# ---- div_seq_flat ----
[src/rtl/div_if.sv]
// Request/response bundle between the EX-stage pipeline (master) and the
// iterative divider (slave).
interface div_if #(
  parameter int XLEN = 32
) ();
  logic            flush;
  logic            in_valid;
  logic            in_ready;
  logic [1:0]      op;
  logic [XLEN-1:0] in1;
  logic [XLEN-1:0] in2;
  logic            out_valid;
  logic            out_ready;
  logic [XLEN-1:0] result;
  logic            busy;

  modport master (
    output flush, in_valid, op, in1, in2, out_ready,
    input  in_ready, out_valid, result, busy
  );

  modport slave (
    input  flush, in_valid, op, in1, in2, out_ready,
    output in_ready, out_valid, result, busy
  );
endinterface

[src/rtl/div_seq.sv]
// Restoring radix-2 divider for RV32M DIV/DIVU/REM/REMU, one quotient bit per
// clock, with RISC-V divide-by-zero and signed-overflow results.
module div_seq #(
  parameter int XLEN      = 32,
  parameter bit FAST_SPEC = 1'b1
) (
  input  logic  clk,
  input  logic  rst_n,
  div_if.slave  bus
);
  localparam int CW = $clog2(XLEN) + 1;

  typedef enum logic [1:0] {IDLE, CALC, FIX, DONE} state_e;

  state_e          state_q, state_d;
  logic [CW-1:0]   count_q, count_d;
  logic [XLEN:0]   rem_q, rem_d;
  logic [XLEN-1:0] quot_q, quot_d;
  logic [XLEN-1:0] dvsr_q, dvsr_d;
  logic [XLEN-1:0] spec_res_q, spec_res_d;
  logic [XLEN-1:0] result_q, result_d;
  logic            op_rem_q, op_rem_d;
  logic            neg_quot_q, neg_quot_d;
  logic            neg_rem_q, neg_rem_d;
  logic            special_q, special_d;
  logic            in_ready_q, in_ready_d;
  logic            out_valid_q, out_valid_d;
  logic            busy_q, busy_d;

  logic            accept, is_signed, a_neg, b_neg, div0, ovf, special;
  logic [XLEN-1:0] a_mag, b_mag, spec_res, quot_fix, rem_fix, fix_res;
  logic [XLEN+1:0] shifted, diff;

  // Operand classification on the request inputs, used only in the accept cycle.
  assign accept    = bus.in_valid & in_ready_q;
  assign is_signed = ~bus.op[0];
  assign a_neg     = is_signed & bus.in1[XLEN-1];
  assign b_neg     = is_signed & bus.in2[XLEN-1];
  assign a_mag     = a_neg ? -bus.in1 : bus.in1;
  assign b_mag     = b_neg ? -bus.in2 : bus.in2;
  assign div0      = (bus.in2 == '0);
  assign ovf       = is_signed & (bus.in1 == {1'b1, {(XLEN-1){1'b0}}}) & (bus.in2 == '1);
  assign special   = div0 | ovf;
  assign spec_res  = bus.op[1] ? (div0 ? bus.in1 : '0)
                               : (div0 ? '1 : {1'b1, {(XLEN-1){1'b0}}});

  // One restoring step: shift the next dividend bit into the partial remainder.
  assign shifted  = {rem_q, quot_q[XLEN-1]};
  assign diff     = shifted - {2'b00, dvsr_q};

  assign quot_fix = neg_quot_q ? -quot_q : quot_q;
  assign rem_fix  = neg_rem_q ? -rem_q[XLEN-1:0] : rem_q[XLEN-1:0];
  assign fix_res  = (!FAST_SPEC && special_q) ? spec_res_q
                                              : (op_rem_q ? rem_fix : quot_fix);

  always_comb begin
    // NOTE: every signal gets a hold default first so no path through the case infers a latch.
    state_d     = state_q;
    count_d     = count_q;
    rem_d       = rem_q;
    quot_d      = quot_q;
    dvsr_d      = dvsr_q;
    spec_res_d  = spec_res_q;
    result_d    = result_q;
    op_rem_d    = op_rem_q;
    neg_quot_d  = neg_quot_q;
    neg_rem_d   = neg_rem_q;
    special_d   = special_q;
    in_ready_d  = in_ready_q;
    out_valid_d = out_valid_q;
    busy_d      = busy_q;

    unique case (state_q)
      IDLE: begin
        if (accept) begin
          op_rem_d   = bus.op[1];
          neg_quot_d = a_neg ^ b_neg;
          neg_rem_d  = a_neg;
          quot_d     = a_mag;
          dvsr_d     = b_mag;
          rem_d      = '0;
          count_d    = '0;
          special_d  = special;
          spec_res_d = spec_res;
          in_ready_d = 1'b0;
          busy_d     = 1'b1;
          if (FAST_SPEC && special) begin
            result_d    = spec_res;
            out_valid_d = 1'b1;
            state_d     = DONE;
          end else begin
            state_d = CALC;
          end
        end
      end
      CALC: begin
        if (!diff[XLEN+1]) begin
          rem_d  = diff[XLEN:0];
          quot_d = {quot_q[XLEN-2:0], 1'b1};
        end else begin
          rem_d  = shifted[XLEN:0];
          quot_d = {quot_q[XLEN-2:0], 1'b0};
        end
        count_d = count_q + 1'b1;
        if (count_q == CW'(XLEN-1)) state_d = FIX;
      end
      FIX: begin
        result_d    = fix_res;
        out_valid_d = 1'b1;
        state_d     = DONE;
      end
      DONE: begin
        if (bus.out_ready) begin
          out_valid_d = 1'b0;
          in_ready_d  = 1'b1;
          busy_d      = 1'b0;
          state_d     = IDLE;
        end
      end
      default: state_d = IDLE;
    endcase

    // A pipeline redirect wins over everything, including a pending accept.
    if (bus.flush) begin
      state_d     = IDLE;
      out_valid_d = 1'b0;
      in_ready_d  = 1'b1;
      busy_d      = 1'b0;
    end
  end

  // NOTE: state is updated only with non-blocking assignments so all flops sample the same pre-edge values.
  always_ff @(posedge clk or negedge rst_n) begin
    if (!rst_n) begin
      state_q     <= IDLE;
      count_q     <= '0;
      rem_q       <= '0;
      quot_q      <= '0;
      dvsr_q      <= '0;
      spec_res_q  <= '0;
      result_q    <= '0;
      op_rem_q    <= 1'b0;
      neg_quot_q  <= 1'b0;
      neg_rem_q   <= 1'b0;
      special_q   <= 1'b0;
      in_ready_q  <= 1'b1;
      out_valid_q <= 1'b0;
      busy_q      <= 1'b0;
    end else begin
      state_q     <= state_d;
      count_q     <= count_d;
      rem_q       <= rem_d;
      quot_q      <= quot_d;
      dvsr_q      <= dvsr_d;
      spec_res_q  <= spec_res_d;
      result_q    <= result_d;
      op_rem_q    <= op_rem_d;
      neg_quot_q  <= neg_quot_d;
      neg_rem_q   <= neg_rem_d;
      special_q   <= special_d;
      in_ready_q  <= in_ready_d;
      out_valid_q <= out_valid_d;
      busy_q      <= busy_d;
    end
  end

  assign bus.in_ready  = in_ready_q;
  assign bus.out_valid = out_valid_q;
  assign bus.result    = result_q;
  assign bus.busy      = busy_q;
endmodule

[src/flat_wrapper.sv]
// flat-port wrapper written by rule: the top's interface ports become plain ports
module div_seq_flat 
#(
  parameter int XLEN      = 32,
  parameter bit FAST_SPEC = 1'b1
)
  (clk, rst_n, bus_flush, bus_in_valid, bus_op, bus_in1, bus_in2, bus_out_ready, bus_in_ready, bus_out_valid, bus_result, bus_busy);
  div_if #(.XLEN(XLEN)) bus_i ();
  input  logic clk;
  input  logic rst_n;
  input wire logic [$bits(bus_i.flush)-1:0] bus_flush;
  input wire logic [$bits(bus_i.in_valid)-1:0] bus_in_valid;
  input wire logic [$bits(bus_i.op)-1:0] bus_op;
  input wire logic [$bits(bus_i.in1)-1:0] bus_in1;
  input wire logic [$bits(bus_i.in2)-1:0] bus_in2;
  input wire logic [$bits(bus_i.out_ready)-1:0] bus_out_ready;
  output wire logic [$bits(bus_i.in_ready)-1:0] bus_in_ready;
  output wire logic [$bits(bus_i.out_valid)-1:0] bus_out_valid;
  output wire logic [$bits(bus_i.result)-1:0] bus_result;
  output wire logic [$bits(bus_i.busy)-1:0] bus_busy;
  assign bus_i.flush = bus_flush;
  assign bus_i.in_valid = bus_in_valid;
  assign bus_i.op = bus_op;
  assign bus_i.in1 = bus_in1;
  assign bus_i.in2 = bus_in2;
  assign bus_i.out_ready = bus_out_ready;
  assign bus_in_ready = bus_i.in_ready;
  assign bus_out_valid = bus_i.out_valid;
  assign bus_result = bus_i.result;
  assign bus_busy = bus_i.busy;
  div_seq #(.XLEN(XLEN), .FAST_SPEC(FAST_SPEC)) u_core (.clk(clk), .rst_n(rst_n), .bus(bus_i));
endmodule
[config.mk]
export PLATFORM = sky130hd
export DESIGN_NAME = div_seq_flat
export DESIGN_NICKNAME = d
export VERILOG_FILES = /design/src/rtl/div_if.sv /design/src/rtl/div_seq.sv /design/src/flat_wrapper.sv
export SDC_FILE = /design/constraint.sdc
export NUM_CORES = 1
export LEC_CHECK = 0
export CAP_MARGIN = 20
export CORE_MARGIN = 1
export CORE_UTILIZATION = 35
export CTS_BUF_LIST = sky130_fd_sc_hd__clkbuf_8
export DETAILED_ROUTE_END_ITERATION = 12
export PLACE_DENSITY_LB_ADDON = 0.08
export SYNTH_ARGS = -nofsm -noshare
export SYNTH_HDL_FRONTEND = slang
export SYNTH_SLANG_ARGS = --single-unit
[constraint.sdc]
create_clock -name clk -period 3.25 [get_ports clk]
set_clock_uncertainty 0.1 [all_clocks]
set_input_delay 0.4875 -clock clk [delete_from_list [all_inputs] [get_ports clk]]
set_output_delay 0.4875 -clock clk [all_outputs]
set_load 0.02 [all_outputs]
==> impl_metrics.tcl <==
# flow metrics
set metrics [dict create \
    status "finished clean" \
    area_delta_synth_final_pct 34.4 \
    cap_viol_max_count 0 \
    hp-class "register to register" \
    dominant-cell-class "combinational gates" \
    rr_worst_depth 14 \
    synthAdderAreaFrac_pct 5.02 \
    grt_pass1_vias 10300 \
    intPower_uw 5770 \
    drc 0 \
    clkSinkCount 143 \
    cp-startpoint "u_core.quot_q[31]$_DFFE_PN0P_" \
    ys_sh_xor_pct 11.8 \
    drt-met1-wl_um 16800 \
    routed.top_layer "met4" \
    dp_hpwl_um 25800 \
    largestPowerGroup "combinational logic" \
    top_area_share_pct 32.7 \
    seq_cell_power_uw 2950 \
]
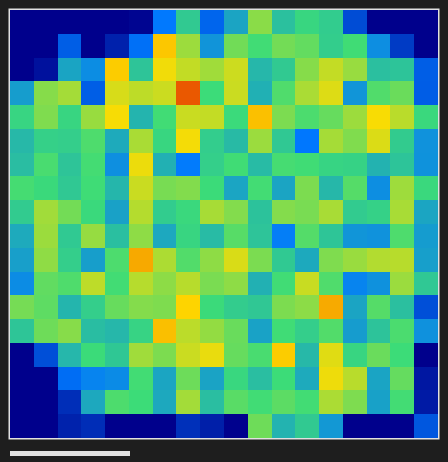
(div_seq_flat/util_map.png)
Scale bar: 50 um. 18 x 18 tiles, from dark blue (low) to red (high), 0 to 100% covered.
mean over tiles	44%
tiles over 75% full	2.8%
fullest tile	90%
core footprint: 30600 um^2
utilization after layout: 47.7%
FP Util: 35.5%


# ---- alu_arbiter ----
==> alu_arbiter/class_map.png <==
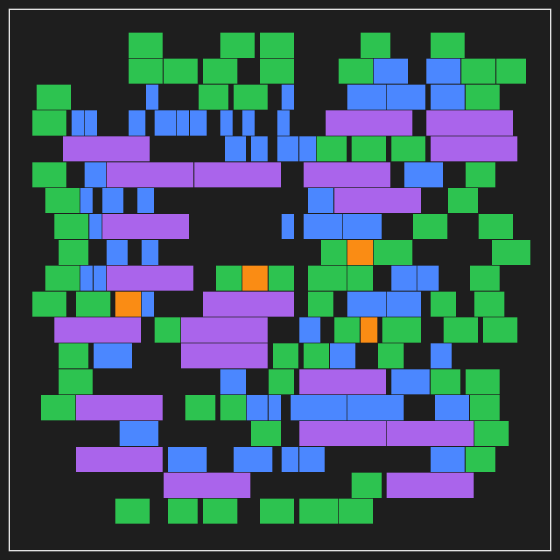
**src/rtl/alu_arbiter.sv**
```systemverilog
// alu_arbiter
//   Shares one 4-bit ALU between two requesters. A request is accepted in
//   IDLE via valid/ready. Its operands are registered onto the ALU inputs,
//   and the ALU result is captured one cycle later. The result is then
//   presented with the owning requester ID until the consumer accepts it.
//
// Ports
//   clk, reset                 clock (rising edge), async active-high reset
//   reqN_valid / reqN_ready    request handshake for requester N (N = 0, 1)
//   reqN_a, reqN_b             operands A and B (4 bits)
//   reqN_c                     shift amount (2 bits)
//   reqN_op                    opcode (2 bits)
//   alu_inA/inB/inC/op         registered drive to the ALU instance
//   alu_ans                    combinational result from the ALU
//   rsp_valid / rsp_ready      response handshake
//   rsp_data, rsp_id           captured result and the ID of its owner
//
// Build option
//   ALU_ARB_FIXED_PRIO_EN      when defined, requester 0 always wins a tie.
//                              When undefined, ties are resolved round-robin.
module alu_arbiter (
  input  logic       clk,
  input  logic       reset,
  input  logic       req0_valid,
  output logic       req0_ready,
  input  logic [3:0] req0_a,
  input  logic [3:0] req0_b,
  input  logic [1:0] req0_c,
  input  logic [1:0] req0_op,
  input  logic       req1_valid,
  output logic       req1_ready,
  input  logic [3:0] req1_a,
  input  logic [3:0] req1_b,
  input  logic [1:0] req1_c,
  input  logic [1:0] req1_op,
  output logic [3:0] alu_inA,
  output logic [3:0] alu_inB,
  output logic [1:0] alu_inC,
  output logic [1:0] alu_op,
  input  logic [3:0] alu_ans,
  output logic       rsp_valid,
  input  logic       rsp_ready,
  output logic [3:0] rsp_data,
  output logic       rsp_id
);

  typedef enum logic [1:0] {IDLE, EXEC, RESP} state_t;

  state_t state;
  logic   lastGrant;
  logic   anyValid;
  logic   grantId;

  // Grant selection. It is only meaningful in IDLE, where the ready outputs
  // are gated.
  always_comb begin
    anyValid = req0_valid | req1_valid;
    grantId  = 1'b0;
    if (req0_valid && req1_valid) begin
`ifdef ALU_ARB_FIXED_PRIO_EN
      grantId = 1'b0;
`else
      grantId = ~lastGrant;
`endif
    end else if (req1_valid) begin
      grantId = 1'b1;
    end
  end

  assign req0_ready = (state == IDLE) && anyValid && !grantId;
  assign req1_ready = (state == IDLE) && anyValid &&  grantId;

  always_ff @(posedge clk or posedge reset) begin
    if (reset) begin
      state     <= IDLE;
      alu_inA   <= '0;
      alu_inB   <= '0;
      alu_inC   <= '0;
      alu_op    <= '0;
      rsp_valid <= 1'b0;
      rsp_data  <= '0;
      rsp_id    <= 1'b0;
      lastGrant <= 1'b1;
    end else begin
      case (state)
        IDLE: begin
          if (anyValid) begin
            if (grantId) begin
              alu_inA <= req1_a;
              alu_inB <= req1_b;
              alu_inC <= req1_c;
              alu_op  <= req1_op;
            end else begin
              alu_inA <= req0_a;
              alu_inB <= req0_b;
              alu_inC <= req0_c;
              alu_op  <= req0_op;
            end
            lastGrant <= grantId;
            rsp_id    <= grantId;
            state     <= EXEC;
          end
        end
        EXEC: begin
          rsp_data  <= alu_ans;
          rsp_valid <= 1'b1;
          state     <= RESP;
        end
        RESP: begin
          if (rsp_ready) begin
            rsp_valid <= 1'b0;
            state     <= IDLE;
          end
        end
        default: begin
          rsp_valid <= 1'b0;
          state     <= IDLE;
        end
      endcase
    end
  end

endmodule

```
**config.mk**
```make
export PLATFORM = sky130hd
export DESIGN_NAME = alu_arbiter
export DESIGN_NICKNAME = d
export VERILOG_FILES = /design/src/rtl/alu_arbiter.sv
export SDC_FILE = /design/constraint.sdc
export NUM_CORES = 1
export LEC_CHECK = 0
export CORE_MARGIN = 2
export CORE_UTILIZATION = 33
export CTS_CLUSTER_DIAMETER = 150
export DETAILED_ROUTE_END_ITERATION = 10
export PLACE_DENSITY_LB_ADDON = 0.1
export SYNTH_ARGS = -nofsm -noshare
export SYNTH_HDL_FRONTEND = slang
export SYNTH_SLANG_ARGS = --single-unit
export TNS_END_PERCENT = 50
```
**constraint.sdc**
```tcl
create_clock -name clk -period 1.6 [get_ports clk]
set_clock_uncertainty 0.2 [all_clocks]
set_input_delay 0.32 -clock clk [delete_from_list [all_inputs] [get_ports clk]]
set_output_delay 0.32 -clock clk [all_outputs]
set_load 0.02 [all_outputs]
```
==> impl_metrics.tcl <==
# flow metrics
set metrics [dict create \
    taps 31 \
    setup_ws_ns -0.221 \
    powerClk_uw 249 \
    cp_top_family "flip-flops" \
    status "finished, violations left" \
    violations "negative setup slack" \
    aoi_share_pct 19.6 \
    numCtsBuffers 3 \
    relSlewSlack_pct 85.8 \
    met3_usage_pct 5.76 \
    critPathMaxStageDelay_ns 0.56 \
    synth_seq_share_pct 57.4 \
    num-nonclk-inverters 2 \
    top_area_share_pct 54.5 \
    synth_cells 81 \
    ys_async_sr_fraction_pct 100 \
    met2_usage_pct 27.2 \
    setup_viol 8 \
]
Notes on alu_arbiter/class_map.png above:
class	colour	cells
registers	purple	21
remaining buffers and delay cells	green	69
clock drivers and dummy loads	orange	4
remaining logic cells	blue	56
Site Rows: 19
utilization after layout: 60.7%
Final Cell Area: 1640 um^2
core footprint: 2710 um^2


# ---- ui_button_conditioner ----
==> ui_button_conditioner/sizing.png <==
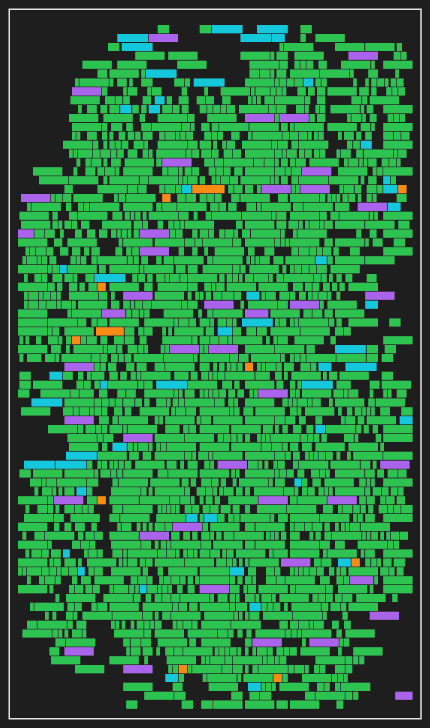
==> ui_button_conditioner/util_map.png <==
Scale bar: 50 um. 13 x 22 tiles, from dark blue (low) to red (high), 0 to 100% covered.
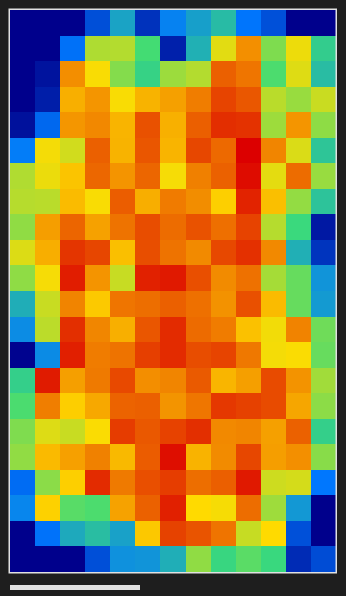
## src/rtl/ui_button_conditioner.sv

```systemverilog
// Debounces five active-low pushbuttons and eight slide switches; buttons emit one-cycle press pulses, up/down auto-repeat while held.
// Latency: DEBOUNCE_CYCLES+1 edges from first raw sample to registered output; no backpressure, every output is a free-running register.
module ui_button_conditioner #(
    parameter int DEBOUNCE_CYCLES = 650000,
    parameter int REPEAT_DELAY    = 13500000,
    parameter int REPEAT_RATE     = 2700000
) (
    input  logic       clk,
    input  logic       reset,
    input  logic       btn_enter_raw,
    input  logic       btn_up_raw,
    input  logic       btn_down_raw,
    input  logic       btn_left_raw,
    input  logic       btn_right_raw,
    input  logic [7:0] sw_raw,
    output logic       enter,
    output logic       up,
    output logic       down,
    output logic       left,
    output logic       right,
    output logic       s7,
    output logic       s6,
    output logic       s5,
    output logic       s4,
    output logic       s3,
    output logic       s2,
    output logic       s1,
    output logic       s0
);

    localparam int NCH  = 13;
    localparam int NBTN = 5;
    localparam int DW   = (DEBOUNCE_CYCLES > 1) ? $clog2(DEBOUNCE_CYCLES) : 1;
    localparam int RMAX = (REPEAT_DELAY > REPEAT_RATE) ? REPEAT_DELAY : REPEAT_RATE;
    localparam int RW   = (RMAX > 1) ? $clog2(RMAX) : 1;

    localparam logic [DW-1:0]  DB_LAST = DW'(DEBOUNCE_CYCLES - 1);
    localparam logic [RW-1:0]  RD_LAST = RW'(REPEAT_DELAY - 1);
    localparam logic [RW-1:0]  RR_LAST = RW'(REPEAT_RATE - 1);
    // Released level per channel: buttons idle high, switches idle low.
    localparam logic [NCH-1:0] IDLE    = {8'h00, 5'b11111};

    // Channel order: 0 enter, 1 up, 2 down, 3 left, 4 right, 5..12 sw[0..7].
    logic [NCH-1:0]  raw;
    logic [NCH-1:0]  meta_q;
    logic [NCH-1:0]  sync_q;
    logic [NCH-1:0]  deb_q, deb_d;
    logic [DW-1:0]   cnt_q [NCH];
    logic [DW-1:0]   cnt_d [NCH];
    logic [NBTN-1:0] pulse_q, pulse_d;
    logic [1:0]      rfirst_q, rfirst_d;
    logic [RW-1:0]   rcnt_q [2];
    logic [RW-1:0]   rcnt_d [2];

    assign raw = {sw_raw, btn_right_raw, btn_left_raw, btn_down_raw, btn_up_raw, btn_enter_raw};

    always_comb begin
        deb_d = deb_q;
        for (int i = 0; i < NCH; i++) begin
            cnt_d[i] = '0;
            if (sync_q[i] != deb_q[i]) begin
                if (cnt_q[i] == DB_LAST) begin
                    deb_d[i] = sync_q[i];
                end else begin
                    cnt_d[i] = cnt_q[i] + 1'b1;
                end
            end
        end

        pulse_d = deb_q[NBTN-1:0] & ~deb_d[NBTN-1:0];

        // Repeat timer only runs while up/down is pressed before and after this edge.
        for (int j = 0; j < 2; j++) begin
            rcnt_d[j]   = '0;
            rfirst_d[j] = 1'b1;
            if (!deb_q[j+1] && !deb_d[j+1]) begin
                rfirst_d[j] = rfirst_q[j];
                if (rcnt_q[j] == (rfirst_q[j] ? RD_LAST : RR_LAST)) begin
                    pulse_d[j+1] = 1'b1;
                    rfirst_d[j]  = 1'b0;
                end else begin
                    rcnt_d[j] = rcnt_q[j] + 1'b1;
                end
            end
        end
    end

    always_ff @(posedge clk or negedge reset) begin
        if (!reset) begin
            meta_q   <= IDLE;
            sync_q   <= IDLE;
            deb_q    <= IDLE;
            pulse_q  <= '0;
            rfirst_q <= 2'b11;
            for (int i = 0; i < NCH; i++) cnt_q[i] <= '0;
            for (int j = 0; j < 2; j++) rcnt_q[j] <= '0;
        end else begin
            meta_q   <= raw;
            sync_q   <= meta_q;
            deb_q    <= deb_d;
            pulse_q  <= pulse_d;
            rfirst_q <= rfirst_d;
            for (int i = 0; i < NCH; i++) cnt_q[i] <= cnt_d[i];
            for (int j = 0; j < 2; j++) rcnt_q[j] <= rcnt_d[j];
        end
    end

    assign {right, left, down, up, enter}      = pulse_q;
    assign {s7, s6, s5, s4, s3, s2, s1, s0}    = deb_q[NCH-1:NBTN];

endmodule

```

## config.mk

```make
export PLATFORM = sky130hd
export DESIGN_NAME = ui_button_conditioner
export DESIGN_NICKNAME = d
export VERILOG_FILES = /design/src/rtl/ui_button_conditioner.sv
export SDC_FILE = /design/constraint.sdc
export NUM_CORES = 1
export LEC_CHECK = 0
export CORE_ASPECT_RATIO = 1.75
export CORE_MARGIN = 2
export CORE_UTILIZATION = 66
export CTS_CLUSTER_SIZE = 12
export DETAILED_ROUTE_END_ITERATION = 7
export PLACE_DENSITY = 0.92
export SLEW_MARGIN = 10
export SYNTH_ARGS = -nofsm -noshare
export SYNTH_HDL_FRONTEND = slang
export SYNTH_SLANG_ARGS = --single-unit
```

## constraint.sdc

```tcl
create_clock -name clk -period 5 [get_ports clk]
set_input_delay 1 -clock clk [delete_from_list [all_inputs] [get_ports clk]]
set_output_delay 1 -clock clk [all_outputs]
set_load 0.02 [all_outputs]
```

==> impl_metrics.tcl <==
# flow metrics
set metrics [dict create \
    buffer_area_share_pct 2.16 \
    num-nonclk-inverters 52 \
    cp_num_cells 5 \
    hold_viol_final 0 \
    gp_congestion 0.882 \
    ys_sh_mux_pct 0.726 \
    area_delta_synth_final_pct 9.34 \
    pg_comb_uw 162 \
    finalWirelength_um 35700 \
    num-multi-input-gates 1251 \
    finClkSkew_ns 0.0189 \
    period_needed_ns 2.61 \
    fillers 1655 \
    synth_stat.cells 1718 \
    reg_top3 "cnt_q x260, rcnt_q x48" \
    holdPathEnd "sync_q[7]$_DFF_PN0_" \
    drt_iter0_drc 876 \
    dominant-cell-class "sequential cells" \
    met1_usage_pct 30.8 \
    warning_count 28 \
    switching_power_uw 1210 \
    dp_cells 2012 \
    syn_nets 1748 \
    status "finished clean" \
    die_area_um2 27200 \
    yosys_area_um2 17100 \
    vdd_drop_max_v 0.000288 \
    fin_cells 2074 \
    rows 77 \
    antenna_found_initial 0 \
]
Notes on ui_button_conditioner/sizing.png above:
size	colour	cells	most used
x2	cyan	50	dfstp_2
x6 and larger	purple	42	clkbuf_16
x3 and x4	orange	11	buf_4
x1 and smaller	green	1655	dfrtp_1

Notes on ui_button_conditioner/util_map.png above:
densest ninth of the die	centre
emptiest ninth of the die	north-west
fullest tile	100%
tiles over 75% full	55%
mean over tiles	67%
nearly empty tiles	5.6%


# ---- mem_port_arbiter ----
==> mem_port_arbiter/sizing.png <==
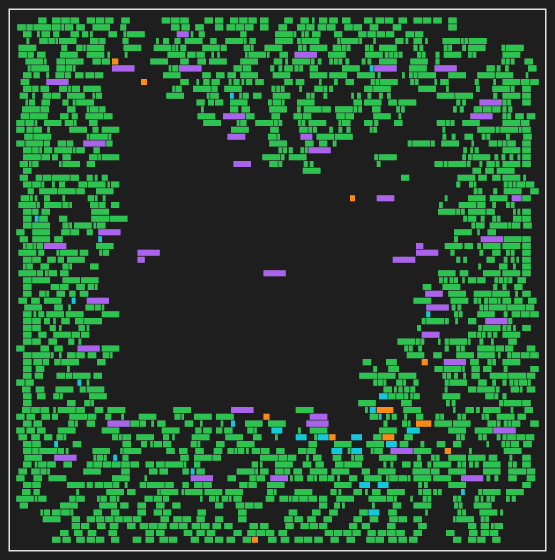
==> mem_port_arbiter/route_heat.png <==
Scale bar: 50 um. 21 x 22 tiles, from dark blue (low) to red (high), scaled to the fullest tile. Values are wire area over tile area, all layers added.
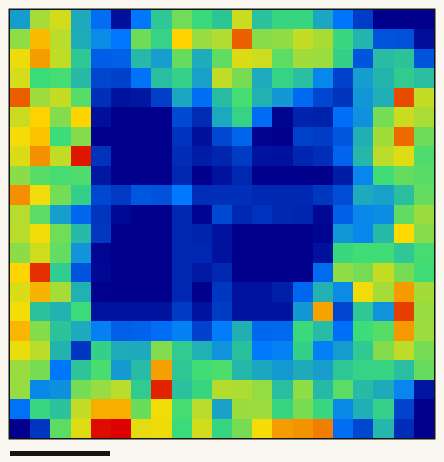
==> mem_port_arbiter/class_map.png <==
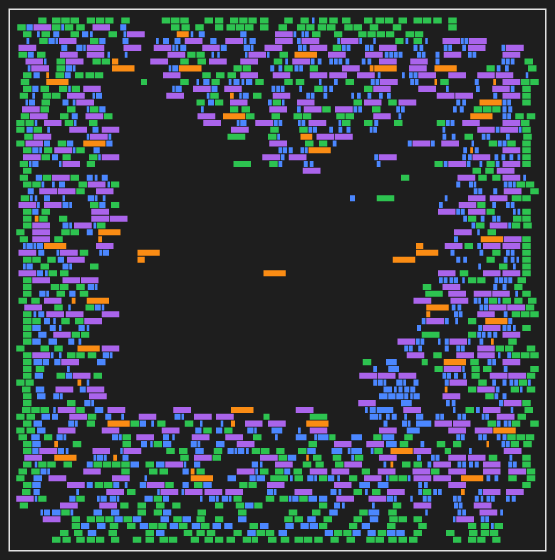
## src/rtl/mem_port_arbiter.sv

```systemverilog
// Shares one downstream memory port between the fetch (read-only) and data (read/write) requesters.
// Build option: define MEM_ARB_ROUND_ROBIN_EN for round-robin arbitration instead of data-first priority.
module mem_port_arbiter #(
    parameter int ADDR_W = 64,
    parameter int DATA_W = 64
) (
    input  logic                  clock,
    input  logic                  reset,
    input  logic                  i_req,
    input  logic [ADDR_W-1:0]     i_addr,
    input  logic                  i_flush,
    output logic                  i_rvalid,
    output logic [DATA_W-1:0]     i_rdata,
    output logic                  i_err,
    input  logic                  d_req,
    input  logic [ADDR_W-1:0]     d_addr,
    input  logic                  d_we,
    input  logic [DATA_W-1:0]     d_wdata,
    input  logic [DATA_W/8-1:0]   d_wstrb,
    output logic                  d_rvalid,
    output logic [DATA_W-1:0]     d_rdata,
    output logic                  d_err,
    output logic                  mem_req,
    output logic [ADDR_W-1:0]     mem_addr,
    output logic                  mem_we,
    output logic [DATA_W-1:0]     mem_wdata,
    output logic [DATA_W/8-1:0]   mem_wstrb,
    input  logic                  mem_gnt,
    input  logic                  mem_rvalid,
    input  logic [DATA_W-1:0]     mem_rdata,
    input  logic                  mem_err
);

    localparam int STRB_W = DATA_W / 8;

    localparam logic [1:0] ST_IDLE      = 2'd0;
    localparam logic [1:0] ST_WAIT_GNT  = 2'd1;
    localparam logic [1:0] ST_WAIT_RESP = 2'd2;

    localparam logic [1:0] OWN_NONE = 2'd0;
    localparam logic [1:0] OWN_INST = 2'd1;
    localparam logic [1:0] OWN_DATA = 2'd2;

    localparam logic LAST_INST = 1'b0;
    localparam logic LAST_DATA = 1'b1;

    logic [1:0]        r_state;
    logic [1:0]        r_owner;
    logic              r_drop;
    logic              r_last_owner;
    logic              r_mem_req;
    logic [ADDR_W-1:0] r_mem_addr;
    logic              r_mem_we;
    logic [DATA_W-1:0] r_mem_wdata;
    logic [STRB_W-1:0] r_mem_wstrb;
    logic              r_i_rvalid;
    logic [DATA_W-1:0] r_i_rdata;
    logic              r_i_err;
    logic              r_d_rvalid;
    logic [DATA_W-1:0] r_d_rdata;
    logic              r_d_err;

    logic              w_i_cand;
    logic              w_d_cand;
    logic              w_pick_data;
    logic              w_grant;
    logic              w_flush_own;
    logic              w_resp_take;
    logic              w_resp_inst;
    logic              w_resp_data;

    logic [1:0]        w_state_nxt;
    logic [1:0]        w_owner_nxt;
    logic              w_drop_nxt;
    logic              w_last_nxt;
    logic              w_mem_req_nxt;
    logic [ADDR_W-1:0] w_mem_addr_nxt;
    logic              w_mem_we_nxt;
    logic [DATA_W-1:0] w_mem_wdata_nxt;
    logic [STRB_W-1:0] w_mem_wstrb_nxt;

    // Arbitration and response qualification; a flush blocks fetch selection in the same cycle
    always_comb begin
        w_i_cand = i_req & ~i_flush;
        w_d_cand = d_req;
`ifdef MEM_ARB_ROUND_ROBIN_EN
        if (w_i_cand && w_d_cand) begin
            w_pick_data = (r_last_owner == LAST_INST);
        end else begin
            w_pick_data = w_d_cand;
        end
`else
        w_pick_data = w_d_cand;
`endif
        w_grant     = (r_state == ST_IDLE) && (w_i_cand || w_d_cand);
        w_flush_own = i_flush && (r_owner == OWN_INST);
        w_resp_take = ((r_state == ST_WAIT_GNT) && mem_gnt && mem_rvalid) ||
                      ((r_state == ST_WAIT_RESP) && mem_rvalid);
        // A flush landing in the completion cycle also kills the fetch response
        w_resp_inst = w_resp_take && (r_owner == OWN_INST) && !r_drop && !i_flush;
        w_resp_data = w_resp_take && (r_owner == OWN_DATA);
    end

    // Transaction state machine and downstream payload next-state
    always_comb begin
        w_state_nxt     = r_state;
        w_owner_nxt     = r_owner;
        w_drop_nxt      = r_drop;
        w_last_nxt      = r_last_owner;
        w_mem_req_nxt   = r_mem_req;
        w_mem_addr_nxt  = r_mem_addr;
        w_mem_we_nxt    = r_mem_we;
        w_mem_wdata_nxt = r_mem_wdata;
        w_mem_wstrb_nxt = r_mem_wstrb;
        case (r_state)
            ST_IDLE: begin
                w_drop_nxt = 1'b0;
                if (w_grant) begin
                    w_state_nxt   = ST_WAIT_GNT;
                    w_mem_req_nxt = 1'b1;
                    if (w_pick_data) begin
                        w_owner_nxt     = OWN_DATA;
                        w_last_nxt      = LAST_DATA;
                        w_mem_addr_nxt  = d_addr;
                        w_mem_we_nxt    = d_we;
                        w_mem_wdata_nxt = d_wdata;
                        w_mem_wstrb_nxt = d_wstrb;
                    end else begin
                        w_owner_nxt     = OWN_INST;
                        w_last_nxt      = LAST_INST;
                        w_mem_addr_nxt  = i_addr;
                        w_mem_we_nxt    = 1'b0;
                        w_mem_wdata_nxt = {DATA_W{1'b0}};
                        w_mem_wstrb_nxt = {STRB_W{1'b0}};
                    end
                end else begin
                    w_owner_nxt   = OWN_NONE;
                    w_mem_req_nxt = 1'b0;
                end
            end
            ST_WAIT_GNT: begin
                if (mem_gnt) begin
                    w_mem_req_nxt = 1'b0;
                    if (mem_rvalid) begin
                        w_state_nxt = ST_IDLE;
                        w_owner_nxt = OWN_NONE;
                        w_drop_nxt  = 1'b0;
                    end else begin
                        w_state_nxt = ST_WAIT_RESP;
                        w_drop_nxt  = r_drop | w_flush_own;
                    end
                end else begin
                    w_drop_nxt = r_drop | w_flush_own;
                end
            end
            ST_WAIT_RESP: begin
                if (mem_rvalid) begin
                    w_state_nxt = ST_IDLE;
                    w_owner_nxt = OWN_NONE;
                    w_drop_nxt  = 1'b0;
                end else begin
                    w_drop_nxt = r_drop | w_flush_own;
                end
            end
            default: begin
                w_state_nxt   = ST_IDLE;
                w_owner_nxt   = OWN_NONE;
                w_drop_nxt    = 1'b0;
                w_mem_req_nxt = 1'b0;
            end
        endcase
    end

    // State, payload and response registers with synchronous active-low reset
    always_ff @(posedge clock) begin
        if (!reset) begin
            r_state      <= ST_IDLE;
            r_owner      <= OWN_NONE;
            r_drop       <= 1'b0;
            r_last_owner <= LAST_INST;
            r_mem_req    <= 1'b0;
            r_mem_addr   <= {ADDR_W{1'b0}};
            r_mem_we     <= 1'b0;
            r_mem_wdata  <= {DATA_W{1'b0}};
            r_mem_wstrb  <= {STRB_W{1'b0}};
            r_i_rvalid   <= 1'b0;
            r_i_rdata    <= {DATA_W{1'b0}};
            r_i_err      <= 1'b0;
            r_d_rvalid   <= 1'b0;
            r_d_rdata    <= {DATA_W{1'b0}};
            r_d_err      <= 1'b0;
        end else begin
            r_state      <= w_state_nxt;
            r_owner      <= w_owner_nxt;
            r_drop       <= w_drop_nxt;
            r_last_owner <= w_last_nxt;
            r_mem_req    <= w_mem_req_nxt;
            r_mem_addr   <= w_mem_addr_nxt;
            r_mem_we     <= w_mem_we_nxt;
            r_mem_wdata  <= w_mem_wdata_nxt;
            r_mem_wstrb  <= w_mem_wstrb_nxt;
            r_i_rvalid   <= w_resp_inst;
            r_d_rvalid   <= w_resp_data;
            if (w_resp_inst) begin
                r_i_rdata <= mem_rdata;
                r_i_err   <= mem_err;
            end
            if (w_resp_data) begin
                r_d_rdata <= mem_rdata;
                r_d_err   <= mem_err;
            end
        end
    end

    assign mem_req   = r_mem_req;
    assign mem_addr  = r_mem_addr;
    assign mem_we    = r_mem_we;
    assign mem_wdata = r_mem_wdata;
    assign mem_wstrb = r_mem_wstrb;
    assign i_rvalid  = r_i_rvalid;
    assign i_rdata   = r_i_rdata;
    assign i_err     = r_i_err;
    assign d_rvalid  = r_d_rvalid;
    assign d_rdata   = r_d_rdata;
    assign d_err     = r_d_err;

endmodule
```

## config.mk

```make
export PLATFORM = sky130hd
export DESIGN_NAME = mem_port_arbiter
export DESIGN_NICKNAME = d
export VERILOG_FILES = /design/src/rtl/mem_port_arbiter.sv
export SDC_FILE = /design/constraint.sdc
export NUM_CORES = 1
export LEC_CHECK = 0
export CAP_MARGIN = 20
export CORE_AREA = 2 2 211 213
export DETAILED_ROUTE_END_ITERATION = 8
export DIE_AREA = 0 0 213 215
export GPL_TIMING_DRIVEN = 1
export PLACE_DENSITY = 0.56
export SLEW_MARGIN = 10
export SYNTH_ARGS = -nofsm -noshare
export SYNTH_HDL_FRONTEND = slang
export SYNTH_SLANG_ARGS = --single-unit
```

## constraint.sdc

```tcl
create_clock -name clock -period 4.6 [get_ports clock]
set_clock_uncertainty 0.2 [all_clocks]
set_input_delay 0.92 -clock clock [delete_from_list [all_inputs] [get_ports clock]]
set_output_delay 0.92 -clock clock [all_outputs]
set_load 0.005 [all_outputs]
```

==> impl_metrics.tcl <==
# flow metrics
set metrics [dict create \
    warning_count 31 \
    status "finished clean" \
    hp-class "register to register" \
    comb_area_um2 4050 \
    cp_num_cells 1 \
    aoi_share_pct 18.1 \
    worstPathArrival_ns 1.56 \
    overflow 0 \
    post_cts_resized 0 \
    fin_cells 2181 \
    grt_pass1_vias 9398 \
    clock_area_share_pct 5.47 \
    critPathSlowestCell "clkdlybuf4s50_1" \
    dominant-cell-class "buffers" \
    ys_async_sr_fraction_pct 0 \
    path_cells "clkdlybuf4s50_1" \
    antenna_left 0 \
    synth_stat.cells 1079 \
    max_slew.worst_pin.slew_ns 0.915 \
    synth.avg_cell_area_um2 9.31 \
    synth.area.top_cells "dfxtp_1 55%, nand3_1 6.6%, mux2i_1 6.5%" \
    root_buffer "clkbuf_16" \
    endpoint "mem_wdata[45]" \
    worstSetupPathType "register to output port" \
    hold_viol_final 0 \
    yosysWarnings 0 \
]
## Picture notes: mem_port_arbiter/sizing.png
size	colour	cells	most used
x6 and larger	purple	43	clkbuf_16
x3 and x4	orange	11	buf_4
x1 and smaller	green	1508	clkdlybuf4s50_1
x2	cyan	26	clkinv_2
Non-clk bufs: 554
Final Cell Area: 16800 um^2
Area Overhead vs Synth: 67.7%

## Picture notes: mem_port_arbiter/route_heat.png
tiles over half the peak	33%
nearly empty tiles	13%
emptiest ninth of the die	centre
fullest tile	0.36
routed via count: 9497
GR Util All Layers: 15.1%
routed len/inst: 16.6 um

## Picture notes: mem_port_arbiter/class_map.png
class	colour	cells
remaining buffers and delay cells	green	554
clock drivers and dummy loads	orange	57
registers	purple	275
remaining logic cells	blue	702


# ---- tx_block_flat ----
==> tx_block_flat/route_heat.png <==
Scale bar: 20 um. 11 x 11 tiles, from dark blue (low) to red (high), scaled to the fullest tile. Values are wire area over tile area, all layers added.
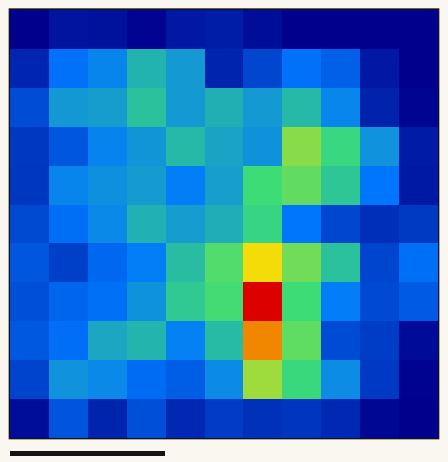
## src/rtl/tx_block_if.sv

```systemverilog
// tx_block_if -- byte-write and serial-line bundle for the UART transmitter.
//
// Signals:
//   tx_data       byte to transmit, sampled when a write is accepted
//   data_write    one-cycle write strobe (the "valid" of the write handshake)
//   serial_out    UART line, idle high
//   tx_empty      holding buffer empty (the "ready" of the write handshake)
//   busy          a frame is being shifted out
//   tx_done       one-cycle pulse after the stop bit completes
//   overrun_error one-cycle pulse when a write is dropped
//   state_dbg     current FSM state (IDLE=0, START=1, DATA=2, STOP=3)
//
// Handshake: a write transfers on a rising edge where data_write=1 and
// tx_empty=1. data_write is a strobe, not a held request: if tx_empty=0 at
// that edge the byte is dropped (never retried) and overrun_error pulses
// in the following cycle.
interface tx_block_if;
  logic [7:0] tx_data;
  logic       data_write;
  logic       serial_out;
  logic       tx_empty;
  logic       busy;
  logic       tx_done;
  logic       overrun_error;
  logic [1:0] state_dbg;

  modport master (
    output tx_data, data_write,
    input  serial_out, tx_empty, busy, tx_done, overrun_error, state_dbg
  );

  modport slave (
    input  tx_data, data_write,
    output serial_out, tx_empty, busy, tx_done, overrun_error, state_dbg
  );
endinterface

```

## src/rtl/tx_block.sv

```systemverilog
// tx_block -- UART transmitter with a one-byte holding buffer.
//
// Sends 8N1 frames (start 0, data LSB first, stop 1), each bit lasting
// BIT_PERIOD clock cycles. A new byte may be written while a frame is in
// progress; it is sent back-to-back after the current stop bit.
//
// Ports:
//   clk    system clock, rising edge
//   n_rst  asynchronous reset, active high (1 = in reset)
//   bus    tx_block_if.slave: tx_data/data_write in; serial_out, tx_empty,
//          busy, tx_done, overrun_error, state_dbg out
//
// Every output is a flop. serial_out is computed from the current state, so
// the line lags the FSM by one cycle: a write at edge k loads the shift
// register at k+1 and the start bit appears at k+2.
module tx_block #(
  parameter int BIT_PERIOD = 10
) (
  input  logic        clk,
  input  logic        n_rst,
  tx_block_if.slave   bus
);

  typedef enum logic [1:0] {IDLE, START, DATA, STOP} state_t;

  localparam logic [7:0] LAST_TICK = 8'(BIT_PERIOD - 1);

  state_t     state_q, state_d;
  logic [7:0] timer_q, timer_d;
  logic [2:0] idx_q, idx_d;
  logic [7:0] shreg_q, shreg_d;
  logic [7:0] buf_q, buf_d;
  logic       full_q, full_d;
  logic       ser_q, ser_d;
  logic       busy_q, busy_d;
  logic       done_q, done_d;
  logic       ovr_q, ovr_d;

  logic       bit_end;
  logic [7:0] timer_inc;

  assign bit_end   = (timer_q == LAST_TICK);
  assign timer_inc = bit_end ? 8'd0 : timer_q + 8'd1;

  always_ff @(posedge clk or posedge n_rst) begin
    if (n_rst) begin
      state_q <= IDLE;
      timer_q <= '0;
      idx_q   <= '0;
      shreg_q <= '0;
      buf_q   <= '0;
      full_q  <= 1'b0;
      ser_q   <= 1'b1;
      busy_q  <= 1'b0;
      done_q  <= 1'b0;
      ovr_q   <= 1'b0;
    end else begin
      state_q <= state_d;
      timer_q <= timer_d;
      idx_q   <= idx_d;
      shreg_q <= shreg_d;
      buf_q   <= buf_d;
      full_q  <= full_d;
      ser_q   <= ser_d;
      busy_q  <= busy_d;
      done_q  <= done_d;
      ovr_q   <= ovr_d;
    end
  end

  always_comb begin
    state_d = state_q;
    timer_d = timer_q;
    idx_d   = idx_q;
    shreg_d = shreg_q;
    buf_d   = buf_q;
    full_d  = full_q;
    ser_d   = 1'b1;
    done_d  = 1'b0;
    ovr_d   = bus.data_write & full_q;

    case (state_q)
      IDLE: begin
        timer_d = '0;
        if (full_q) begin
          state_d = START;
          shreg_d = buf_q;
          full_d  = 1'b0;
        end
      end
      START: begin
        ser_d   = 1'b0;
        timer_d = timer_inc;
        if (bit_end) begin
          state_d = DATA;
          idx_d   = '0;
        end
      end
      DATA: begin
        ser_d   = shreg_q[0];
        timer_d = timer_inc;
        if (bit_end) begin
          shreg_d = shreg_q >> 1;
          if (idx_q == 3'd7) state_d = STOP;
          else               idx_d   = idx_q + 3'd1;
        end
      end
      STOP: begin
        ser_d   = 1'b1;
        timer_d = timer_inc;
        if (bit_end) begin
          done_d = 1'b1;
          // A byte already waiting goes straight out; a byte written at
          // this very edge is only seen next cycle, giving one IDLE cycle.
          if (full_q) begin
            state_d = START;
            shreg_d = buf_q;
            full_d  = 1'b0;
          end else begin
            state_d = IDLE;
          end
        end
      end
      default: state_d = IDLE;
    endcase

    // Accept needs an empty buffer, a load needs a full one, so the two
    // never collide on the same edge.
    if (bus.data_write && !full_q) begin
      full_d = 1'b1;
      buf_d  = bus.tx_data;
    end

    busy_d = (state_d != IDLE);
  end

  assign bus.serial_out    = ser_q;
  assign bus.tx_empty      = ~full_q;
  assign bus.busy          = busy_q;
  assign bus.tx_done       = done_q;
  assign bus.overrun_error = ovr_q;
  assign bus.state_dbg     = state_q;

endmodule
```

## src/flat_wrapper.sv

```systemverilog
// flat-port wrapper written by rule: the top's interface ports become plain ports
module tx_block_flat 
#(
  parameter int BIT_PERIOD = 10
)
  (clk, n_rst, bus_tx_data, bus_data_write, bus_serial_out, bus_tx_empty, bus_busy, bus_tx_done, bus_overrun_error, bus_state_dbg);
  tx_block_if bus_i ();
  input  logic clk;
  input  logic n_rst;
  input wire logic [$bits(bus_i.tx_data)-1:0] bus_tx_data;
  input wire logic [$bits(bus_i.data_write)-1:0] bus_data_write;
  output wire logic [$bits(bus_i.serial_out)-1:0] bus_serial_out;
  output wire logic [$bits(bus_i.tx_empty)-1:0] bus_tx_empty;
  output wire logic [$bits(bus_i.busy)-1:0] bus_busy;
  output wire logic [$bits(bus_i.tx_done)-1:0] bus_tx_done;
  output wire logic [$bits(bus_i.overrun_error)-1:0] bus_overrun_error;
  output wire logic [$bits(bus_i.state_dbg)-1:0] bus_state_dbg;
  assign bus_i.tx_data = bus_tx_data;
  assign bus_i.data_write = bus_data_write;
  assign bus_serial_out = bus_i.serial_out;
  assign bus_tx_empty = bus_i.tx_empty;
  assign bus_busy = bus_i.busy;
  assign bus_tx_done = bus_i.tx_done;
  assign bus_overrun_error = bus_i.overrun_error;
  assign bus_state_dbg = bus_i.state_dbg;
  tx_block #(.BIT_PERIOD(BIT_PERIOD)) u_core (.clk(clk), .n_rst(n_rst), .bus(bus_i));
endmodule
```

## config.mk

```make
export PLATFORM = sky130hd
export DESIGN_NAME = tx_block_flat
export DESIGN_NICKNAME = d
export VERILOG_FILES = /design/src/rtl/tx_block_if.sv /design/src/rtl/tx_block.sv /design/src/flat_wrapper.sv
export SDC_FILE = /design/constraint.sdc
export NUM_CORES = 1
export LEC_CHECK = 0
export ABC_AREA = 0
export CAP_MARGIN = 20
export CORE_UTILIZATION = 60
export DETAILED_ROUTE_END_ITERATION = 12
export GPL_TIMING_DRIVEN = 0
export PLACE_DENSITY = 0.93
export SYNTH_ARGS = -nofsm -noshare
export SYNTH_HDL_FRONTEND = slang
export SYNTH_SLANG_ARGS = --single-unit
export TNS_END_PERCENT = 10
```

## constraint.sdc

```tcl
create_clock -name clk -period 3.35 [get_ports clk]
set_clock_uncertainty 0.05 [all_clocks]
set_input_delay 0.67 -clock clk [delete_from_list [all_inputs] [get_ports clk]]
set_output_delay 0.67 -clock clk [all_outputs]
set_load 0.02 [all_outputs]
```

==> impl_metrics.tcl <==
# flow metrics
set metrics [dict create \
    status "finished clean" \
    p_sw_share_pct 22.2 \
    r2r_end "u_core.bus.busy$_DFF_PP0_" \
    powerClk_uw 294 \
    setup_ws_ns 1.12 \
    vdd_drop_max_v 0.000626 \
    cap_viol_max_count 0 \
    buffer_area_share_pct 11.2 \
    ys_async_sr_fraction_pct 100 \
    pg_comb_uw 83.1 \
    grt_start_max_net_pins 23 \
    leakage_uw 0.000930 \
    whs_ns 0.460 \
    taps 30 \
    clock_buffers 5 \
    dominant-cell-class "sequential cells" \
    synth-simple-area-share_pct 11.5 \
    antenna_found_initial 0 \
    antenna_left 0 \
    seq_cell_power_uw 476 \
    synth.area.top_cells "dfrtp_1 48%, mux2_2 9.9%, mux2_4 7.0%" \
]
About tx_block_flat/route_heat.png:
fullest tile	0.61
tiles over half the peak	9.9%
nearly empty tiles	9.1%


# ---- mem_dispatcher_flat ----
==> mem_dispatcher_flat/sizing.png <==
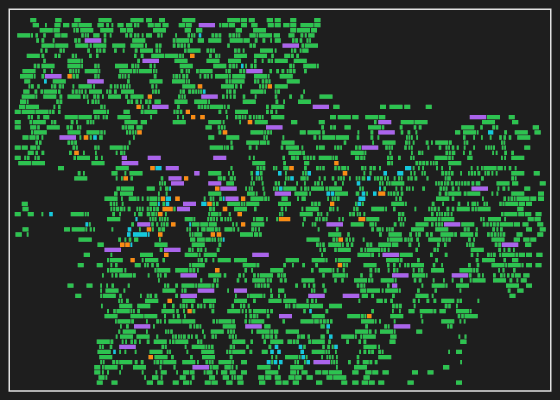
==> mem_dispatcher_flat/class_map.png <==
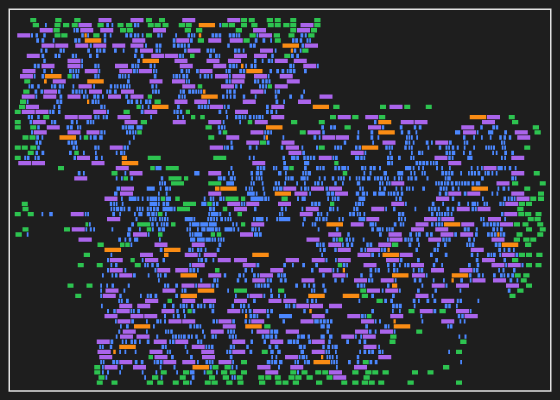
==> mem_dispatcher_flat/route_heat.png <==
Scale bar: 100 um. 29 x 20 tiles, from dark blue (low) to red (high), scaled to the fullest tile. Values are wire area over tile area, all layers added.
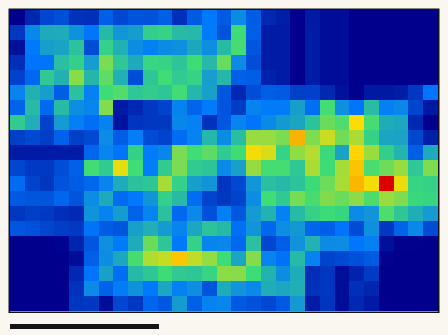
**config.mk**
```make
export PLATFORM = sky130hd
export DESIGN_NAME = mem_dispatcher_flat
export DESIGN_NICKNAME = d
export VERILOG_FILES = /design/src/rtl/mem_dispatcher_if.sv /design/src/rtl/mem_dispatcher.sv /design/src/flat_wrapper.sv
export SDC_FILE = /design/constraint.sdc
export NUM_CORES = 1
export LEC_CHECK = 0
export ABC_AREA = 1
export CELL_PAD_IN_SITES_DETAIL_PLACEMENT = 0
export CELL_PAD_IN_SITES_GLOBAL_PLACEMENT = 1
export CORE_ASPECT_RATIO = 0.7
export CORE_MARGIN = 2
export CORE_UTILIZATION = 25
export CTS_BUF_LIST = sky130_fd_sc_hd__clkbuf_16
export DETAILED_ROUTE_END_ITERATION = 16
export PLACE_DENSITY = 0.67
export SLEW_MARGIN = 20
export SYNTH_ARGS = -nofsm -noshare
export SYNTH_HDL_FRONTEND = slang
export SYNTH_SLANG_ARGS = --single-unit
```
**constraint.sdc**
```tcl
create_clock -name in_clk -period 2.69 [get_ports in_clk]
set_input_delay 0.6725 -clock in_clk [delete_from_list [all_inputs] [get_ports in_clk]]
set_output_delay 0.6725 -clock in_clk [all_outputs]
set_load 0.02 [all_outputs]
```
**src/rtl/mem_dispatcher_if.sv**
```systemverilog
// Signal bundle between the memory dispatcher and its fetcher, LSU and RAM/IO neighbours.
interface mem_dispatcher_if #(
    parameter int ADDR_W = 32
);
    logic              in_flush_enable;
    logic              in_fetcher_requesting;
    logic [ADDR_W-1:0] in_fetcher_addr;
    logic              out_fetcher_req_enable;
    logic              out_fetcher_data_enable;
    logic [31:0]       out_fetcher_inst;
    logic              in_lsu_requesting;
    logic              in_lsu_rw;
    logic [2:0]        in_lsu_size;
    logic [ADDR_W-1:0] in_lsu_addr;
    logic [31:0]       in_lsu_wdata;
    logic              out_lsu_req_enable;
    logic              out_lsu_data_enable;
    logic [31:0]       out_lsu_rdata;
    logic [ADDR_W-1:0] out_mem_addr;
    logic [7:0]        out_mem_dout;
    logic              out_mem_wr;
    logic [7:0]        in_mem_din;
    logic              in_io_buffer_full;

    modport master (
        input  in_flush_enable,
        input  in_fetcher_requesting,
        input  in_fetcher_addr,
        output out_fetcher_req_enable,
        output out_fetcher_data_enable,
        output out_fetcher_inst,
        input  in_lsu_requesting,
        input  in_lsu_rw,
        input  in_lsu_size,
        input  in_lsu_addr,
        input  in_lsu_wdata,
        output out_lsu_req_enable,
        output out_lsu_data_enable,
        output out_lsu_rdata,
        output out_mem_addr,
        output out_mem_dout,
        output out_mem_wr,
        input  in_mem_din,
        input  in_io_buffer_full
    );

    modport slave (
        output in_flush_enable,
        output in_fetcher_requesting,
        output in_fetcher_addr,
        input  out_fetcher_req_enable,
        input  out_fetcher_data_enable,
        input  out_fetcher_inst,
        output in_lsu_requesting,
        output in_lsu_rw,
        output in_lsu_size,
        output in_lsu_addr,
        output in_lsu_wdata,
        input  out_lsu_req_enable,
        input  out_lsu_data_enable,
        input  out_lsu_rdata,
        input  out_mem_addr,
        input  out_mem_dout,
        input  out_mem_wr,
        output in_mem_din,
        output in_io_buffer_full
    );
endinterface

```
**src/rtl/mem_dispatcher.sv**
```systemverilog
// Serialises fetch and LSU requests onto the single byte-wide RAM port.
// LSU has strict priority; in-flight fetches are abandoned on flush.
module mem_dispatcher #(
    parameter int         ADDR_W     = 32,
    parameter logic [1:0] IO_BASE_HI = 2'b11
) (
    input  logic             in_clk,
    input  logic             in_rst,
    input  logic             in_rdy,
    mem_dispatcher_if.master bus
);

    typedef enum logic [1:0] {
        IDLE  = 2'd0,
        READ  = 2'd1,
        WRITE = 2'd2
    } state_t;

    state_t            state_r, state_s;
    logic              fslot_vld_r, fslot_vld_s;
    logic [ADDR_W-1:0] fslot_addr_r, fslot_addr_s;
    logic              lslot_vld_r, lslot_vld_s;
    logic              lslot_rw_r, lslot_rw_s;
    logic [2:0]        lslot_len_r, lslot_len_s;
    logic [ADDR_W-1:0] lslot_addr_r, lslot_addr_s;
    logic [31:0]       lslot_wdata_r, lslot_wdata_s;
    logic              cur_fetch_r, cur_fetch_s;
    logic [ADDR_W-1:0] cur_base_r, cur_base_s;
    logic [2:0]        cur_len_r, cur_len_s;
    logic [31:0]       cur_wdata_r, cur_wdata_s;
    logic [2:0]        idx_r, idx_s;
    logic [31:0]       asm_r, asm_s;
    logic [ADDR_W-1:0] mem_addr_r, mem_addr_s;
    logic [7:0]        mem_dout_r, mem_dout_s;
    logic              mem_wr_r, mem_wr_s;
    logic              f_ren_r, f_ren_s;
    logic              f_de_r, f_de_s;
    logic [31:0]       f_inst_r, f_inst_s;
    logic              l_ren_r, l_ren_s;
    logic              l_de_r, l_de_s;
    logic [31:0]       l_rdata_r, l_rdata_s;
    logic              rdy_q_r;
    logic [7:0]        din_hold_r;
    logic [7:0]        byte_s;
    logic [2:0]        cap_k_s;
    logic [ADDR_W-1:0] idx_addr_s;

    function automatic logic [31:0] put_byte(input logic [31:0] word, input logic [1:0] k,
                                             input logic [7:0] b);
        logic [31:0] w;
        w = word;
        case (k)
            2'd0:    w[7:0]   = b;
            2'd1:    w[15:8]  = b;
            2'd2:    w[23:16] = b;
            2'd3:    w[31:24] = b;
            default: w        = word;
        endcase
        return w;
    endfunction

    function automatic logic [7:0] pick_byte(input logic [31:0] word, input logic [1:0] k);
        logic [7:0] b;
        case (k)
            2'd0:    b = word[7:0];
            2'd1:    b = word[15:8];
            2'd2:    b = word[23:16];
            2'd3:    b = word[31:24];
            default: b = 8'd0;
        endcase
        return b;
    endfunction

    function automatic logic io_blocked(input logic [1:0] region, input logic full);
        return full && (region == IO_BASE_HI);
    endfunction

    function automatic logic [2:0] size_to_len(input logic [2:0] size);
        logic [2:0] len;
        case (size)
            3'd1:    len = 3'd1;
            3'd2:    len = 3'd2;
            default: len = 3'd4;
        endcase
        return len;
    endfunction

    // While stalled, the RAM keeps answering the held address, so the byte
    // due at the first stalled edge is parked here and consumed on resume.
    assign byte_s     = rdy_q_r ? bus.in_mem_din : din_hold_r;
    assign cap_k_s    = idx_r - 3'd2;
    assign idx_addr_s = cur_base_r + {{(ADDR_W-3){1'b0}}, idx_r};

    // Slot capture, scheduling and byte sequencing.
    always_comb begin
        state_s       = state_r;
        fslot_vld_s   = fslot_vld_r;
        fslot_addr_s  = fslot_addr_r;
        lslot_vld_s   = lslot_vld_r;
        lslot_rw_s    = lslot_rw_r;
        lslot_len_s   = lslot_len_r;
        lslot_addr_s  = lslot_addr_r;
        lslot_wdata_s = lslot_wdata_r;
        cur_fetch_s   = cur_fetch_r;
        cur_base_s    = cur_base_r;
        cur_len_s     = cur_len_r;
        cur_wdata_s   = cur_wdata_r;
        idx_s         = idx_r;
        asm_s         = asm_r;
        mem_addr_s    = mem_addr_r;
        mem_dout_s    = mem_dout_r;
        mem_wr_s      = 1'b0;
        f_de_s        = 1'b0;
        f_inst_s      = f_inst_r;
        l_de_s        = 1'b0;
        l_rdata_s     = l_rdata_r;

        if (bus.in_fetcher_requesting && f_ren_r && !bus.in_flush_enable) begin
            fslot_vld_s  = 1'b1;
            fslot_addr_s = bus.in_fetcher_addr;
        end else if (bus.in_flush_enable) begin
            fslot_vld_s = 1'b0;
        end else begin
            fslot_vld_s = fslot_vld_r;
        end

        if (bus.in_lsu_requesting && l_ren_r) begin
            lslot_vld_s   = 1'b1;
            lslot_rw_s    = bus.in_lsu_rw;
            lslot_len_s   = size_to_len(bus.in_lsu_size);
            lslot_addr_s  = bus.in_lsu_addr;
            lslot_wdata_s = bus.in_lsu_wdata;
        end else begin
            lslot_vld_s = lslot_vld_r;
        end

        case (state_r)
            IDLE: begin
                if (lslot_vld_r) begin
                    lslot_vld_s = 1'b0;
                    cur_fetch_s = 1'b0;
                    cur_base_s  = lslot_addr_r;
                    cur_len_s   = lslot_len_r;
                    cur_wdata_s = lslot_wdata_r;
                    asm_s       = 32'd0;
                    mem_addr_s  = lslot_addr_r;
                    if (!lslot_rw_r) begin
                        state_s = READ;
                        idx_s   = 3'd1;
                    end else if (io_blocked(lslot_addr_r[17:16], bus.in_io_buffer_full)) begin
                        state_s = WRITE;
                        idx_s   = 3'd0;
                    end else begin
                        state_s    = WRITE;
                        idx_s      = 3'd1;
                        mem_dout_s = lslot_wdata_r[7:0];
                        mem_wr_s   = 1'b1;
                    end
                end else if (fslot_vld_r && !bus.in_flush_enable) begin
                    fslot_vld_s = 1'b0;
                    cur_fetch_s = 1'b1;
                    cur_base_s  = fslot_addr_r;
                    cur_len_s   = 3'd4;
                    asm_s       = 32'd0;
                    mem_addr_s  = fslot_addr_r;
                    idx_s       = 3'd1;
                    state_s     = READ;
                end else begin
                    state_s = IDLE;
                end
            end
            READ: begin
                if (cur_fetch_r && bus.in_flush_enable) begin
                    state_s = IDLE;
                end else begin
                    if (idx_r < cur_len_r) begin
                        mem_addr_s = idx_addr_s;
                    end else begin
                        mem_addr_s = mem_addr_r;
                    end
                    if (idx_r >= 3'd2) begin
                        asm_s = put_byte(asm_r, cap_k_s[1:0], byte_s);
                    end else begin
                        asm_s = asm_r;
                    end
                    if (idx_r == (cur_len_r + 3'd1)) begin
                        state_s = IDLE;
                        if (cur_fetch_r) begin
                            f_de_s   = 1'b1;
                            f_inst_s = asm_s;
                        end else begin
                            l_de_s    = 1'b1;
                            l_rdata_s = asm_s;
                        end
                    end else begin
                        state_s = READ;
                    end
                    idx_s = idx_r + 3'd1;
                end
            end
            WRITE: begin
                if (idx_r == cur_len_r) begin
                    state_s = IDLE;
                    l_de_s  = 1'b1;
                end else if (io_blocked(idx_addr_s[17:16], bus.in_io_buffer_full)) begin
                    mem_addr_s = idx_addr_s;
                end else begin
                    mem_addr_s = idx_addr_s;
                    mem_dout_s = pick_byte(cur_wdata_r, idx_r[1:0]);
                    mem_wr_s   = 1'b1;
                    idx_s      = idx_r + 3'd1;
                end
            end
            default: begin
                state_s = IDLE;
            end
        endcase

        f_ren_s = !fslot_vld_s && !((state_s == READ) && cur_fetch_s);
        l_ren_s = !lslot_vld_s && !((state_s != IDLE) && !cur_fetch_s);
    end

    // Dispatcher state and registered outputs; frozen while in_rdy is low.
    always_ff @(posedge in_clk) begin
        if (in_rst) begin
            state_r       <= IDLE;
            fslot_vld_r   <= 1'b0;
            fslot_addr_r  <= {ADDR_W{1'b0}};
            lslot_vld_r   <= 1'b0;
            lslot_rw_r    <= 1'b0;
            lslot_len_r   <= 3'd0;
            lslot_addr_r  <= {ADDR_W{1'b0}};
            lslot_wdata_r <= 32'd0;
            cur_fetch_r   <= 1'b0;
            cur_base_r    <= {ADDR_W{1'b0}};
            cur_len_r     <= 3'd0;
            cur_wdata_r   <= 32'd0;
            idx_r         <= 3'd0;
            asm_r         <= 32'd0;
            mem_addr_r    <= {ADDR_W{1'b0}};
            mem_dout_r    <= 8'd0;
            mem_wr_r      <= 1'b0;
            f_ren_r       <= 1'b0;
            f_de_r        <= 1'b0;
            f_inst_r      <= 32'd0;
            l_ren_r       <= 1'b0;
            l_de_r        <= 1'b0;
            l_rdata_r     <= 32'd0;
        end else if (in_rdy) begin
            state_r       <= state_s;
            fslot_vld_r   <= fslot_vld_s;
            fslot_addr_r  <= fslot_addr_s;
            lslot_vld_r   <= lslot_vld_s;
            lslot_rw_r    <= lslot_rw_s;
            lslot_len_r   <= lslot_len_s;
            lslot_addr_r  <= lslot_addr_s;
            lslot_wdata_r <= lslot_wdata_s;
            cur_fetch_r   <= cur_fetch_s;
            cur_base_r    <= cur_base_s;
            cur_len_r     <= cur_len_s;
            cur_wdata_r   <= cur_wdata_s;
            idx_r         <= idx_s;
            asm_r         <= asm_s;
            mem_addr_r    <= mem_addr_s;
            mem_dout_r    <= mem_dout_s;
            mem_wr_r      <= mem_wr_s;
            f_ren_r       <= f_ren_s;
            f_de_r        <= f_de_s;
            f_inst_r      <= f_inst_s;
            l_ren_r       <= l_ren_s;
            l_de_r        <= l_de_s;
            l_rdata_r     <= l_rdata_s;
        end
    end

    // Tracks in_rdy and parks the RAM byte at the onset of a stall.
    always_ff @(posedge in_clk) begin
        if (in_rst) begin
            rdy_q_r    <= 1'b1;
            din_hold_r <= 8'd0;
        end else begin
            rdy_q_r <= in_rdy;
            if (rdy_q_r && !in_rdy) begin
                din_hold_r <= bus.in_mem_din;
            end
        end
    end

    assign bus.out_fetcher_req_enable  = f_ren_r;
    assign bus.out_fetcher_data_enable = f_de_r;
    assign bus.out_fetcher_inst        = f_inst_r;
    assign bus.out_lsu_req_enable      = l_ren_r;
    assign bus.out_lsu_data_enable     = l_de_r;
    assign bus.out_lsu_rdata           = l_rdata_r;
    assign bus.out_mem_addr            = mem_addr_r;
    assign bus.out_mem_dout            = mem_dout_r;
    assign bus.out_mem_wr              = mem_wr_r;

endmodule

```
**src/flat_wrapper.sv**
```systemverilog
// flat-port wrapper written by rule: the top's interface ports become plain ports
module mem_dispatcher_flat 
#(
    parameter int         ADDR_W     = 32,
    parameter logic [1:0] IO_BASE_HI = 2'b11
)
  (in_clk, in_rst, in_rdy, bus_in_flush_enable, bus_in_fetcher_requesting, bus_in_fetcher_addr, bus_out_fetcher_req_enable, bus_out_fetcher_data_enable, bus_out_fetcher_inst, bus_in_lsu_requesting, bus_in_lsu_rw, bus_in_lsu_size, bus_in_lsu_addr, bus_in_lsu_wdata, bus_out_lsu_req_enable, bus_out_lsu_data_enable, bus_out_lsu_rdata, bus_out_mem_addr, bus_out_mem_dout, bus_out_mem_wr, bus_in_mem_din, bus_in_io_buffer_full);
  mem_dispatcher_if #(.ADDR_W(ADDR_W)) bus_i ();
  input  logic in_clk;
  input  logic in_rst;
  input  logic in_rdy;
  input wire logic [$bits(bus_i.in_flush_enable)-1:0] bus_in_flush_enable;
  input wire logic [$bits(bus_i.in_fetcher_requesting)-1:0] bus_in_fetcher_requesting;
  input wire logic [$bits(bus_i.in_fetcher_addr)-1:0] bus_in_fetcher_addr;
  output wire logic [$bits(bus_i.out_fetcher_req_enable)-1:0] bus_out_fetcher_req_enable;
  output wire logic [$bits(bus_i.out_fetcher_data_enable)-1:0] bus_out_fetcher_data_enable;
  output wire logic [$bits(bus_i.out_fetcher_inst)-1:0] bus_out_fetcher_inst;
  input wire logic [$bits(bus_i.in_lsu_requesting)-1:0] bus_in_lsu_requesting;
  input wire logic [$bits(bus_i.in_lsu_rw)-1:0] bus_in_lsu_rw;
  input wire logic [$bits(bus_i.in_lsu_size)-1:0] bus_in_lsu_size;
  input wire logic [$bits(bus_i.in_lsu_addr)-1:0] bus_in_lsu_addr;
  input wire logic [$bits(bus_i.in_lsu_wdata)-1:0] bus_in_lsu_wdata;
  output wire logic [$bits(bus_i.out_lsu_req_enable)-1:0] bus_out_lsu_req_enable;
  output wire logic [$bits(bus_i.out_lsu_data_enable)-1:0] bus_out_lsu_data_enable;
  output wire logic [$bits(bus_i.out_lsu_rdata)-1:0] bus_out_lsu_rdata;
  output wire logic [$bits(bus_i.out_mem_addr)-1:0] bus_out_mem_addr;
  output wire logic [$bits(bus_i.out_mem_dout)-1:0] bus_out_mem_dout;
  output wire logic [$bits(bus_i.out_mem_wr)-1:0] bus_out_mem_wr;
  input wire logic [$bits(bus_i.in_mem_din)-1:0] bus_in_mem_din;
  input wire logic [$bits(bus_i.in_io_buffer_full)-1:0] bus_in_io_buffer_full;
  assign bus_i.in_flush_enable = bus_in_flush_enable;
  assign bus_i.in_fetcher_requesting = bus_in_fetcher_requesting;
  assign bus_i.in_fetcher_addr = bus_in_fetcher_addr;
  assign bus_out_fetcher_req_enable = bus_i.out_fetcher_req_enable;
  assign bus_out_fetcher_data_enable = bus_i.out_fetcher_data_enable;
  assign bus_out_fetcher_inst = bus_i.out_fetcher_inst;
  assign bus_i.in_lsu_requesting = bus_in_lsu_requesting;
  assign bus_i.in_lsu_rw = bus_in_lsu_rw;
  assign bus_i.in_lsu_size = bus_in_lsu_size;
  assign bus_i.in_lsu_addr = bus_in_lsu_addr;
  assign bus_i.in_lsu_wdata = bus_in_lsu_wdata;
  assign bus_out_lsu_req_enable = bus_i.out_lsu_req_enable;
  assign bus_out_lsu_data_enable = bus_i.out_lsu_data_enable;
  assign bus_out_lsu_rdata = bus_i.out_lsu_rdata;
  assign bus_out_mem_addr = bus_i.out_mem_addr;
  assign bus_out_mem_dout = bus_i.out_mem_dout;
  assign bus_out_mem_wr = bus_i.out_mem_wr;
  assign bus_i.in_mem_din = bus_in_mem_din;
  assign bus_i.in_io_buffer_full = bus_in_io_buffer_full;
  mem_dispatcher #(.ADDR_W(ADDR_W), .IO_BASE_HI(IO_BASE_HI)) u_core (.in_clk(in_clk), .in_rst(in_rst), .in_rdy(in_rdy), .bus(bus_i));
endmodule
```
==> impl_metrics.tcl <==
# flow metrics
set metrics [dict create \
    taps 740 \
    rsz0062_at_grt "no" \
    power_uw 10800 \
    dp_slack_ns 0.120 \
    grtUsageTotal_pct 16.5 \
    critPathMaxStageDelay_ns 0.36 \
    warning_count 33 \
    yosysWarnings 0 \
    insertion_delay_ns 0.56 \
    synth-edff-count 0 \
    common_cells "386 x nand2_1, 325 x dfxtp_1, 297 x o21ai_0, 266 x a21oi_1, 200 x nor2_1" \
    drt_iter0_drc 1138 \
    max_freq_mhz 411 \
    antenna_cells 3 \
    aoi_share_pct 21.5 \
    dp_hpwl_um 34800 \
    finalWirelength_um 48800 \
    synth_flops 325 \
    vias_per_cell 4.64 \
    status "finished clean" \
]
## Picture notes: mem_dispatcher_flat/sizing.png
size	colour	cells	most used
x6 and larger	purple	55	clkbuf_16
x3 and x4	orange	50	buf_4
x2	cyan	55	nor2_2
x1 and smaller	green	2045	nand2_1

## Picture notes: mem_dispatcher_flat/class_map.png
class	colour	cells
remaining buffers and delay cells	green	277
remaining logic cells	blue	1542
clock drivers and dummy loads	orange	61
registers	purple	325
core footprint: 55500 um^2
Site Rows: 72

## Picture notes: mem_dispatcher_flat/route_heat.png
densest ninth of the die	east
fullest tile	0.50
emptiest ninth of the die	north-east


# ---- note_sequencer ----
$ cat src/rtl/note_sequencer.sv
// rtl/note_sequencer.sv - step sequencer driving the voice gate and pitch from a small note table
module note_sequencer #(
  parameter int AW = 4
) (
  input  logic          clk,
  input  logic          rst,
  input  logic          tick,
  input  logic          start,
  input  logic          stop,
  input  logic [AW-1:0] loop_last,
  input  logic          wr_en,
  input  logic [AW-1:0] wr_addr,
  input  logic [31:0]   wr_count,
  input  logic [7:0]    wr_gate,
  input  logic [7:0]    wr_len,
  input  logic          wr_rest,
  output logic          trig,
  output logic [31:0]   osc_count,
  output logic [AW-1:0] step,
  output logic          running,
  output logic          step_pulse
);

  localparam int DEPTH = 2 ** AW;

  typedef enum logic [1:0] {IDLE, LOAD, APPLY, PLAY} state_t;

  state_t state, state_nxt;

  logic [31:0] mem_count [DEPTH];
  logic [7:0]  mem_gate  [DEPTH];
  logic [7:0]  mem_len   [DEPTH];
  logic        mem_rest  [DEPTH];

  logic [31:0] rd_count;
  logic [7:0]  rd_gate;
  logic [7:0]  rd_len;
  logic        rd_rest;

  logic [7:0]  gate_cnt;
  logic [7:0]  len_cnt;
  logic        len_done;

  // Read and write share one edge, so a same-address write in LOAD returns the old entry.
  always_ff @(posedge clk) begin
    if (wr_en) begin
      mem_count[wr_addr] <= wr_count;
      mem_gate[wr_addr]  <= wr_gate;
      mem_len[wr_addr]   <= wr_len;
      mem_rest[wr_addr]  <= wr_rest;
    end
    if (state == LOAD) begin
      rd_count <= mem_count[step];
      rd_gate  <= mem_gate[step];
      rd_len   <= mem_len[step];
      rd_rest  <= mem_rest[step];
    end
  end

  assign len_done   = (state == PLAY) && tick && (len_cnt <= 8'd1);
  assign running    = (state != IDLE);
  assign step_pulse = (state == APPLY);

  always_ff @(posedge clk) begin
    if (rst) state <= IDLE;
    else     state <= state_nxt;
  end

  always_comb begin
    state_nxt = state;
    case (state)
      IDLE:    if (start) state_nxt = LOAD;
      LOAD:    state_nxt = APPLY;
      APPLY:   state_nxt = PLAY;
      PLAY:    if (len_done) state_nxt = LOAD;
      default: state_nxt = IDLE;
    endcase
    if (stop) state_nxt = IDLE;
  end

  always_ff @(posedge clk) begin
    if (rst) begin
      trig      <= 1'b0;
      osc_count <= 32'd0;
      step      <= '0;
      gate_cnt  <= 8'd0;
      len_cnt   <= 8'd0;
    end else if (stop) begin
      trig <= 1'b0;
    end else begin
      case (state)
        IDLE: if (start) step <= '0;
        APPLY: begin
          if (!rd_rest) osc_count <= rd_count;
          trig     <= !rd_rest && (rd_gate != 8'd0);
          gate_cnt <= rd_gate;
          len_cnt  <= (rd_len == 8'd0) ? 8'd1 : rd_len;
        end
        PLAY: if (tick) begin
          // A gate expiring on the boundary tick leaves trig to the next APPLY (legato tie).
          if (gate_cnt != 8'd0) begin
            gate_cnt <= gate_cnt - 8'd1;
            if (gate_cnt == 8'd1 && !len_done) trig <= 1'b0;
          end
          if (len_cnt != 8'd0) len_cnt <= len_cnt - 8'd1;
          if (len_done) step <= (step >= loop_last) ? '0 : step + 1'b1;
        end
        default: ;
      endcase
    end
  end

endmodule

$ cat config.mk
export PLATFORM = sky130hd
export DESIGN_NAME = note_sequencer
export DESIGN_NICKNAME = d
export VERILOG_FILES = /design/src/rtl/note_sequencer.sv
export SDC_FILE = /design/constraint.sdc
export NUM_CORES = 1
export LEC_CHECK = 0
export CAP_MARGIN = 20
export CELL_PAD_IN_SITES_DETAIL_PLACEMENT = 0
export CELL_PAD_IN_SITES_GLOBAL_PLACEMENT = 1
export CORE_ASPECT_RATIO = 0.9
export CORE_MARGIN = 2
export CORE_UTILIZATION = 54
export DETAILED_ROUTE_END_ITERATION = 8
export HOLD_SLACK_MARGIN = 0.15
export PLACE_DENSITY_LB_ADDON = 0.1
export SLEW_MARGIN = 40
export SYNTH_ARGS = -nofsm -noshare
export SYNTH_HDL_FRONTEND = slang
export SYNTH_SLANG_ARGS = --single-unit
export TNS_END_PERCENT = 30
$ cat constraint.sdc
create_clock -name clk -period 5.6 [get_ports clk]
set_clock_uncertainty 0.1 [all_clocks]
set_input_delay 0.56 -clock clk [delete_from_list [all_inputs] [get_ports clk]]
set_output_delay 0.56 -clock clk [all_outputs]
set_load 0.02 [all_outputs]
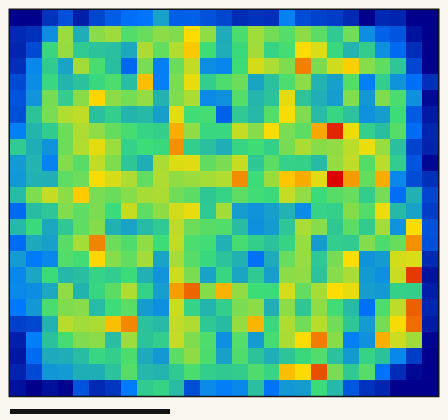
(note_sequencer/route_heat.png)
Scale bar: 100 um. 27 x 24 tiles, from dark blue (low) to red (high), scaled to the fullest tile. Values are wire area over tile area, all layers added.
nearly empty tiles	2.8%
tiles over half the peak	45%
fullest tile	0.37
mean over tiles	0.17

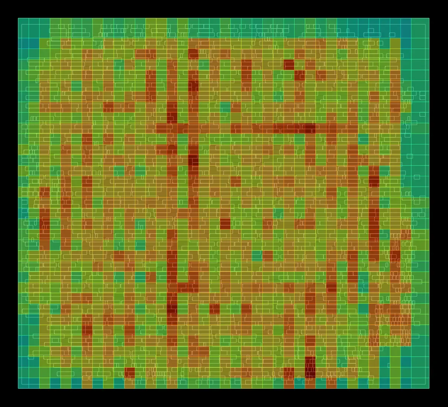
(note_sequencer/congestion_map.png)
routed len/inst: 27.5 um
GR Util All Layers: 22.5%

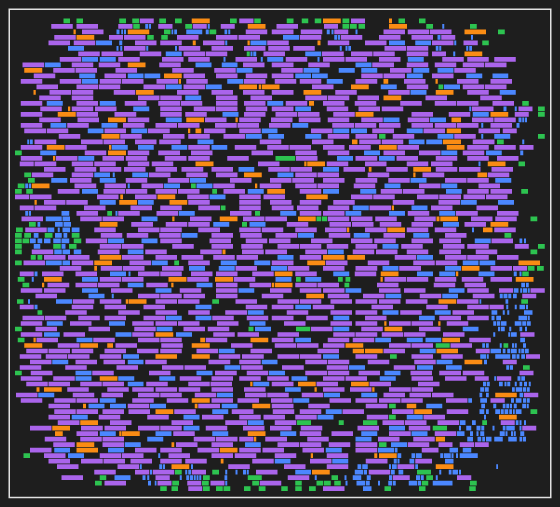
(note_sequencer/class_map.png)
class	colour	cells
remaining buffers and delay cells	green	136
registers	purple	888
remaining logic cells	blue	545
clock drivers and dummy loads	orange	158
Site Rows: 86
utilization after layout: 63.0%
Seq area share: 67.6%

==> impl_metrics.tcl <==
# flow metrics
set metrics [dict create \
    warning_count 32 \
    critPathMaxStageDelay_ns 0.83 \
    ys_async_sr_fraction_pct 0 \
    status "finished clean" \
    root_buffer "clkbuf_16" \
    comb_area_share_pct 18.7 \
    relSlewSlack_pct 43.1 \
    drv_slew 0 \
    drc 0 \
    synth-edff-count 833 \
    period_needed_ns 3.15 \
    cp-end-kind "register" \
    gp_congestion 0.740 \
    r2r_slack_ns 2.45 \
    antenna_cells 2 \
    intPower_uw 10900 \
    largest_reg_flops 512 \
    hold_buffers 0 \
    clock_area_share_pct 7.34 \
    finalClockPeriodUsage_pct 56.3 \
    dominant-cell-class "sequential cells" \
    top_logic_kind "multiplexers" \
    syn_area_um2 33600 \
    routed.top_layer "met4" \
    ys_sh_mux_pct 16.5 \
    synth_top_flop_cell "edfxtp_1" \
    yosys_area_um2 33600 \
]

# ---- maxpool_relu_stage_flat ----
==> maxpool_relu_stage_flat/route_heat.png <==
Scale bar: 20 um. 17 x 17 tiles, from dark blue (low) to red (high), scaled to the fullest tile. Values are wire area over tile area, all layers added.
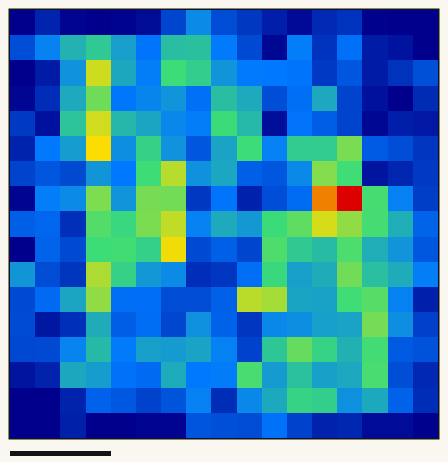
==> maxpool_relu_stage_flat/util_map.png <==
Scale bar: 20 um. 8 x 8 tiles, from dark blue (low) to red (high), 0 to 100% covered.
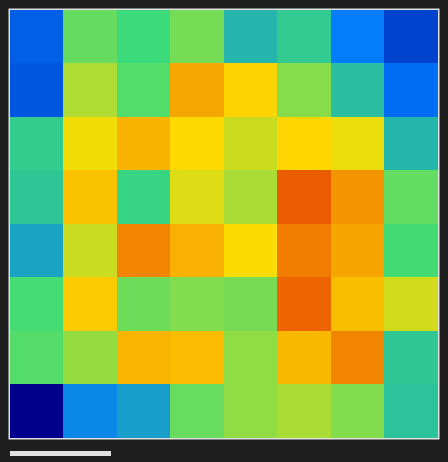
==> maxpool_relu_stage_flat/sizing.png <==
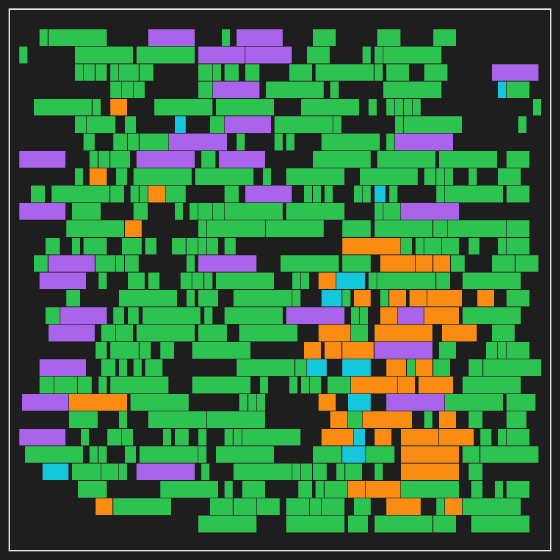
`src/rtl/maxpool_relu_stage_pkg.sv`:
```
// Shared definitions for the pooling stage: default widths, int8 limits,
// FSM encodings and the HWC address helper also used by the conv stage.
package maxpool_relu_stage_pkg;

  localparam int DATA_W_DEF = 8;
  localparam int ADDR_W_DEF = 16;

  localparam int INT8_MIN = -128;
  localparam int INT8_MAX = 127;

  localparam logic [1:0] S_IDLE  = 2'd0;
  localparam logic [1:0] S_RUN   = 2'd1;
  localparam logic [1:0] S_DRAIN = 2'd2;
  localparam logic [1:0] S_FIN   = 2'd3;

  // Element address in a height-width-channel laid out feature map.
  function automatic logic [31:0] hwc_addr(input logic [31:0] row, input logic [31:0] col,
                                           input logic [31:0] ch, input logic [31:0] dim,
                                           input logic [31:0] chn);
    return ch + (row * dim + col) * chn;
  endfunction

endpackage

```
`src/rtl/maxpool_relu_stage_if.sv`:
```
// Job handshake plus read/write memory ports of the pooling stage.
// slave = the stage itself, master = the surrounding controller and memories.
interface maxpool_relu_stage_if
  import maxpool_relu_stage_pkg::*;
#(
  parameter int DATA_W = DATA_W_DEF,
  parameter int ADDR_W = ADDR_W_DEF
);

  logic              start;
  logic              busy;
  logic              done;
  logic              rd_en;
  logic [ADDR_W-1:0] rd_addr;
  logic [DATA_W-1:0] rd_data;
  logic              wr_en;
  logic [ADDR_W-1:0] wr_addr;
  logic [DATA_W-1:0] wr_data;

  modport master (
    output start, rd_data,
    input  busy, done, rd_en, rd_addr, wr_en, wr_addr, wr_data
  );

  modport slave (
    input  start, rd_data,
    output busy, done, rd_en, rd_addr, wr_en, wr_addr, wr_data
  );

endinterface

```
`src/rtl/maxpool_relu_stage_pool_addr_gen.sv`:
```
// Window walker for 2x2/stride-2 pooling: orow/ocol/ch/w counters, read address,
// and the output address / window index / last flag delayed to match read data.
module pool_addr_gen
  import maxpool_relu_stage_pkg::*;
#(
  parameter int DIM_IN = 32,
  parameter int CH     = 32,
  parameter int ADDR_W = ADDR_W_DEF
) (
  input  logic              clk,
  input  logic              reset,
  input  logic              clear,
  input  logic              adv,
  output logic [ADDR_W-1:0] rd_addr,
  output logic              last,
  output logic              s1_valid,
  output logic [1:0]        s1_w,
  output logic [ADDR_W-1:0] s1_oaddr,
  output logic              s1_last
);

  localparam int DIM_OUT = DIM_IN / 2;
  localparam int OW      = (DIM_OUT > 1) ? $clog2(DIM_OUT) : 1;
  localparam int CW      = (CH > 1) ? $clog2(CH) : 1;

  logic [1:0]    w;
  logic [CW-1:0] ch;
  logic [OW-1:0] ocol;
  logic [OW-1:0] orow;
  logic          ch_max;
  logic          ocol_max;
  logic          orow_max;
  logic [31:0]   row;
  logic [31:0]   col;
  logic [ADDR_W-1:0] oaddr;

  assign ch_max   = (ch == CW'(CH - 1));
  assign ocol_max = (ocol == OW'(DIM_OUT - 1));
  assign orow_max = (orow == OW'(DIM_OUT - 1));
  assign last     = ch_max && ocol_max && orow_max && (w == 2'd3);

  // w[1] selects the lower window row, w[0] the right-hand column.
  assign row     = 32'(orow) * 32'd2 + 32'(w[1]);
  assign col     = 32'(ocol) * 32'd2 + 32'(w[0]);
  assign rd_addr = ADDR_W'(hwc_addr(row, col, 32'(ch), DIM_IN, CH));
  assign oaddr   = ADDR_W'(hwc_addr(32'(orow), 32'(ocol), 32'(ch), DIM_OUT, CH));

  always_ff @(posedge clk or posedge reset) begin
    if (reset) begin
      w    <= '0;
      ch   <= '0;
      ocol <= '0;
      orow <= '0;
    end else if (clear) begin
      w    <= '0;
      ch   <= '0;
      ocol <= '0;
      orow <= '0;
    end else if (adv) begin
      w <= w + 2'd1;
      if (w == 2'd3) begin
        if (ch_max) begin
          ch <= '0;
          if (ocol_max) begin
            ocol <= '0;
            orow <= orow_max ? '0 : orow + OW'(1);
          end else begin
            ocol <= ocol + OW'(1);
          end
        end else begin
          ch <= ch + CW'(1);
        end
      end
    end
  end

  always_ff @(posedge clk or posedge reset) begin
    if (reset) begin
      s1_valid <= 1'b0;
      s1_w     <= '0;
      s1_oaddr <= '0;
      s1_last  <= 1'b0;
    end else begin
      s1_valid <= adv;
      s1_w     <= w;
      s1_oaddr <= oaddr;
      s1_last  <= last;
    end
  end

endmodule

```
`src/rtl/maxpool_relu_stage.sv`:
```
// 2x2/stride-2 max pooling over an int8 HWC feature map, one read per clock.
// Define MAXPOOL_RELU_EN to clamp negative pooled results to zero.
module maxpool_relu_stage
  import maxpool_relu_stage_pkg::*;
#(
  parameter int DIM_IN = 32,
  parameter int CH     = 32,
  parameter int DATA_W = DATA_W_DEF,
  parameter int ADDR_W = ADDR_W_DEF
) (
  input  logic                  clk,
  input  logic                  reset,
  maxpool_relu_stage_if.slave   bus
);

  logic [1:0]               state;
  logic                     run;
  logic                     accept;
  logic [ADDR_W-1:0]        rd_addr_gen;
  logic                     last_rd;
  logic                     s1_valid;
  logic [1:0]               s1_w;
  logic [ADDR_W-1:0]        s1_oaddr;
  logic                     s1_last;
  logic signed [DATA_W-1:0] sample;
  logic signed [DATA_W-1:0] cur_max;
  logic signed [DATA_W-1:0] cand;
  logic signed [DATA_W-1:0] pooled;
  logic                     win_end;
  logic                     wr_en_q;
  logic [ADDR_W-1:0]        wr_addr_q;
  logic [DATA_W-1:0]        wr_data_q;
  logic                     wr_last_q;

  assign run    = (state == S_RUN);
  assign accept = (state == S_IDLE) && bus.start;

  pool_addr_gen #(
    .DIM_IN (DIM_IN),
    .CH     (CH),
    .ADDR_W (ADDR_W)
  ) u_addr_gen (
    .clk      (clk),
    .reset    (reset),
    .clear    (accept),
    .adv      (run),
    .rd_addr  (rd_addr_gen),
    .last     (last_rd),
    .s1_valid (s1_valid),
    .s1_w     (s1_w),
    .s1_oaddr (s1_oaddr),
    .s1_last  (s1_last)
  );

  assign sample  = bus.rd_data;
  assign win_end = s1_valid && (s1_w == 2'd3);

  // First window sample seeds the max; ties keep the value already held.
  always_comb begin
    cand = sample;
    if ((s1_w != 2'd0) && !(sample > cur_max))
      cand = cur_max;
  end

`ifdef MAXPOOL_RELU_EN
  assign pooled = cand[DATA_W-1] ? '0 : cand;
`else
  assign pooled = cand;
`endif

  always_ff @(posedge clk or posedge reset) begin
    if (reset) begin
      state     <= S_IDLE;
      cur_max   <= '0;
      wr_en_q   <= 1'b0;
      wr_addr_q <= '0;
      wr_data_q <= '0;
      wr_last_q <= 1'b0;
    end else begin
      case (state)
        S_IDLE:  if (bus.start) state <= S_RUN;
        S_RUN:   if (last_rd) state <= S_DRAIN;
        S_DRAIN: if (wr_en_q && wr_last_q) state <= S_FIN;
        default: state <= S_IDLE;
      endcase
      if (s1_valid)
        cur_max <= cand;
      wr_en_q   <= win_end;
      wr_last_q <= win_end && s1_last;
      if (win_end) begin
        wr_addr_q <= s1_oaddr;
        wr_data_q <= pooled;
      end
    end
  end

  assign bus.busy    = (state == S_RUN) || (state == S_DRAIN);
  assign bus.done    = (state == S_FIN);
  assign bus.rd_en   = run;
  assign bus.rd_addr = run ? rd_addr_gen : '0;
  assign bus.wr_en   = wr_en_q;
  assign bus.wr_addr = wr_addr_q;
  assign bus.wr_data = wr_data_q;

endmodule

```
`src/flat_wrapper.sv`:
```
// flat-port wrapper written by rule: the top's interface ports become plain ports
module maxpool_relu_stage_flat import maxpool_relu_stage_pkg::*;
#(
  parameter int DIM_IN = 32,
  parameter int CH     = 32,
  parameter int DATA_W = DATA_W_DEF,
  parameter int ADDR_W = ADDR_W_DEF
)
  (clk, reset, bus_start, bus_rd_data, bus_busy, bus_done, bus_rd_en, bus_rd_addr, bus_wr_en, bus_wr_addr, bus_wr_data);
  maxpool_relu_stage_if #(.DATA_W(DATA_W), .ADDR_W(ADDR_W)) bus_i ();
  input  logic clk;
  input  logic reset;
  input wire logic [$bits(bus_i.start)-1:0] bus_start;
  input wire logic [$bits(bus_i.rd_data)-1:0] bus_rd_data;
  output wire logic [$bits(bus_i.busy)-1:0] bus_busy;
  output wire logic [$bits(bus_i.done)-1:0] bus_done;
  output wire logic [$bits(bus_i.rd_en)-1:0] bus_rd_en;
  output wire logic [$bits(bus_i.rd_addr)-1:0] bus_rd_addr;
  output wire logic [$bits(bus_i.wr_en)-1:0] bus_wr_en;
  output wire logic [$bits(bus_i.wr_addr)-1:0] bus_wr_addr;
  output wire logic [$bits(bus_i.wr_data)-1:0] bus_wr_data;
  assign bus_i.start = bus_start;
  assign bus_i.rd_data = bus_rd_data;
  assign bus_busy = bus_i.busy;
  assign bus_done = bus_i.done;
  assign bus_rd_en = bus_i.rd_en;
  assign bus_rd_addr = bus_i.rd_addr;
  assign bus_wr_en = bus_i.wr_en;
  assign bus_wr_addr = bus_i.wr_addr;
  assign bus_wr_data = bus_i.wr_data;
  maxpool_relu_stage #(.DIM_IN(DIM_IN), .CH(CH), .DATA_W(DATA_W), .ADDR_W(ADDR_W)) u_core (.clk(clk), .reset(reset), .bus(bus_i));
endmodule
```
`config.mk`:
```
export PLATFORM = sky130hd
export DESIGN_NAME = maxpool_relu_stage_flat
export DESIGN_NICKNAME = d
export VERILOG_FILES = /design/src/rtl/maxpool_relu_stage_pkg.sv /design/src/rtl/maxpool_relu_stage_if.sv /design/src/rtl/maxpool_relu_stage_pool_addr_gen.sv /design/src/rtl/maxpool_relu_stage.sv /design/src/flat_wrapper.sv
export SDC_FILE = /design/constraint.sdc
export NUM_CORES = 1
export LEC_CHECK = 0
export CORE_UTILIZATION = 45
export CTS_BUF_LIST = sky130_fd_sc_hd__clkbuf_16
export DETAILED_ROUTE_END_ITERATION = 6
export PLACE_DENSITY_LB_ADDON = 0.12
export SLEW_MARGIN = 20
export SYNTH_ARGS = -nofsm -noshare
export SYNTH_HDL_FRONTEND = slang
export SYNTH_SLANG_ARGS = --single-unit
```
`constraint.sdc`:
```
create_clock -name clk -period 2.4 [get_ports clk]
set_input_delay 0.72 -clock clk [delete_from_list [all_inputs] [get_ports clk]]
set_output_delay 0.72 -clock clk [all_outputs]
set_load 0.05 [all_outputs]
```
==> impl_metrics.tcl <==
# flow metrics
set metrics [dict create \
    status "finished clean" \
    top_logic_kind "simple AND/OR/NAND/NOR gates" \
    cts_max_level 3 \
    path_cells "clkdlybuf4s50_1, inv_1, ha_1, nor2b_4, o211ai_4, a21oi_2, o311a_1, buf_4, mux2_4" \
    n_all_buffers 73 \
    ys_sh_xor_pct 0.856 \
    hp-class "register to register" \
    num-multi-input-gates 205 \
    hp-start "u_core.u_addr_gen.s1_oaddr[12]$_DFF_PP0_" \
    synth.area.top_cells "dfrtp_1 53%, nand2_1 7.5%, ha_1 6.9%" \
    insertion_delay_ns 0.32 \
    met2_usage_pct 32.0 \
    seq_power_share_pct 31.1 \
    hold_buffers 0 \
    grt_pass1_vias 2348 \
    p_sw_share_pct 40.7 \
    synth-simple-area-share_pct 21.0 \
    synthAdderAreaFrac_pct 6.93 \
    io_buffers 50 \
    setup_viol 0 \
    largestPowerGroup "combinational logic" \
    power_frac_clock_pct 20.3 \
    sh_seq_area_pct 37.7 \
    critPathSlowestCell "clkdlybuf4s50_1" \
    endpoint "u_core.cur_max[2]$_DFFE_PP0P_" \
    synth_top_cell_by_area "dfrtp_1" \
    synth_seq_share_pct 53.0 \
    mostFrequentLayoutCell "dfrtp_1" \
    num-nonclk-inverters 15 \
]
## Picture notes: maxpool_relu_stage_flat/route_heat.png
densest ninth of the die	east
nearly empty tiles	8.3%
fullest tile	0.53
mean over tiles	0.14
tiles over half the peak	14%
emptiest ninth of the die	north-east
GR Util All Layers: 20.0%
DRT Wirelength: 6640 um
routed via count: 2367
routed len/inst: 14.7 um

## Picture notes: maxpool_relu_stage_flat/util_map.png
mean over tiles	59%
nearly empty tiles	1.6%
fullest tile	90%
tiles over 75% full	30%
emptiest ninth of the die	north-east
core footprint: 6460 um^2
FP Util: 47.5%

## Picture notes: maxpool_relu_stage_flat/sizing.png
size	colour	cells	most used
x1 and smaller	green	292	dfrtp_1
x2	cyan	11	clkinv_2
x3 and x4	orange	43	buf_4
x6 and larger	purple	28	buf_12
final worst slack: 0.0528 ns
Final Cell Area: 4320 um^2
Area Overhead vs Synth: 40.7%


# ---- ahb_master_if ----
==> ahb_master_if/class_map.png <==
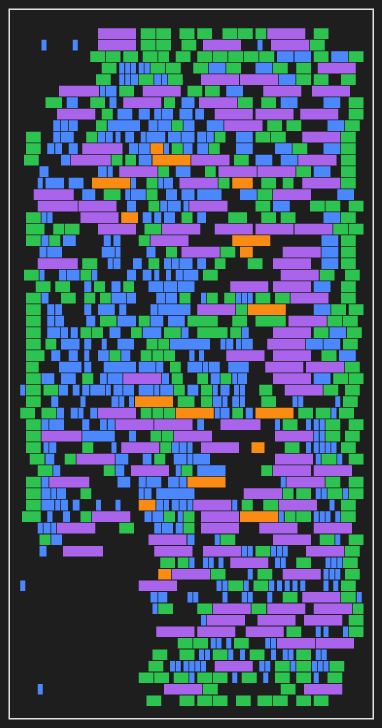
File: config.mk
export PLATFORM = sky130hd
export DESIGN_NAME = ahb_master_if
export DESIGN_NICKNAME = d
export VERILOG_FILES = /design/src/rtl/ahb_master_if.sv
export SDC_FILE = /design/constraint.sdc
export NUM_CORES = 1
export LEC_CHECK = 0
export CORE_ASPECT_RATIO = 2
export CORE_MARGIN = 2
export CORE_UTILIZATION = 39
export CTS_CLUSTER_SIZE = 10
export DETAILED_ROUTE_END_ITERATION = 8
export PLACE_DENSITY = 0.77
export SYNTH_ARGS = -nofsm -noshare
export SYNTH_HDL_FRONTEND = slang
export SYNTH_SLANG_ARGS = --single-unit
export TNS_END_PERCENT = 30
File: constraint.sdc
create_clock -name Hclk -period 1.8 [get_ports Hclk]
set_input_delay 0.18 -clock Hclk [delete_from_list [all_inputs] [get_ports Hclk]]
set_output_delay 0.18 -clock Hclk [all_outputs]
set_load 0.03 [all_outputs]
File: src/rtl/ahb_master_if.sv
// ---------------------------------------------------------------------------
// ahb_master_if
//
// Purpose:
//   AHB-Lite initiator. It accepts one command at a time from a local
//   requester: a single transfer or an INCR burst, read or write. It drives
//   the pipelined address and data phases, honours Hready wait states, and
//   returns read data and completion status to the requester.
//
// Optional feature (macro AHB_MST_ERR_ABORT_EN):
//   When the macro is defined, the first ERROR cycle (Hresp=01, Hready=0)
//   cancels any pending address. The command then ends with done and err
//   pulsing together.
//   When the macro is undefined, Hresp is ignored and err stays 0.
//
// Ports:
//   Hclk, Hresetn         clock (rising edge), async active-low reset
//   cmd_valid/cmd_ready   command handshake (ready only while idle)
//   cmd_write/addr/len    direction, word-aligned start address, beats-1
//   wr_data/wr_pop        write-data source; word consumed when wr_pop=1
//   Hready/Hresp/Hrdata   AHB slave response inputs
//   Haddr/Htrans/Hwrite   AHB address/control outputs (registered)
//   Hsize/Hburst/Hwdata   word size, SINGLE/INCR, data-phase write word
//   rd_valid/rd_data      one pulse per read beat with its data
//   busy/done/err         command in progress, completion pulse, error pulse
// ---------------------------------------------------------------------------
module ahb_master_if #(
  parameter int AW   = 32,
  parameter int DW   = 32,
  parameter int LENW = 4
) (
  input  logic            Hclk,
  input  logic            Hresetn,
  input  logic            cmd_valid,
  output logic            cmd_ready,
  input  logic            cmd_write,
  input  logic [AW-1:0]   cmd_addr,
  input  logic [LENW-1:0] cmd_len,
  input  logic [DW-1:0]   wr_data,
  output logic            wr_pop,
  input  logic            Hready,
  input  logic [1:0]      Hresp,
  input  logic [DW-1:0]   Hrdata,
  output logic [AW-1:0]   Haddr,
  output logic [1:0]      Htrans,
  output logic            Hwrite,
  output logic [2:0]      Hsize,
  output logic [2:0]      Hburst,
  output logic [DW-1:0]   Hwdata,
  output logic            rd_valid,
  output logic [DW-1:0]   rd_data,
  output logic            busy,
  output logic            done,
  output logic            err
);

  localparam logic [1:0] TRANS_IDLE   = 2'b00;
  localparam logic [1:0] TRANS_NONSEQ = 2'b10;
  localparam logic [1:0] TRANS_SEQ    = 2'b11;

  typedef enum logic [1:0] {
    IDLE = 2'b00,
    ADDR = 2'b01,
    LAST = 2'b10
  } state_t;

  state_t          state_q;
  logic [AW-1:0]   haddr_q;
  logic [1:0]      htrans_q;
  logic            hwrite_q;
  logic [2:0]      hburst_q;
  logic [DW-1:0]   hwdata_q;
  logic [LENW-1:0] beatCnt_q;
  logic            dataPhase_q;
  logic            errPend_q;
  logic            rdValid_q;
  logic [DW-1:0]   rdData_q;
  logic            busy_q;
  logic            done_q;
  logic            err_q;

  logic [AW-1:0]   nextAddr_d;
  logic            errStart;

  // The next beat address wraps modulo 2^AW, so 0xFFFF_FFFC + 4 gives 0.
  assign nextAddr_d = haddr_q + AW'(4);

  // An error abort starts on the first cycle of a two-cycle ERROR response
  // to a data phase that is still in flight. Without the feature, Hresp is
  // deliberately unused.
`ifdef AHB_MST_ERR_ABORT_EN
  assign errStart = dataPhase_q && !errPend_q && (Hresp == 2'b01) && !Hready;
`else
  logic unused_hresp;
  assign unused_hresp = ^Hresp;
  assign errStart     = 1'b0;
`endif

  // Commands are only taken while idle. This guarantees an IDLE bus cycle
  // between commands.
  assign cmd_ready = (state_q == IDLE);

  // A write word is consumed exactly when its address phase completes.
  assign wr_pop    = (state_q == ADDR) && hwrite_q && Hready;

  assign Haddr     = haddr_q;
  assign Htrans    = htrans_q;
  assign Hwrite    = hwrite_q;
  assign Hsize     = 3'b010;
  assign Hburst    = hburst_q;
  assign Hwdata    = hwdata_q;
  assign rd_valid  = rdValid_q;
  assign rd_data   = rdData_q;
  assign busy      = busy_q;
  assign done      = done_q;
  assign err       = err_q;

  // Main sequencer. dataPhase_q tracks whether a data phase is on the bus,
  // independently of the address-phase state. The data phase of one beat
  // completes at the same edge as the address phase of the next beat.
  always_ff @(posedge Hclk or negedge Hresetn) begin
    if (!Hresetn) begin
      state_q     <= IDLE;
      haddr_q     <= '0;
      htrans_q    <= TRANS_IDLE;
      hwrite_q    <= 1'b0;
      hburst_q    <= 3'b000;
      hwdata_q    <= '0;
      beatCnt_q   <= '0;
      dataPhase_q <= 1'b0;
      errPend_q   <= 1'b0;
      rdValid_q   <= 1'b0;
      rdData_q    <= '0;
      busy_q      <= 1'b0;
      done_q      <= 1'b0;
      err_q       <= 1'b0;
    end else begin
      rdValid_q <= 1'b0;
      done_q    <= 1'b0;
      err_q     <= 1'b0;

      // Data phase completion. Read data from the second ERROR cycle is
      // not returned.
      if (dataPhase_q && Hready) begin
        dataPhase_q <= 1'b0;
        if (!hwrite_q && !errPend_q) begin
          rdValid_q <= 1'b1;
          rdData_q  <= Hrdata;
        end
      end

      if (errStart) begin
        // Drop any address that is waiting, then let LAST finish the command.
        htrans_q  <= TRANS_IDLE;
        errPend_q <= 1'b1;
        state_q   <= LAST;
      end else begin
        case (state_q)
          IDLE: begin
            if (cmd_valid) begin
              haddr_q   <= cmd_addr;
              htrans_q  <= TRANS_NONSEQ;
              hwrite_q  <= cmd_write;
              hburst_q  <= (cmd_len == '0) ? 3'b000 : 3'b001;
              beatCnt_q <= cmd_len;
              busy_q    <= 1'b1;
              state_q   <= ADDR;
            end
          end
          ADDR: begin
            if (Hready) begin
              dataPhase_q <= 1'b1;
              if (hwrite_q) begin
                hwdata_q <= wr_data;
              end
              if (beatCnt_q != '0) begin
                // A beat that lands on a 1KB boundary restarts as NONSEQ.
                haddr_q   <= nextAddr_d;
                beatCnt_q <= beatCnt_q - LENW'(1);
                htrans_q  <= (nextAddr_d[9:0] == 10'd0) ? TRANS_NONSEQ : TRANS_SEQ;
              end else begin
                htrans_q <= TRANS_IDLE;
                state_q  <= LAST;
              end
            end
          end
          LAST: begin
            if (Hready) begin
              done_q    <= 1'b1;
              err_q     <= errPend_q;
              errPend_q <= 1'b0;
              busy_q    <= 1'b0;
              state_q   <= IDLE;
            end
          end
          default: state_q <= IDLE;
        endcase
      end
    end
  end

endmodule

==> impl_metrics.tcl <==
# flow metrics
set metrics [dict create \
    setup_ws_ns -0.0722 \
    grt_pass1_wl_um 26000 \
    ff_count 110 \
    seq_cell_power_uw 4370 \
    critPathSlowestCell "a221o_1" \
    status "finished, violations left" \
    route.detailed.wl_per_inst_um 17.8 \
    drt-met1-wl_um 6260 \
    setup_viol 5 \
    synth.avg_cell_area_um2 9.51 \
    drc 19 \
    switching_power_uw 7230 \
    dominant-cell-class "buffers" \
    num-multi-input-gates 389 \
    antenna_left 0 \
    cts_tree "yes" \
    numCtsBuffers 9 \
    synth_top_cell_by_area "dfrtp_1" \
    violations "design-rule violations, negative setup slack" \
]
## Picture notes: ahb_master_if/class_map.png
class	colour	cells
clock drivers and dummy loads	orange	16
remaining logic cells	blue	401
registers	purple	110
remaining buffers and delay cells	green	296


# ---- fpdcvt ----
==> fpdcvt/util_map.png <==
Scale bar: 20 um. 12 x 6 tiles, from dark blue (low) to red (high), 0 to 100% covered.
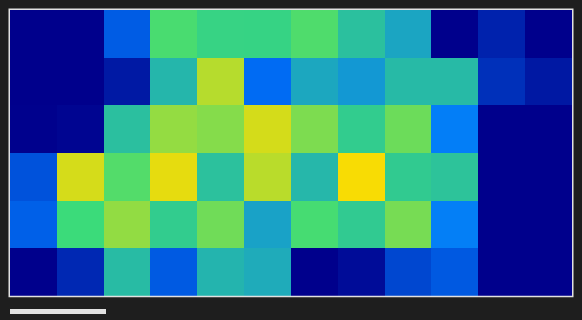
<file path="src/rtl/fpdcvt.sv">
// fpdcvt - sequential decoder for the 8-bit sign/exponent/significand format.
//
// Turns in_data = {S, E[2:0], F[3:0]} into the 12-bit two's-complement value
// (-1)^S * F * 2^E. It shifts the significand left one bit per cycle for E
// cycles, then optionally negates. The result is held in out_data until the
// consumer takes it.
//
// Ports:
//   clk       rising-edge clock
//   rst       asynchronous active-high reset
//   in_data   encoded input byte, sampled only on the accept edge
//   in_valid  producer has a byte for us
//   in_ready  decoder is idle and out of reset
//   out_data  decoded result, updated only on entry to DONE
//   out_valid out_data holds a finished result
//   out_ready consumer accepts out_data
//   busy      conversion in progress or result pending
module fpdcvt (
  input  logic        clk,
  input  logic        rst,
  input  logic [7:0]  in_data,
  input  logic        in_valid,
  output logic        in_ready,
  output logic [11:0] out_data,
  output logic        out_valid,
  input  logic        out_ready,
  output logic        busy
);

  typedef enum logic [1:0] {IDLE, SHIFT, NEG, DONE} state_t;

  state_t             state, state_nxt;
  logic signed [11:0] acc, acc_nxt;
  logic        [2:0]  cnt, cnt_nxt;
  logic               sign, sign_nxt;
  logic signed [11:0] res;
  logic               accept;

  // Two's-complement negation wraps modulo 2^12; the magnitude never exceeds
  // 1920, so the wrap cannot lose information.
  function automatic logic signed [11:0] negate(input logic signed [11:0] v);
    return -v;
  endfunction

  // in_ready is gated by rst so that it reads low for the whole reset period,
  // even though the state register already sits in IDLE.
  assign in_ready  = (state == IDLE) && !rst;
  assign accept    = in_valid && in_ready;
  assign out_valid = (state == DONE);
  assign busy      = (state != IDLE);
  assign out_data  = res;

  always_comb begin
    state_nxt = state;
    acc_nxt   = acc;
    cnt_nxt   = cnt;
    sign_nxt  = sign;
    case (state)
      IDLE: begin
        if (accept) begin
          acc_nxt  = {8'b0, in_data[3:0]};
          cnt_nxt  = in_data[6:4];
          sign_nxt = in_data[7];
          if (in_data[6:4] != 3'd0) state_nxt = SHIFT;
          else if (in_data[7])      state_nxt = NEG;
          else                      state_nxt = DONE;
        end
      end
      SHIFT: begin
        acc_nxt = acc <<< 1;
        cnt_nxt = cnt - 3'd1;
        if (cnt == 3'd1) state_nxt = sign ? NEG : DONE;
      end
      NEG: begin
        acc_nxt   = negate(acc);
        state_nxt = DONE;
      end
      DONE: begin
        if (out_ready) state_nxt = IDLE;
      end
      default: state_nxt = IDLE;
    endcase
  end

  always_ff @(posedge clk or posedge rst) begin
    if (rst) begin
      state <= IDLE;
      acc   <= '0;
      cnt   <= '0;
      sign  <= 1'b0;
      res   <= '0;
    end else begin
      state <= state_nxt;
      acc   <= acc_nxt;
      cnt   <= cnt_nxt;
      sign  <= sign_nxt;
      // Capture the value being formed on the edge that enters DONE, so the
      // output register is loaded exactly once per conversion.
      if (state_nxt == DONE && state != DONE) res <= acc_nxt;
    end
  end

endmodule

</file>
<file path="config.mk">
export PLATFORM = sky130hd
export DESIGN_NAME = fpdcvt
export DESIGN_NICKNAME = d
export VERILOG_FILES = /design/src/rtl/fpdcvt.sv
export SDC_FILE = /design/constraint.sdc
export NUM_CORES = 1
export LEC_CHECK = 0
export ABC_AREA = 1
export CAP_MARGIN = 20
export CORE_ASPECT_RATIO = 0.5
export CORE_UTILIZATION = 25
export CTS_CLUSTER_SIZE = 20
export DETAILED_ROUTE_END_ITERATION = 10
export GPL_TIMING_DRIVEN = 1
export PLACE_DENSITY_LB_ADDON = 0.25
export SKIP_LAST_GASP = 1
export SLEW_MARGIN = 5
export SYNTH_ARGS = -nofsm -noshare
export SYNTH_HDL_FRONTEND = slang
export SYNTH_SLANG_ARGS = --single-unit
</file>
<file path="constraint.sdc">
create_clock -name clk -period 1.8 [get_ports clk]
set_input_delay 0.18 -clock clk [delete_from_list [all_inputs] [get_ports clk]]
set_output_delay 0.18 -clock clk [all_outputs]
set_load 0.01 [all_outputs]
</file>
==> impl_metrics.tcl <==
# flow metrics
set metrics [dict create \
    buffer_area_share_pct 15.3 \
    sh_seq_area_pct 33.6 \
    critPathSlowestCell "clkdlybuf4s50_1" \
    vias 1556 \
    synth_stat.cells 235 \
    grt_start_max_net_pins 31 \
    setup_ws_ns 0.0503 \
    seq_power_share_pct 29.2 \
    n_all_buffers 37 \
    cp_top_family "buffers and inverters" \
    startpoint_type "register" \
    ys_sh_xor_pct 0 \
    grt_pass1_vias 1533 \
    insertion_delay_ns 0.27 \
    status "finished clean" \
    intPower_uw 2300 \
    cts_max_level 2 \
    route.detailed.wl_per_inst_um 11.4 \
    worstSetupPathType "register to output port" \
    clock_area_share_pct 6.59 \
    wl_met3_um 171 \
]
About fpdcvt/util_map.png:
fullest tile	74%
nearly empty tiles	25%
mean over tiles	30%
densest ninth of the die	centre


# ---- axi_digest_tx ----
File: src/rtl/axi_digest_tx.sv
// AXI4-Stream digest transmitter: captures the low 512 bits of a finished Keccak state
// and streams the 224/256/384/512-bit digest selected by tid as DATA_WIDTH-bit beats.
module axi_digest_tx #(
    parameter int DATA_WIDTH = 16
) (
    input  logic                   ACLK,
    input  logic                   ARESET,
    input  logic                   start,
    input  logic [1:0]             tid_in,
    input  logic [4:0][4:0][63:0]  D_in,
    output logic                   ready,
    output logic                   M_TVALID,
    input  logic                   M_TREADY,
    output logic [DATA_WIDTH-1:0]  M_TDATA,
    output logic                   M_TLAST,
    output logic [1:0]             M_TID,
    output logic                   done
);

    typedef enum logic {IDLE, SEND} state_t;

    state_t        state, next_state;
    logic [511:0]  shadow;
    logic [5:0]    idx;
    logic          tlast_q;
    logic [1:0]    tid_q;
    logic          done_q;
    logic [1599:0] flat;
    logic          unused_hi;
    logic          accept;
    logic          handshake;

    function automatic int digest_bits(input logic [1:0] tid);
        case (tid)
            2'd0:    digest_bits = 224;
            2'd1:    digest_bits = 256;
            2'd2:    digest_bits = 384;
            default: digest_bits = 512;
        endcase
    endfunction

    function automatic logic [6:0] beat_count(input logic [1:0] tid);
        beat_count = 7'((digest_bits(tid) + DATA_WIDTH - 1) / DATA_WIDTH);
    endfunction

    // Zeroing the tail at capture time means the shifted-out beats need no further masking.
    function automatic logic [511:0] digest_mask(input logic [1:0] tid);
        logic [511:0] m;
        for (int i = 0; i < 512; i++) begin
            m[i] = (i < digest_bits(tid));
        end
        digest_mask = m;
    endfunction

    assign flat      = D_in;
    assign unused_hi = ^flat[1599:512];

    assign accept    = (state == IDLE) && start;
    assign handshake = (state == SEND) && M_TREADY;

    always_ff @(posedge ACLK or posedge ARESET) begin
        if (ARESET) begin
            state <= IDLE;
        end else begin
            state <= next_state;
        end
    end

    always_comb begin
        next_state = state;
        ready      = 1'b0;
        M_TVALID   = 1'b0;
        case (state)
            IDLE: begin
                ready = 1'b1;
                if (start) begin
                    next_state = SEND;
                end
            end
            SEND: begin
                M_TVALID = 1'b1;
                if (M_TREADY && tlast_q) begin
                    next_state = IDLE;
                end
            end
            default: next_state = IDLE;
        endcase
    end

    // Beat 0 sits in the low bits of the shadow; each accepted beat shifts the next one down.
    always_ff @(posedge ACLK or posedge ARESET) begin
        if (ARESET) begin
            shadow  <= '0;
            idx     <= '0;
            tlast_q <= 1'b0;
            tid_q   <= 2'd0;
            done_q  <= 1'b0;
        end else begin
            done_q <= handshake && tlast_q;
            if (accept) begin
                shadow  <= flat[511:0] & digest_mask(tid_in);
                idx     <= '0;
                tid_q   <= tid_in;
                tlast_q <= (beat_count(tid_in) == 7'd1);
            end else if (handshake) begin
                shadow <= shadow >> DATA_WIDTH;
                if (tlast_q) begin
                    idx     <= '0;
                    tlast_q <= 1'b0;
                end else begin
                    idx     <= idx + 6'd1;
                    tlast_q <= ({1'b0, idx} + 7'd2 == beat_count(tid_q));
                end
            end
        end
    end

    assign M_TDATA = shadow[DATA_WIDTH-1:0];
    assign M_TLAST = tlast_q;
    assign M_TID   = tid_q;
    assign done    = done_q;

endmodule
File: config.mk
export PLATFORM = sky130hd
export DESIGN_NAME = axi_digest_tx
export DESIGN_NICKNAME = d
export VERILOG_FILES = /design/src/rtl/axi_digest_tx.sv
export SDC_FILE = /design/constraint.sdc
export NUM_CORES = 1
export LEC_CHECK = 0
export CORE_AREA = 4 4 635 637
export CTS_BUF_LIST = sky130_fd_sc_hd__clkbuf_4 sky130_fd_sc_hd__clkbuf_8
export DETAILED_ROUTE_END_ITERATION = 8
export DIE_AREA = 0 0 639 641
export PLACE_DENSITY = 0.3
export SLEW_MARGIN = 20
export SYNTH_ARGS = -nofsm -noshare
export SYNTH_HDL_FRONTEND = slang
export SYNTH_SLANG_ARGS = --single-unit
File: constraint.sdc
create_clock -name ACLK -period 18.6 [get_ports ACLK]
set_input_delay 3.72 -clock ACLK [delete_from_list [all_inputs] [get_ports ACLK]]
set_output_delay 3.72 -clock ACLK [all_outputs]
set_load 0.005 [all_outputs]
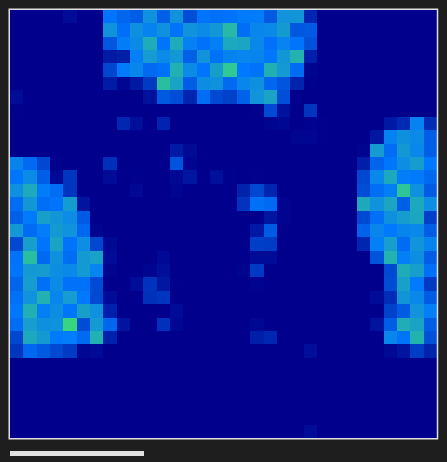
(axi_digest_tx/util_map.png)
Scale bar: 200 um. 32 x 32 tiles, from dark blue (low) to red (high), 0 to 100% covered.
fullest tile	48%
nearly empty tiles	68%
densest ninth of the die	north
mean over tiles	7.4%
emptiest ninth of the die	south
core footprint: 398000 um^2
utilization after layout: 9.37%
FP Util: 5.92%

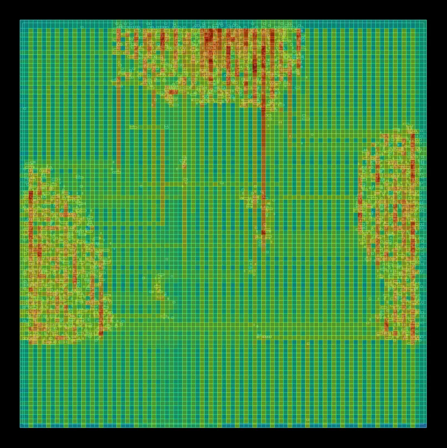
(axi_digest_tx/congestion_map.png)
GR Util met3: 3.07%
GR Util All Layers: 6.36%
met1 Use GR: 8.23%
routed len/inst: 15.7 um
met2 Use GR: 9.21%

==> impl_metrics.tcl <==
# flow metrics
set metrics [dict create \
    taps 5265 \
    dominant-cell-class "sequential cells" \
    fin_cells 8633 \
    synth.area.top_cells "dfrtp_1 56%, nand2_1 13%, a31oi_1 7.1%" \
    top_logic_kind "simple AND/OR/NAND/NOR gates" \
    clkSinkCount 523 \
    setup-tns-final_ns 0 \
    clock_area_share_pct 6.41 \
    worstPathArrival_ns 7.97 \
    num-nonclk-inverters 7 \
    grt_pass1_vias 23200 \
    wl_met2_um 56300 \
    aoi_share_pct 18.1 \
    switching_power_uw 1630 \
    n_all_buffers 574 \
    intPower_uw 2830 \
    power_frac_comb_pct 26.5 \
    top_area_share_pct 55.5 \
    netlist-cell-type-count 33 \
    drive_gt1_share_pct 7.23 \
    synth_top_cell_by_area "dfrtp_1" \
    synth_seq_share_pct 55.5 \
    critPathSlowestCell "buf_4" \
    clk_path_buf_depth 3 \
    vias 22000 \
    status "finished clean" \
    lay_top_cells "804 x nand2_1, 539 x clkdlybuf4s50_1, 523 x dfrtp_1" \
    cts_tree "yes" \
    drt_iter0_drc 1143 \
]

# ---- mcpu_datapath ----
### config.mk
export PLATFORM = sky130hd
export DESIGN_NAME = mcpu_datapath
export DESIGN_NICKNAME = d
export VERILOG_FILES = /design/src/rtl/mcpu_datapath.sv
export SDC_FILE = /design/constraint.sdc
export NUM_CORES = 2
export LEC_CHECK = 0
export CAP_MARGIN = 20
export CORE_MARGIN = 2
export CORE_UTILIZATION = 59
export DETAILED_ROUTE_END_ITERATION = 6
export PLACE_DENSITY = 0.79
export REMOVE_ABC_BUFFERS = 1
export SLEW_MARGIN = 0
export SYNTH_ARGS = -nofsm -noshare
export SYNTH_HDL_FRONTEND = slang
export SYNTH_SLANG_ARGS = --single-unit
### constraint.sdc
create_clock -name clk -period 5.8 [get_ports clk]
set_input_delay 1.16 -clock clk [delete_from_list [all_inputs] [get_ports clk]]
set_output_delay 1.16 -clock clk [all_outputs]
set_load 0.01 [all_outputs]
### src/rtl/mcpu_datapath.sv
// ---------------------------------------------------------------------------
// mcpu_datapath
//   Single-clock MCPU execution datapath. It contains:
//   - a 16x8 register file with three combinational read ports
//     (op1/op2/op3) and one synchronous write port addressed by op1;
//   - a 2-bit-command 8-bit ALU (AND/OR/XOR/ADD with carry);
//   - a 256x8 RAM with one read/write data port and one always-enabled
//     instruction read port.
//   An external sequencer drives every command and strobe. This block does
//   no sequencing of its own.
//
// Ports
//   clk, rst_n                clock, asynchronous active-low reset
//   op1, op2, op3             register selectors (dest/store-src, ALU A, ALU B)
//   regsetcmd, regsetwb       register-file command and write-back enable
//   datatoload                external register write data
//   alucmd                    ALU operation
//   we, re, addr, datawr      RAM data port
//   instraddr                 RAM instruction port address
//   RegOp1, alu1, alu2        reg[op1], reg[op2], reg[op3]
//   alu_out, cf               ALU result and carry
//   datard, instrrd           RAM data-port and instruction-port read data
//   zf                        zero flag (only with MCPU_DATAPATH_ZF_EN)
//
// Optional feature
//   `define MCPU_DATAPATH_ZF_EN adds the zf output, high when alu_out == 0.
// ---------------------------------------------------------------------------
module mcpu_datapath #(
  parameter int WORD_SIZE         = 8,
  parameter int ADDR_WIDTH        = 8,
  parameter int OPERAND_SIZE      = 4,
  parameter int REGS_NUMBER_WIDTH = 4
) (
  input  logic                    clk,
  input  logic                    rst_n,
  input  logic [OPERAND_SIZE-1:0] op1,
  input  logic [OPERAND_SIZE-1:0] op2,
  input  logic [OPERAND_SIZE-1:0] op3,
  input  logic [1:0]              regsetcmd,
  input  logic                    regsetwb,
  input  logic [WORD_SIZE-1:0]    datatoload,
  input  logic [1:0]              alucmd,
  input  logic                    we,
  input  logic                    re,
  input  logic [ADDR_WIDTH-1:0]   addr,
  input  logic [WORD_SIZE-1:0]    datawr,
  input  logic [ADDR_WIDTH-1:0]   instraddr,
  output logic [WORD_SIZE-1:0]    RegOp1,
  output logic [WORD_SIZE-1:0]    alu1,
  output logic [WORD_SIZE-1:0]    alu2,
  output logic [WORD_SIZE-1:0]    alu_out,
  output logic                    cf,
  output logic [WORD_SIZE-1:0]    datard,
`ifdef MCPU_DATAPATH_ZF_EN
  output logic [WORD_SIZE-1:0]    instrrd,
  output logic                    zf
`else
  output logic [WORD_SIZE-1:0]    instrrd
`endif
);

  localparam int REGS  = 1 << REGS_NUMBER_WIDTH;
  localparam int WORDS = 1 << ADDR_WIDTH;

  localparam logic [1:0] RS_NORMAL = 2'b00;
  localparam logic [1:0] RS_MOV    = 2'b01;
  localparam logic [1:0] RS_LOAD   = 2'b10;
  localparam logic [1:0] RS_STORE  = 2'b11;

  localparam logic [1:0] ALU_AND = 2'b00;
  localparam logic [1:0] ALU_OR  = 2'b01;
  localparam logic [1:0] ALU_XOR = 2'b10;
  localparam logic [1:0] ALU_ADD = 2'b11;

  logic [WORD_SIZE-1:0] regs_q [REGS];
  logic [WORD_SIZE-1:0] mem_q  [WORDS];

  // Only the low REGS_NUMBER_WIDTH bits of a selector address the file.
  logic [REGS_NUMBER_WIDTH-1:0] sel1, sel2, sel3;
  assign sel1 = op1[REGS_NUMBER_WIDTH-1:0];
  assign sel2 = op2[REGS_NUMBER_WIDTH-1:0];
  assign sel3 = op3[REGS_NUMBER_WIDTH-1:0];

  // Register file read side
  assign RegOp1 = regs_q[sel1];
  assign alu1   = regs_q[sel2];
  assign alu2   = regs_q[sel3];

  // Register file write side: MOV takes the pre-edge value of reg[op2], so
  // a MOV onto itself rewrites the same value.
  logic                 reg_we_d;
  logic [WORD_SIZE-1:0] reg_wdata_d;

  always_comb begin
    reg_we_d    = 1'b0;
    reg_wdata_d = datatoload;
    unique case (regsetcmd)
      RS_NORMAL: reg_we_d = regsetwb;
      RS_MOV: begin
        reg_we_d    = regsetwb;
        reg_wdata_d = alu1;
      end
      RS_LOAD:   reg_we_d = regsetwb;
      RS_STORE:  reg_we_d = 1'b0;
      default:   reg_we_d = 1'b0;
    endcase
  end

  always_ff @(posedge clk or negedge rst_n) begin
    if (!rst_n) begin
      for (int i = 0; i < REGS; i++) regs_q[i] <= '0;
    end else if (reg_we_d) begin
      regs_q[sel1] <= reg_wdata_d;
    end
  end

  // ALU
  logic [WORD_SIZE:0] sum;
  assign sum = {1'b0, alu1} + {1'b0, alu2};

  always_comb begin
    alu_out = '0;
    cf      = 1'b0;
    unique case (alucmd)
      ALU_AND: alu_out = alu1 & alu2;
      ALU_OR:  alu_out = alu1 | alu2;
      ALU_XOR: alu_out = alu1 ^ alu2;
      ALU_ADD: begin
        alu_out = sum[WORD_SIZE-1:0];
        cf      = sum[WORD_SIZE];
      end
      default: alu_out = '0;
    endcase
  end

`ifdef MCPU_DATAPATH_ZF_EN
  assign zf = (alu_out == '0);
`endif

  // RAM: reset clears every word, so it is built from flops, not a macro.
  always_ff @(posedge clk or negedge rst_n) begin
    if (!rst_n) begin
      for (int i = 0; i < WORDS; i++) mem_q[i] <= '0;
    end else if (we) begin
      mem_q[addr] <= datawr;
    end
  end

  assign datard  = re ? mem_q[addr] : '0;
  assign instrrd = mem_q[instraddr];

endmodule

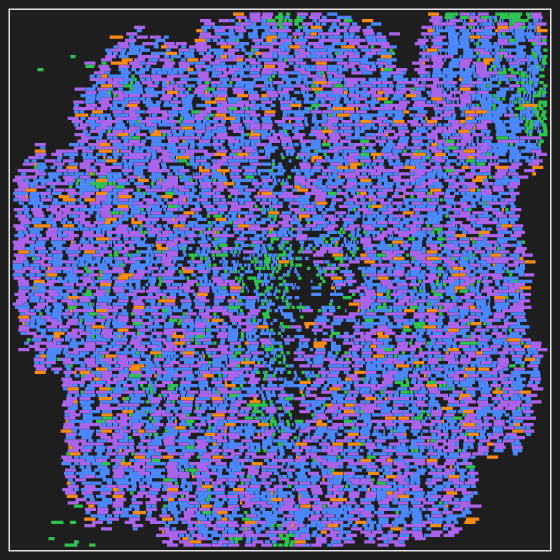
(mcpu_datapath/class_map.png)
class	colour	cells
clock drivers and dummy loads	orange	420
remaining logic cells	blue	4706
remaining buffers and delay cells	green	715
registers	purple	2176

==> impl_metrics.tcl <==
# flow metrics
set metrics [dict create \
    status "finished, violations left" \
    violations "design-rule violations, negative setup slack" \
    worstSetupPathType "input port to output port" \
    setup_viol 6 \
    leakage_uw 0.0598 \
    numCtsBuffers 225 \
    drc 4 \
    vdd_drop_max_v 0.000314 \
    setup_ws_ns -0.218 \
    die_h_um 451 \
    num-multi-input-gates 4677 \
    most_common_cell "dfrtp_1" \
    worstPathArrival_ns 4.86 \
    p_sw_share_pct 26.9 \
    dp_hpwl_um 270000 \
]
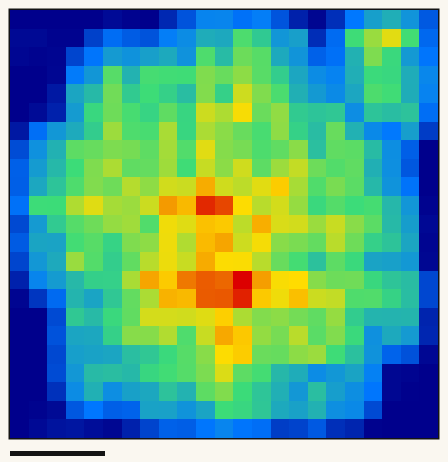
(mcpu_datapath/route_heat.png)
Scale bar: 100 um. 23 x 23 tiles, from dark blue (low) to red (high), scaled to the fullest tile. Values are wire area over tile area, all layers added.
tiles over half the peak	41%
nearly empty tiles	11%
fullest tile	0.84
mean over tiles	0.35
densest ninth of the die	centre



## Gallery

Cell sizes after repair.
panel A
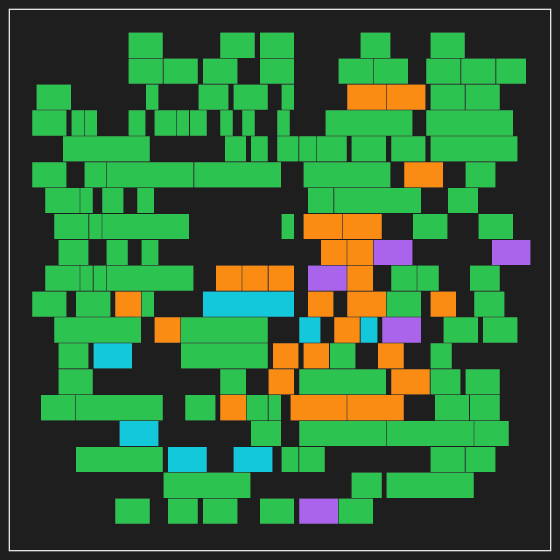
panel B
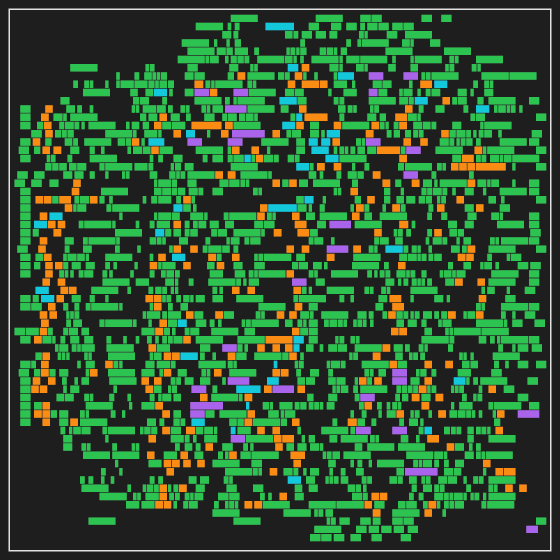
panel C
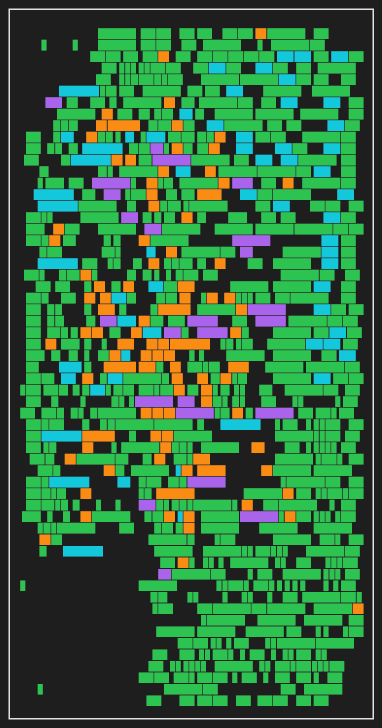
panel D
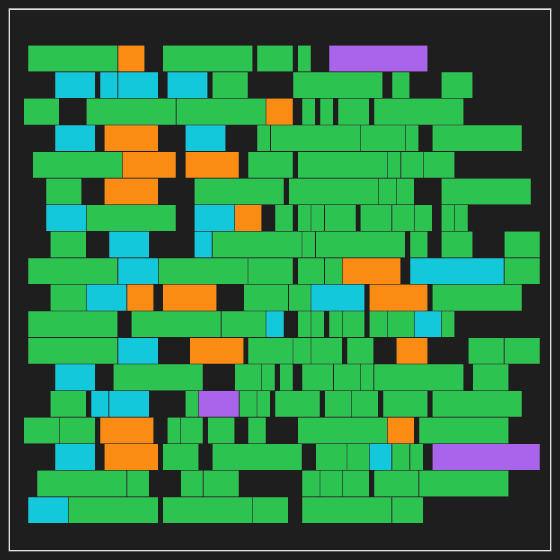
panel E
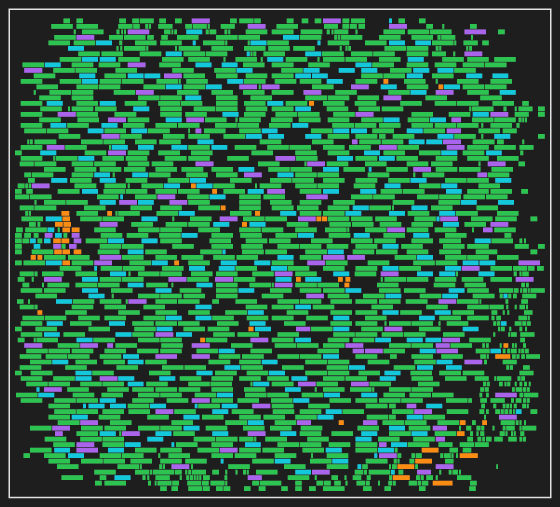
panel F
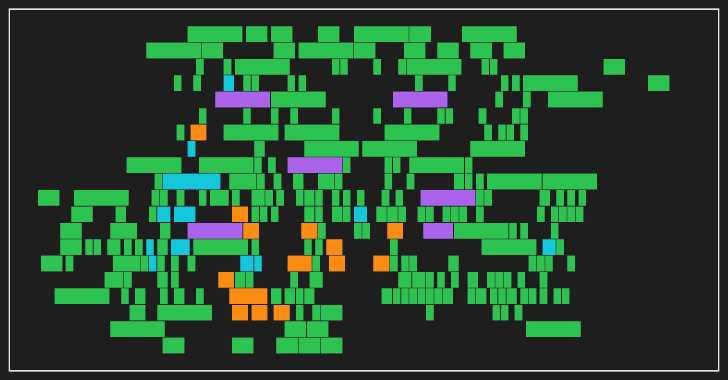
panel E: note_sequencer
panel D: tx_block_flat
panel B: div_seq_flat
panel A: alu_arbiter
panel F: fpdcvt
panel C: ahb_master_if


==> notes/layouts.md <==
Pictures saved along the way, in no particular order.

Local utilization.
picture 1
Scale bar: 20 um. 9 x 17 tiles, from dark blue (low) to red (high), 0 to 100% covered.
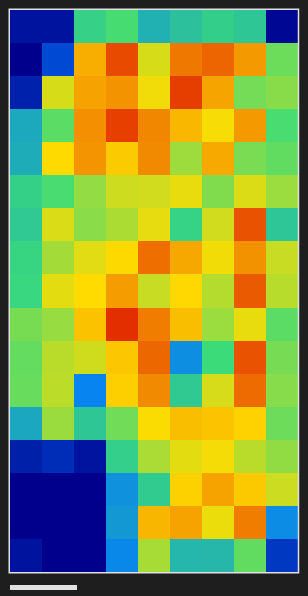
picture 2
Scale bar: 100 um. 27 x 24 tiles, from dark blue (low) to red (high), 0 to 100% covered.
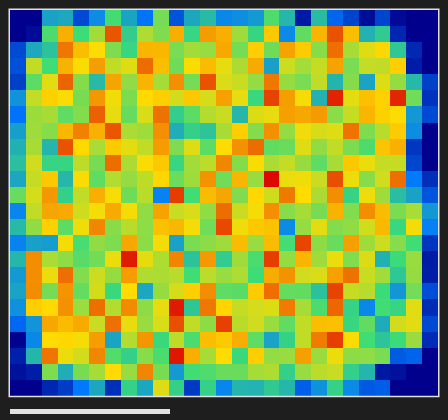
picture 3
Scale bar: 20 um. 11 x 11 tiles, from dark blue (low) to red (high), 0 to 100% covered.
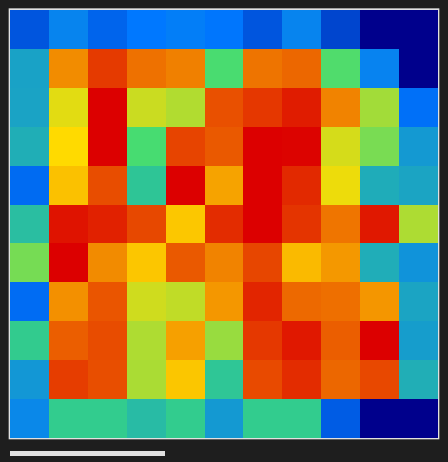
picture 4
Scale bar: 20 um. 11 x 11 tiles, from dark blue (low) to red (high), 0 to 100% covered.
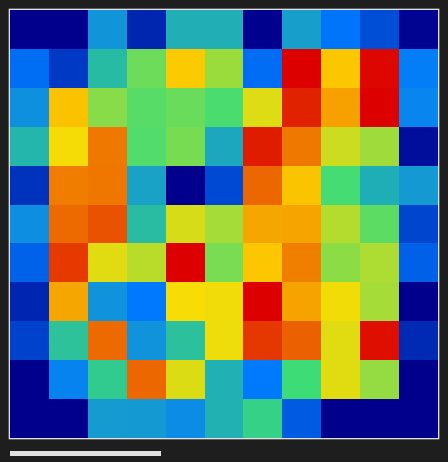
picture 5
Scale bar: 100 um. 29 x 20 tiles, from dark blue (low) to red (high), 0 to 100% covered.
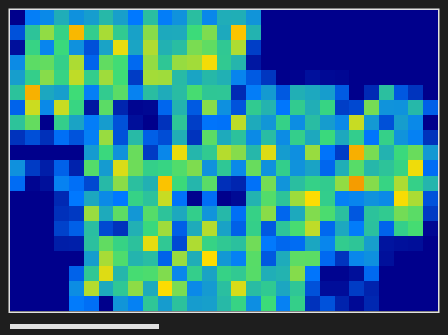
picture 6
Scale bar: 50 um. 21 x 22 tiles, from dark blue (low) to red (high), 0 to 100% covered.
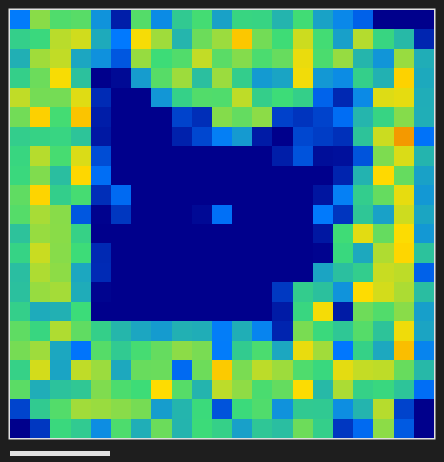
picture 2: note_sequencer
picture 3: tx_block_flat
picture 4: alu_arbiter
picture 5: mem_dispatcher_flat
picture 1: ahb_master_if
picture 6: mem_port_arbiter

Key to picture 2:
mean over tiles	59%
nearly empty tiles	3.2%
fullest tile	99%
tiles over 75% full	26%

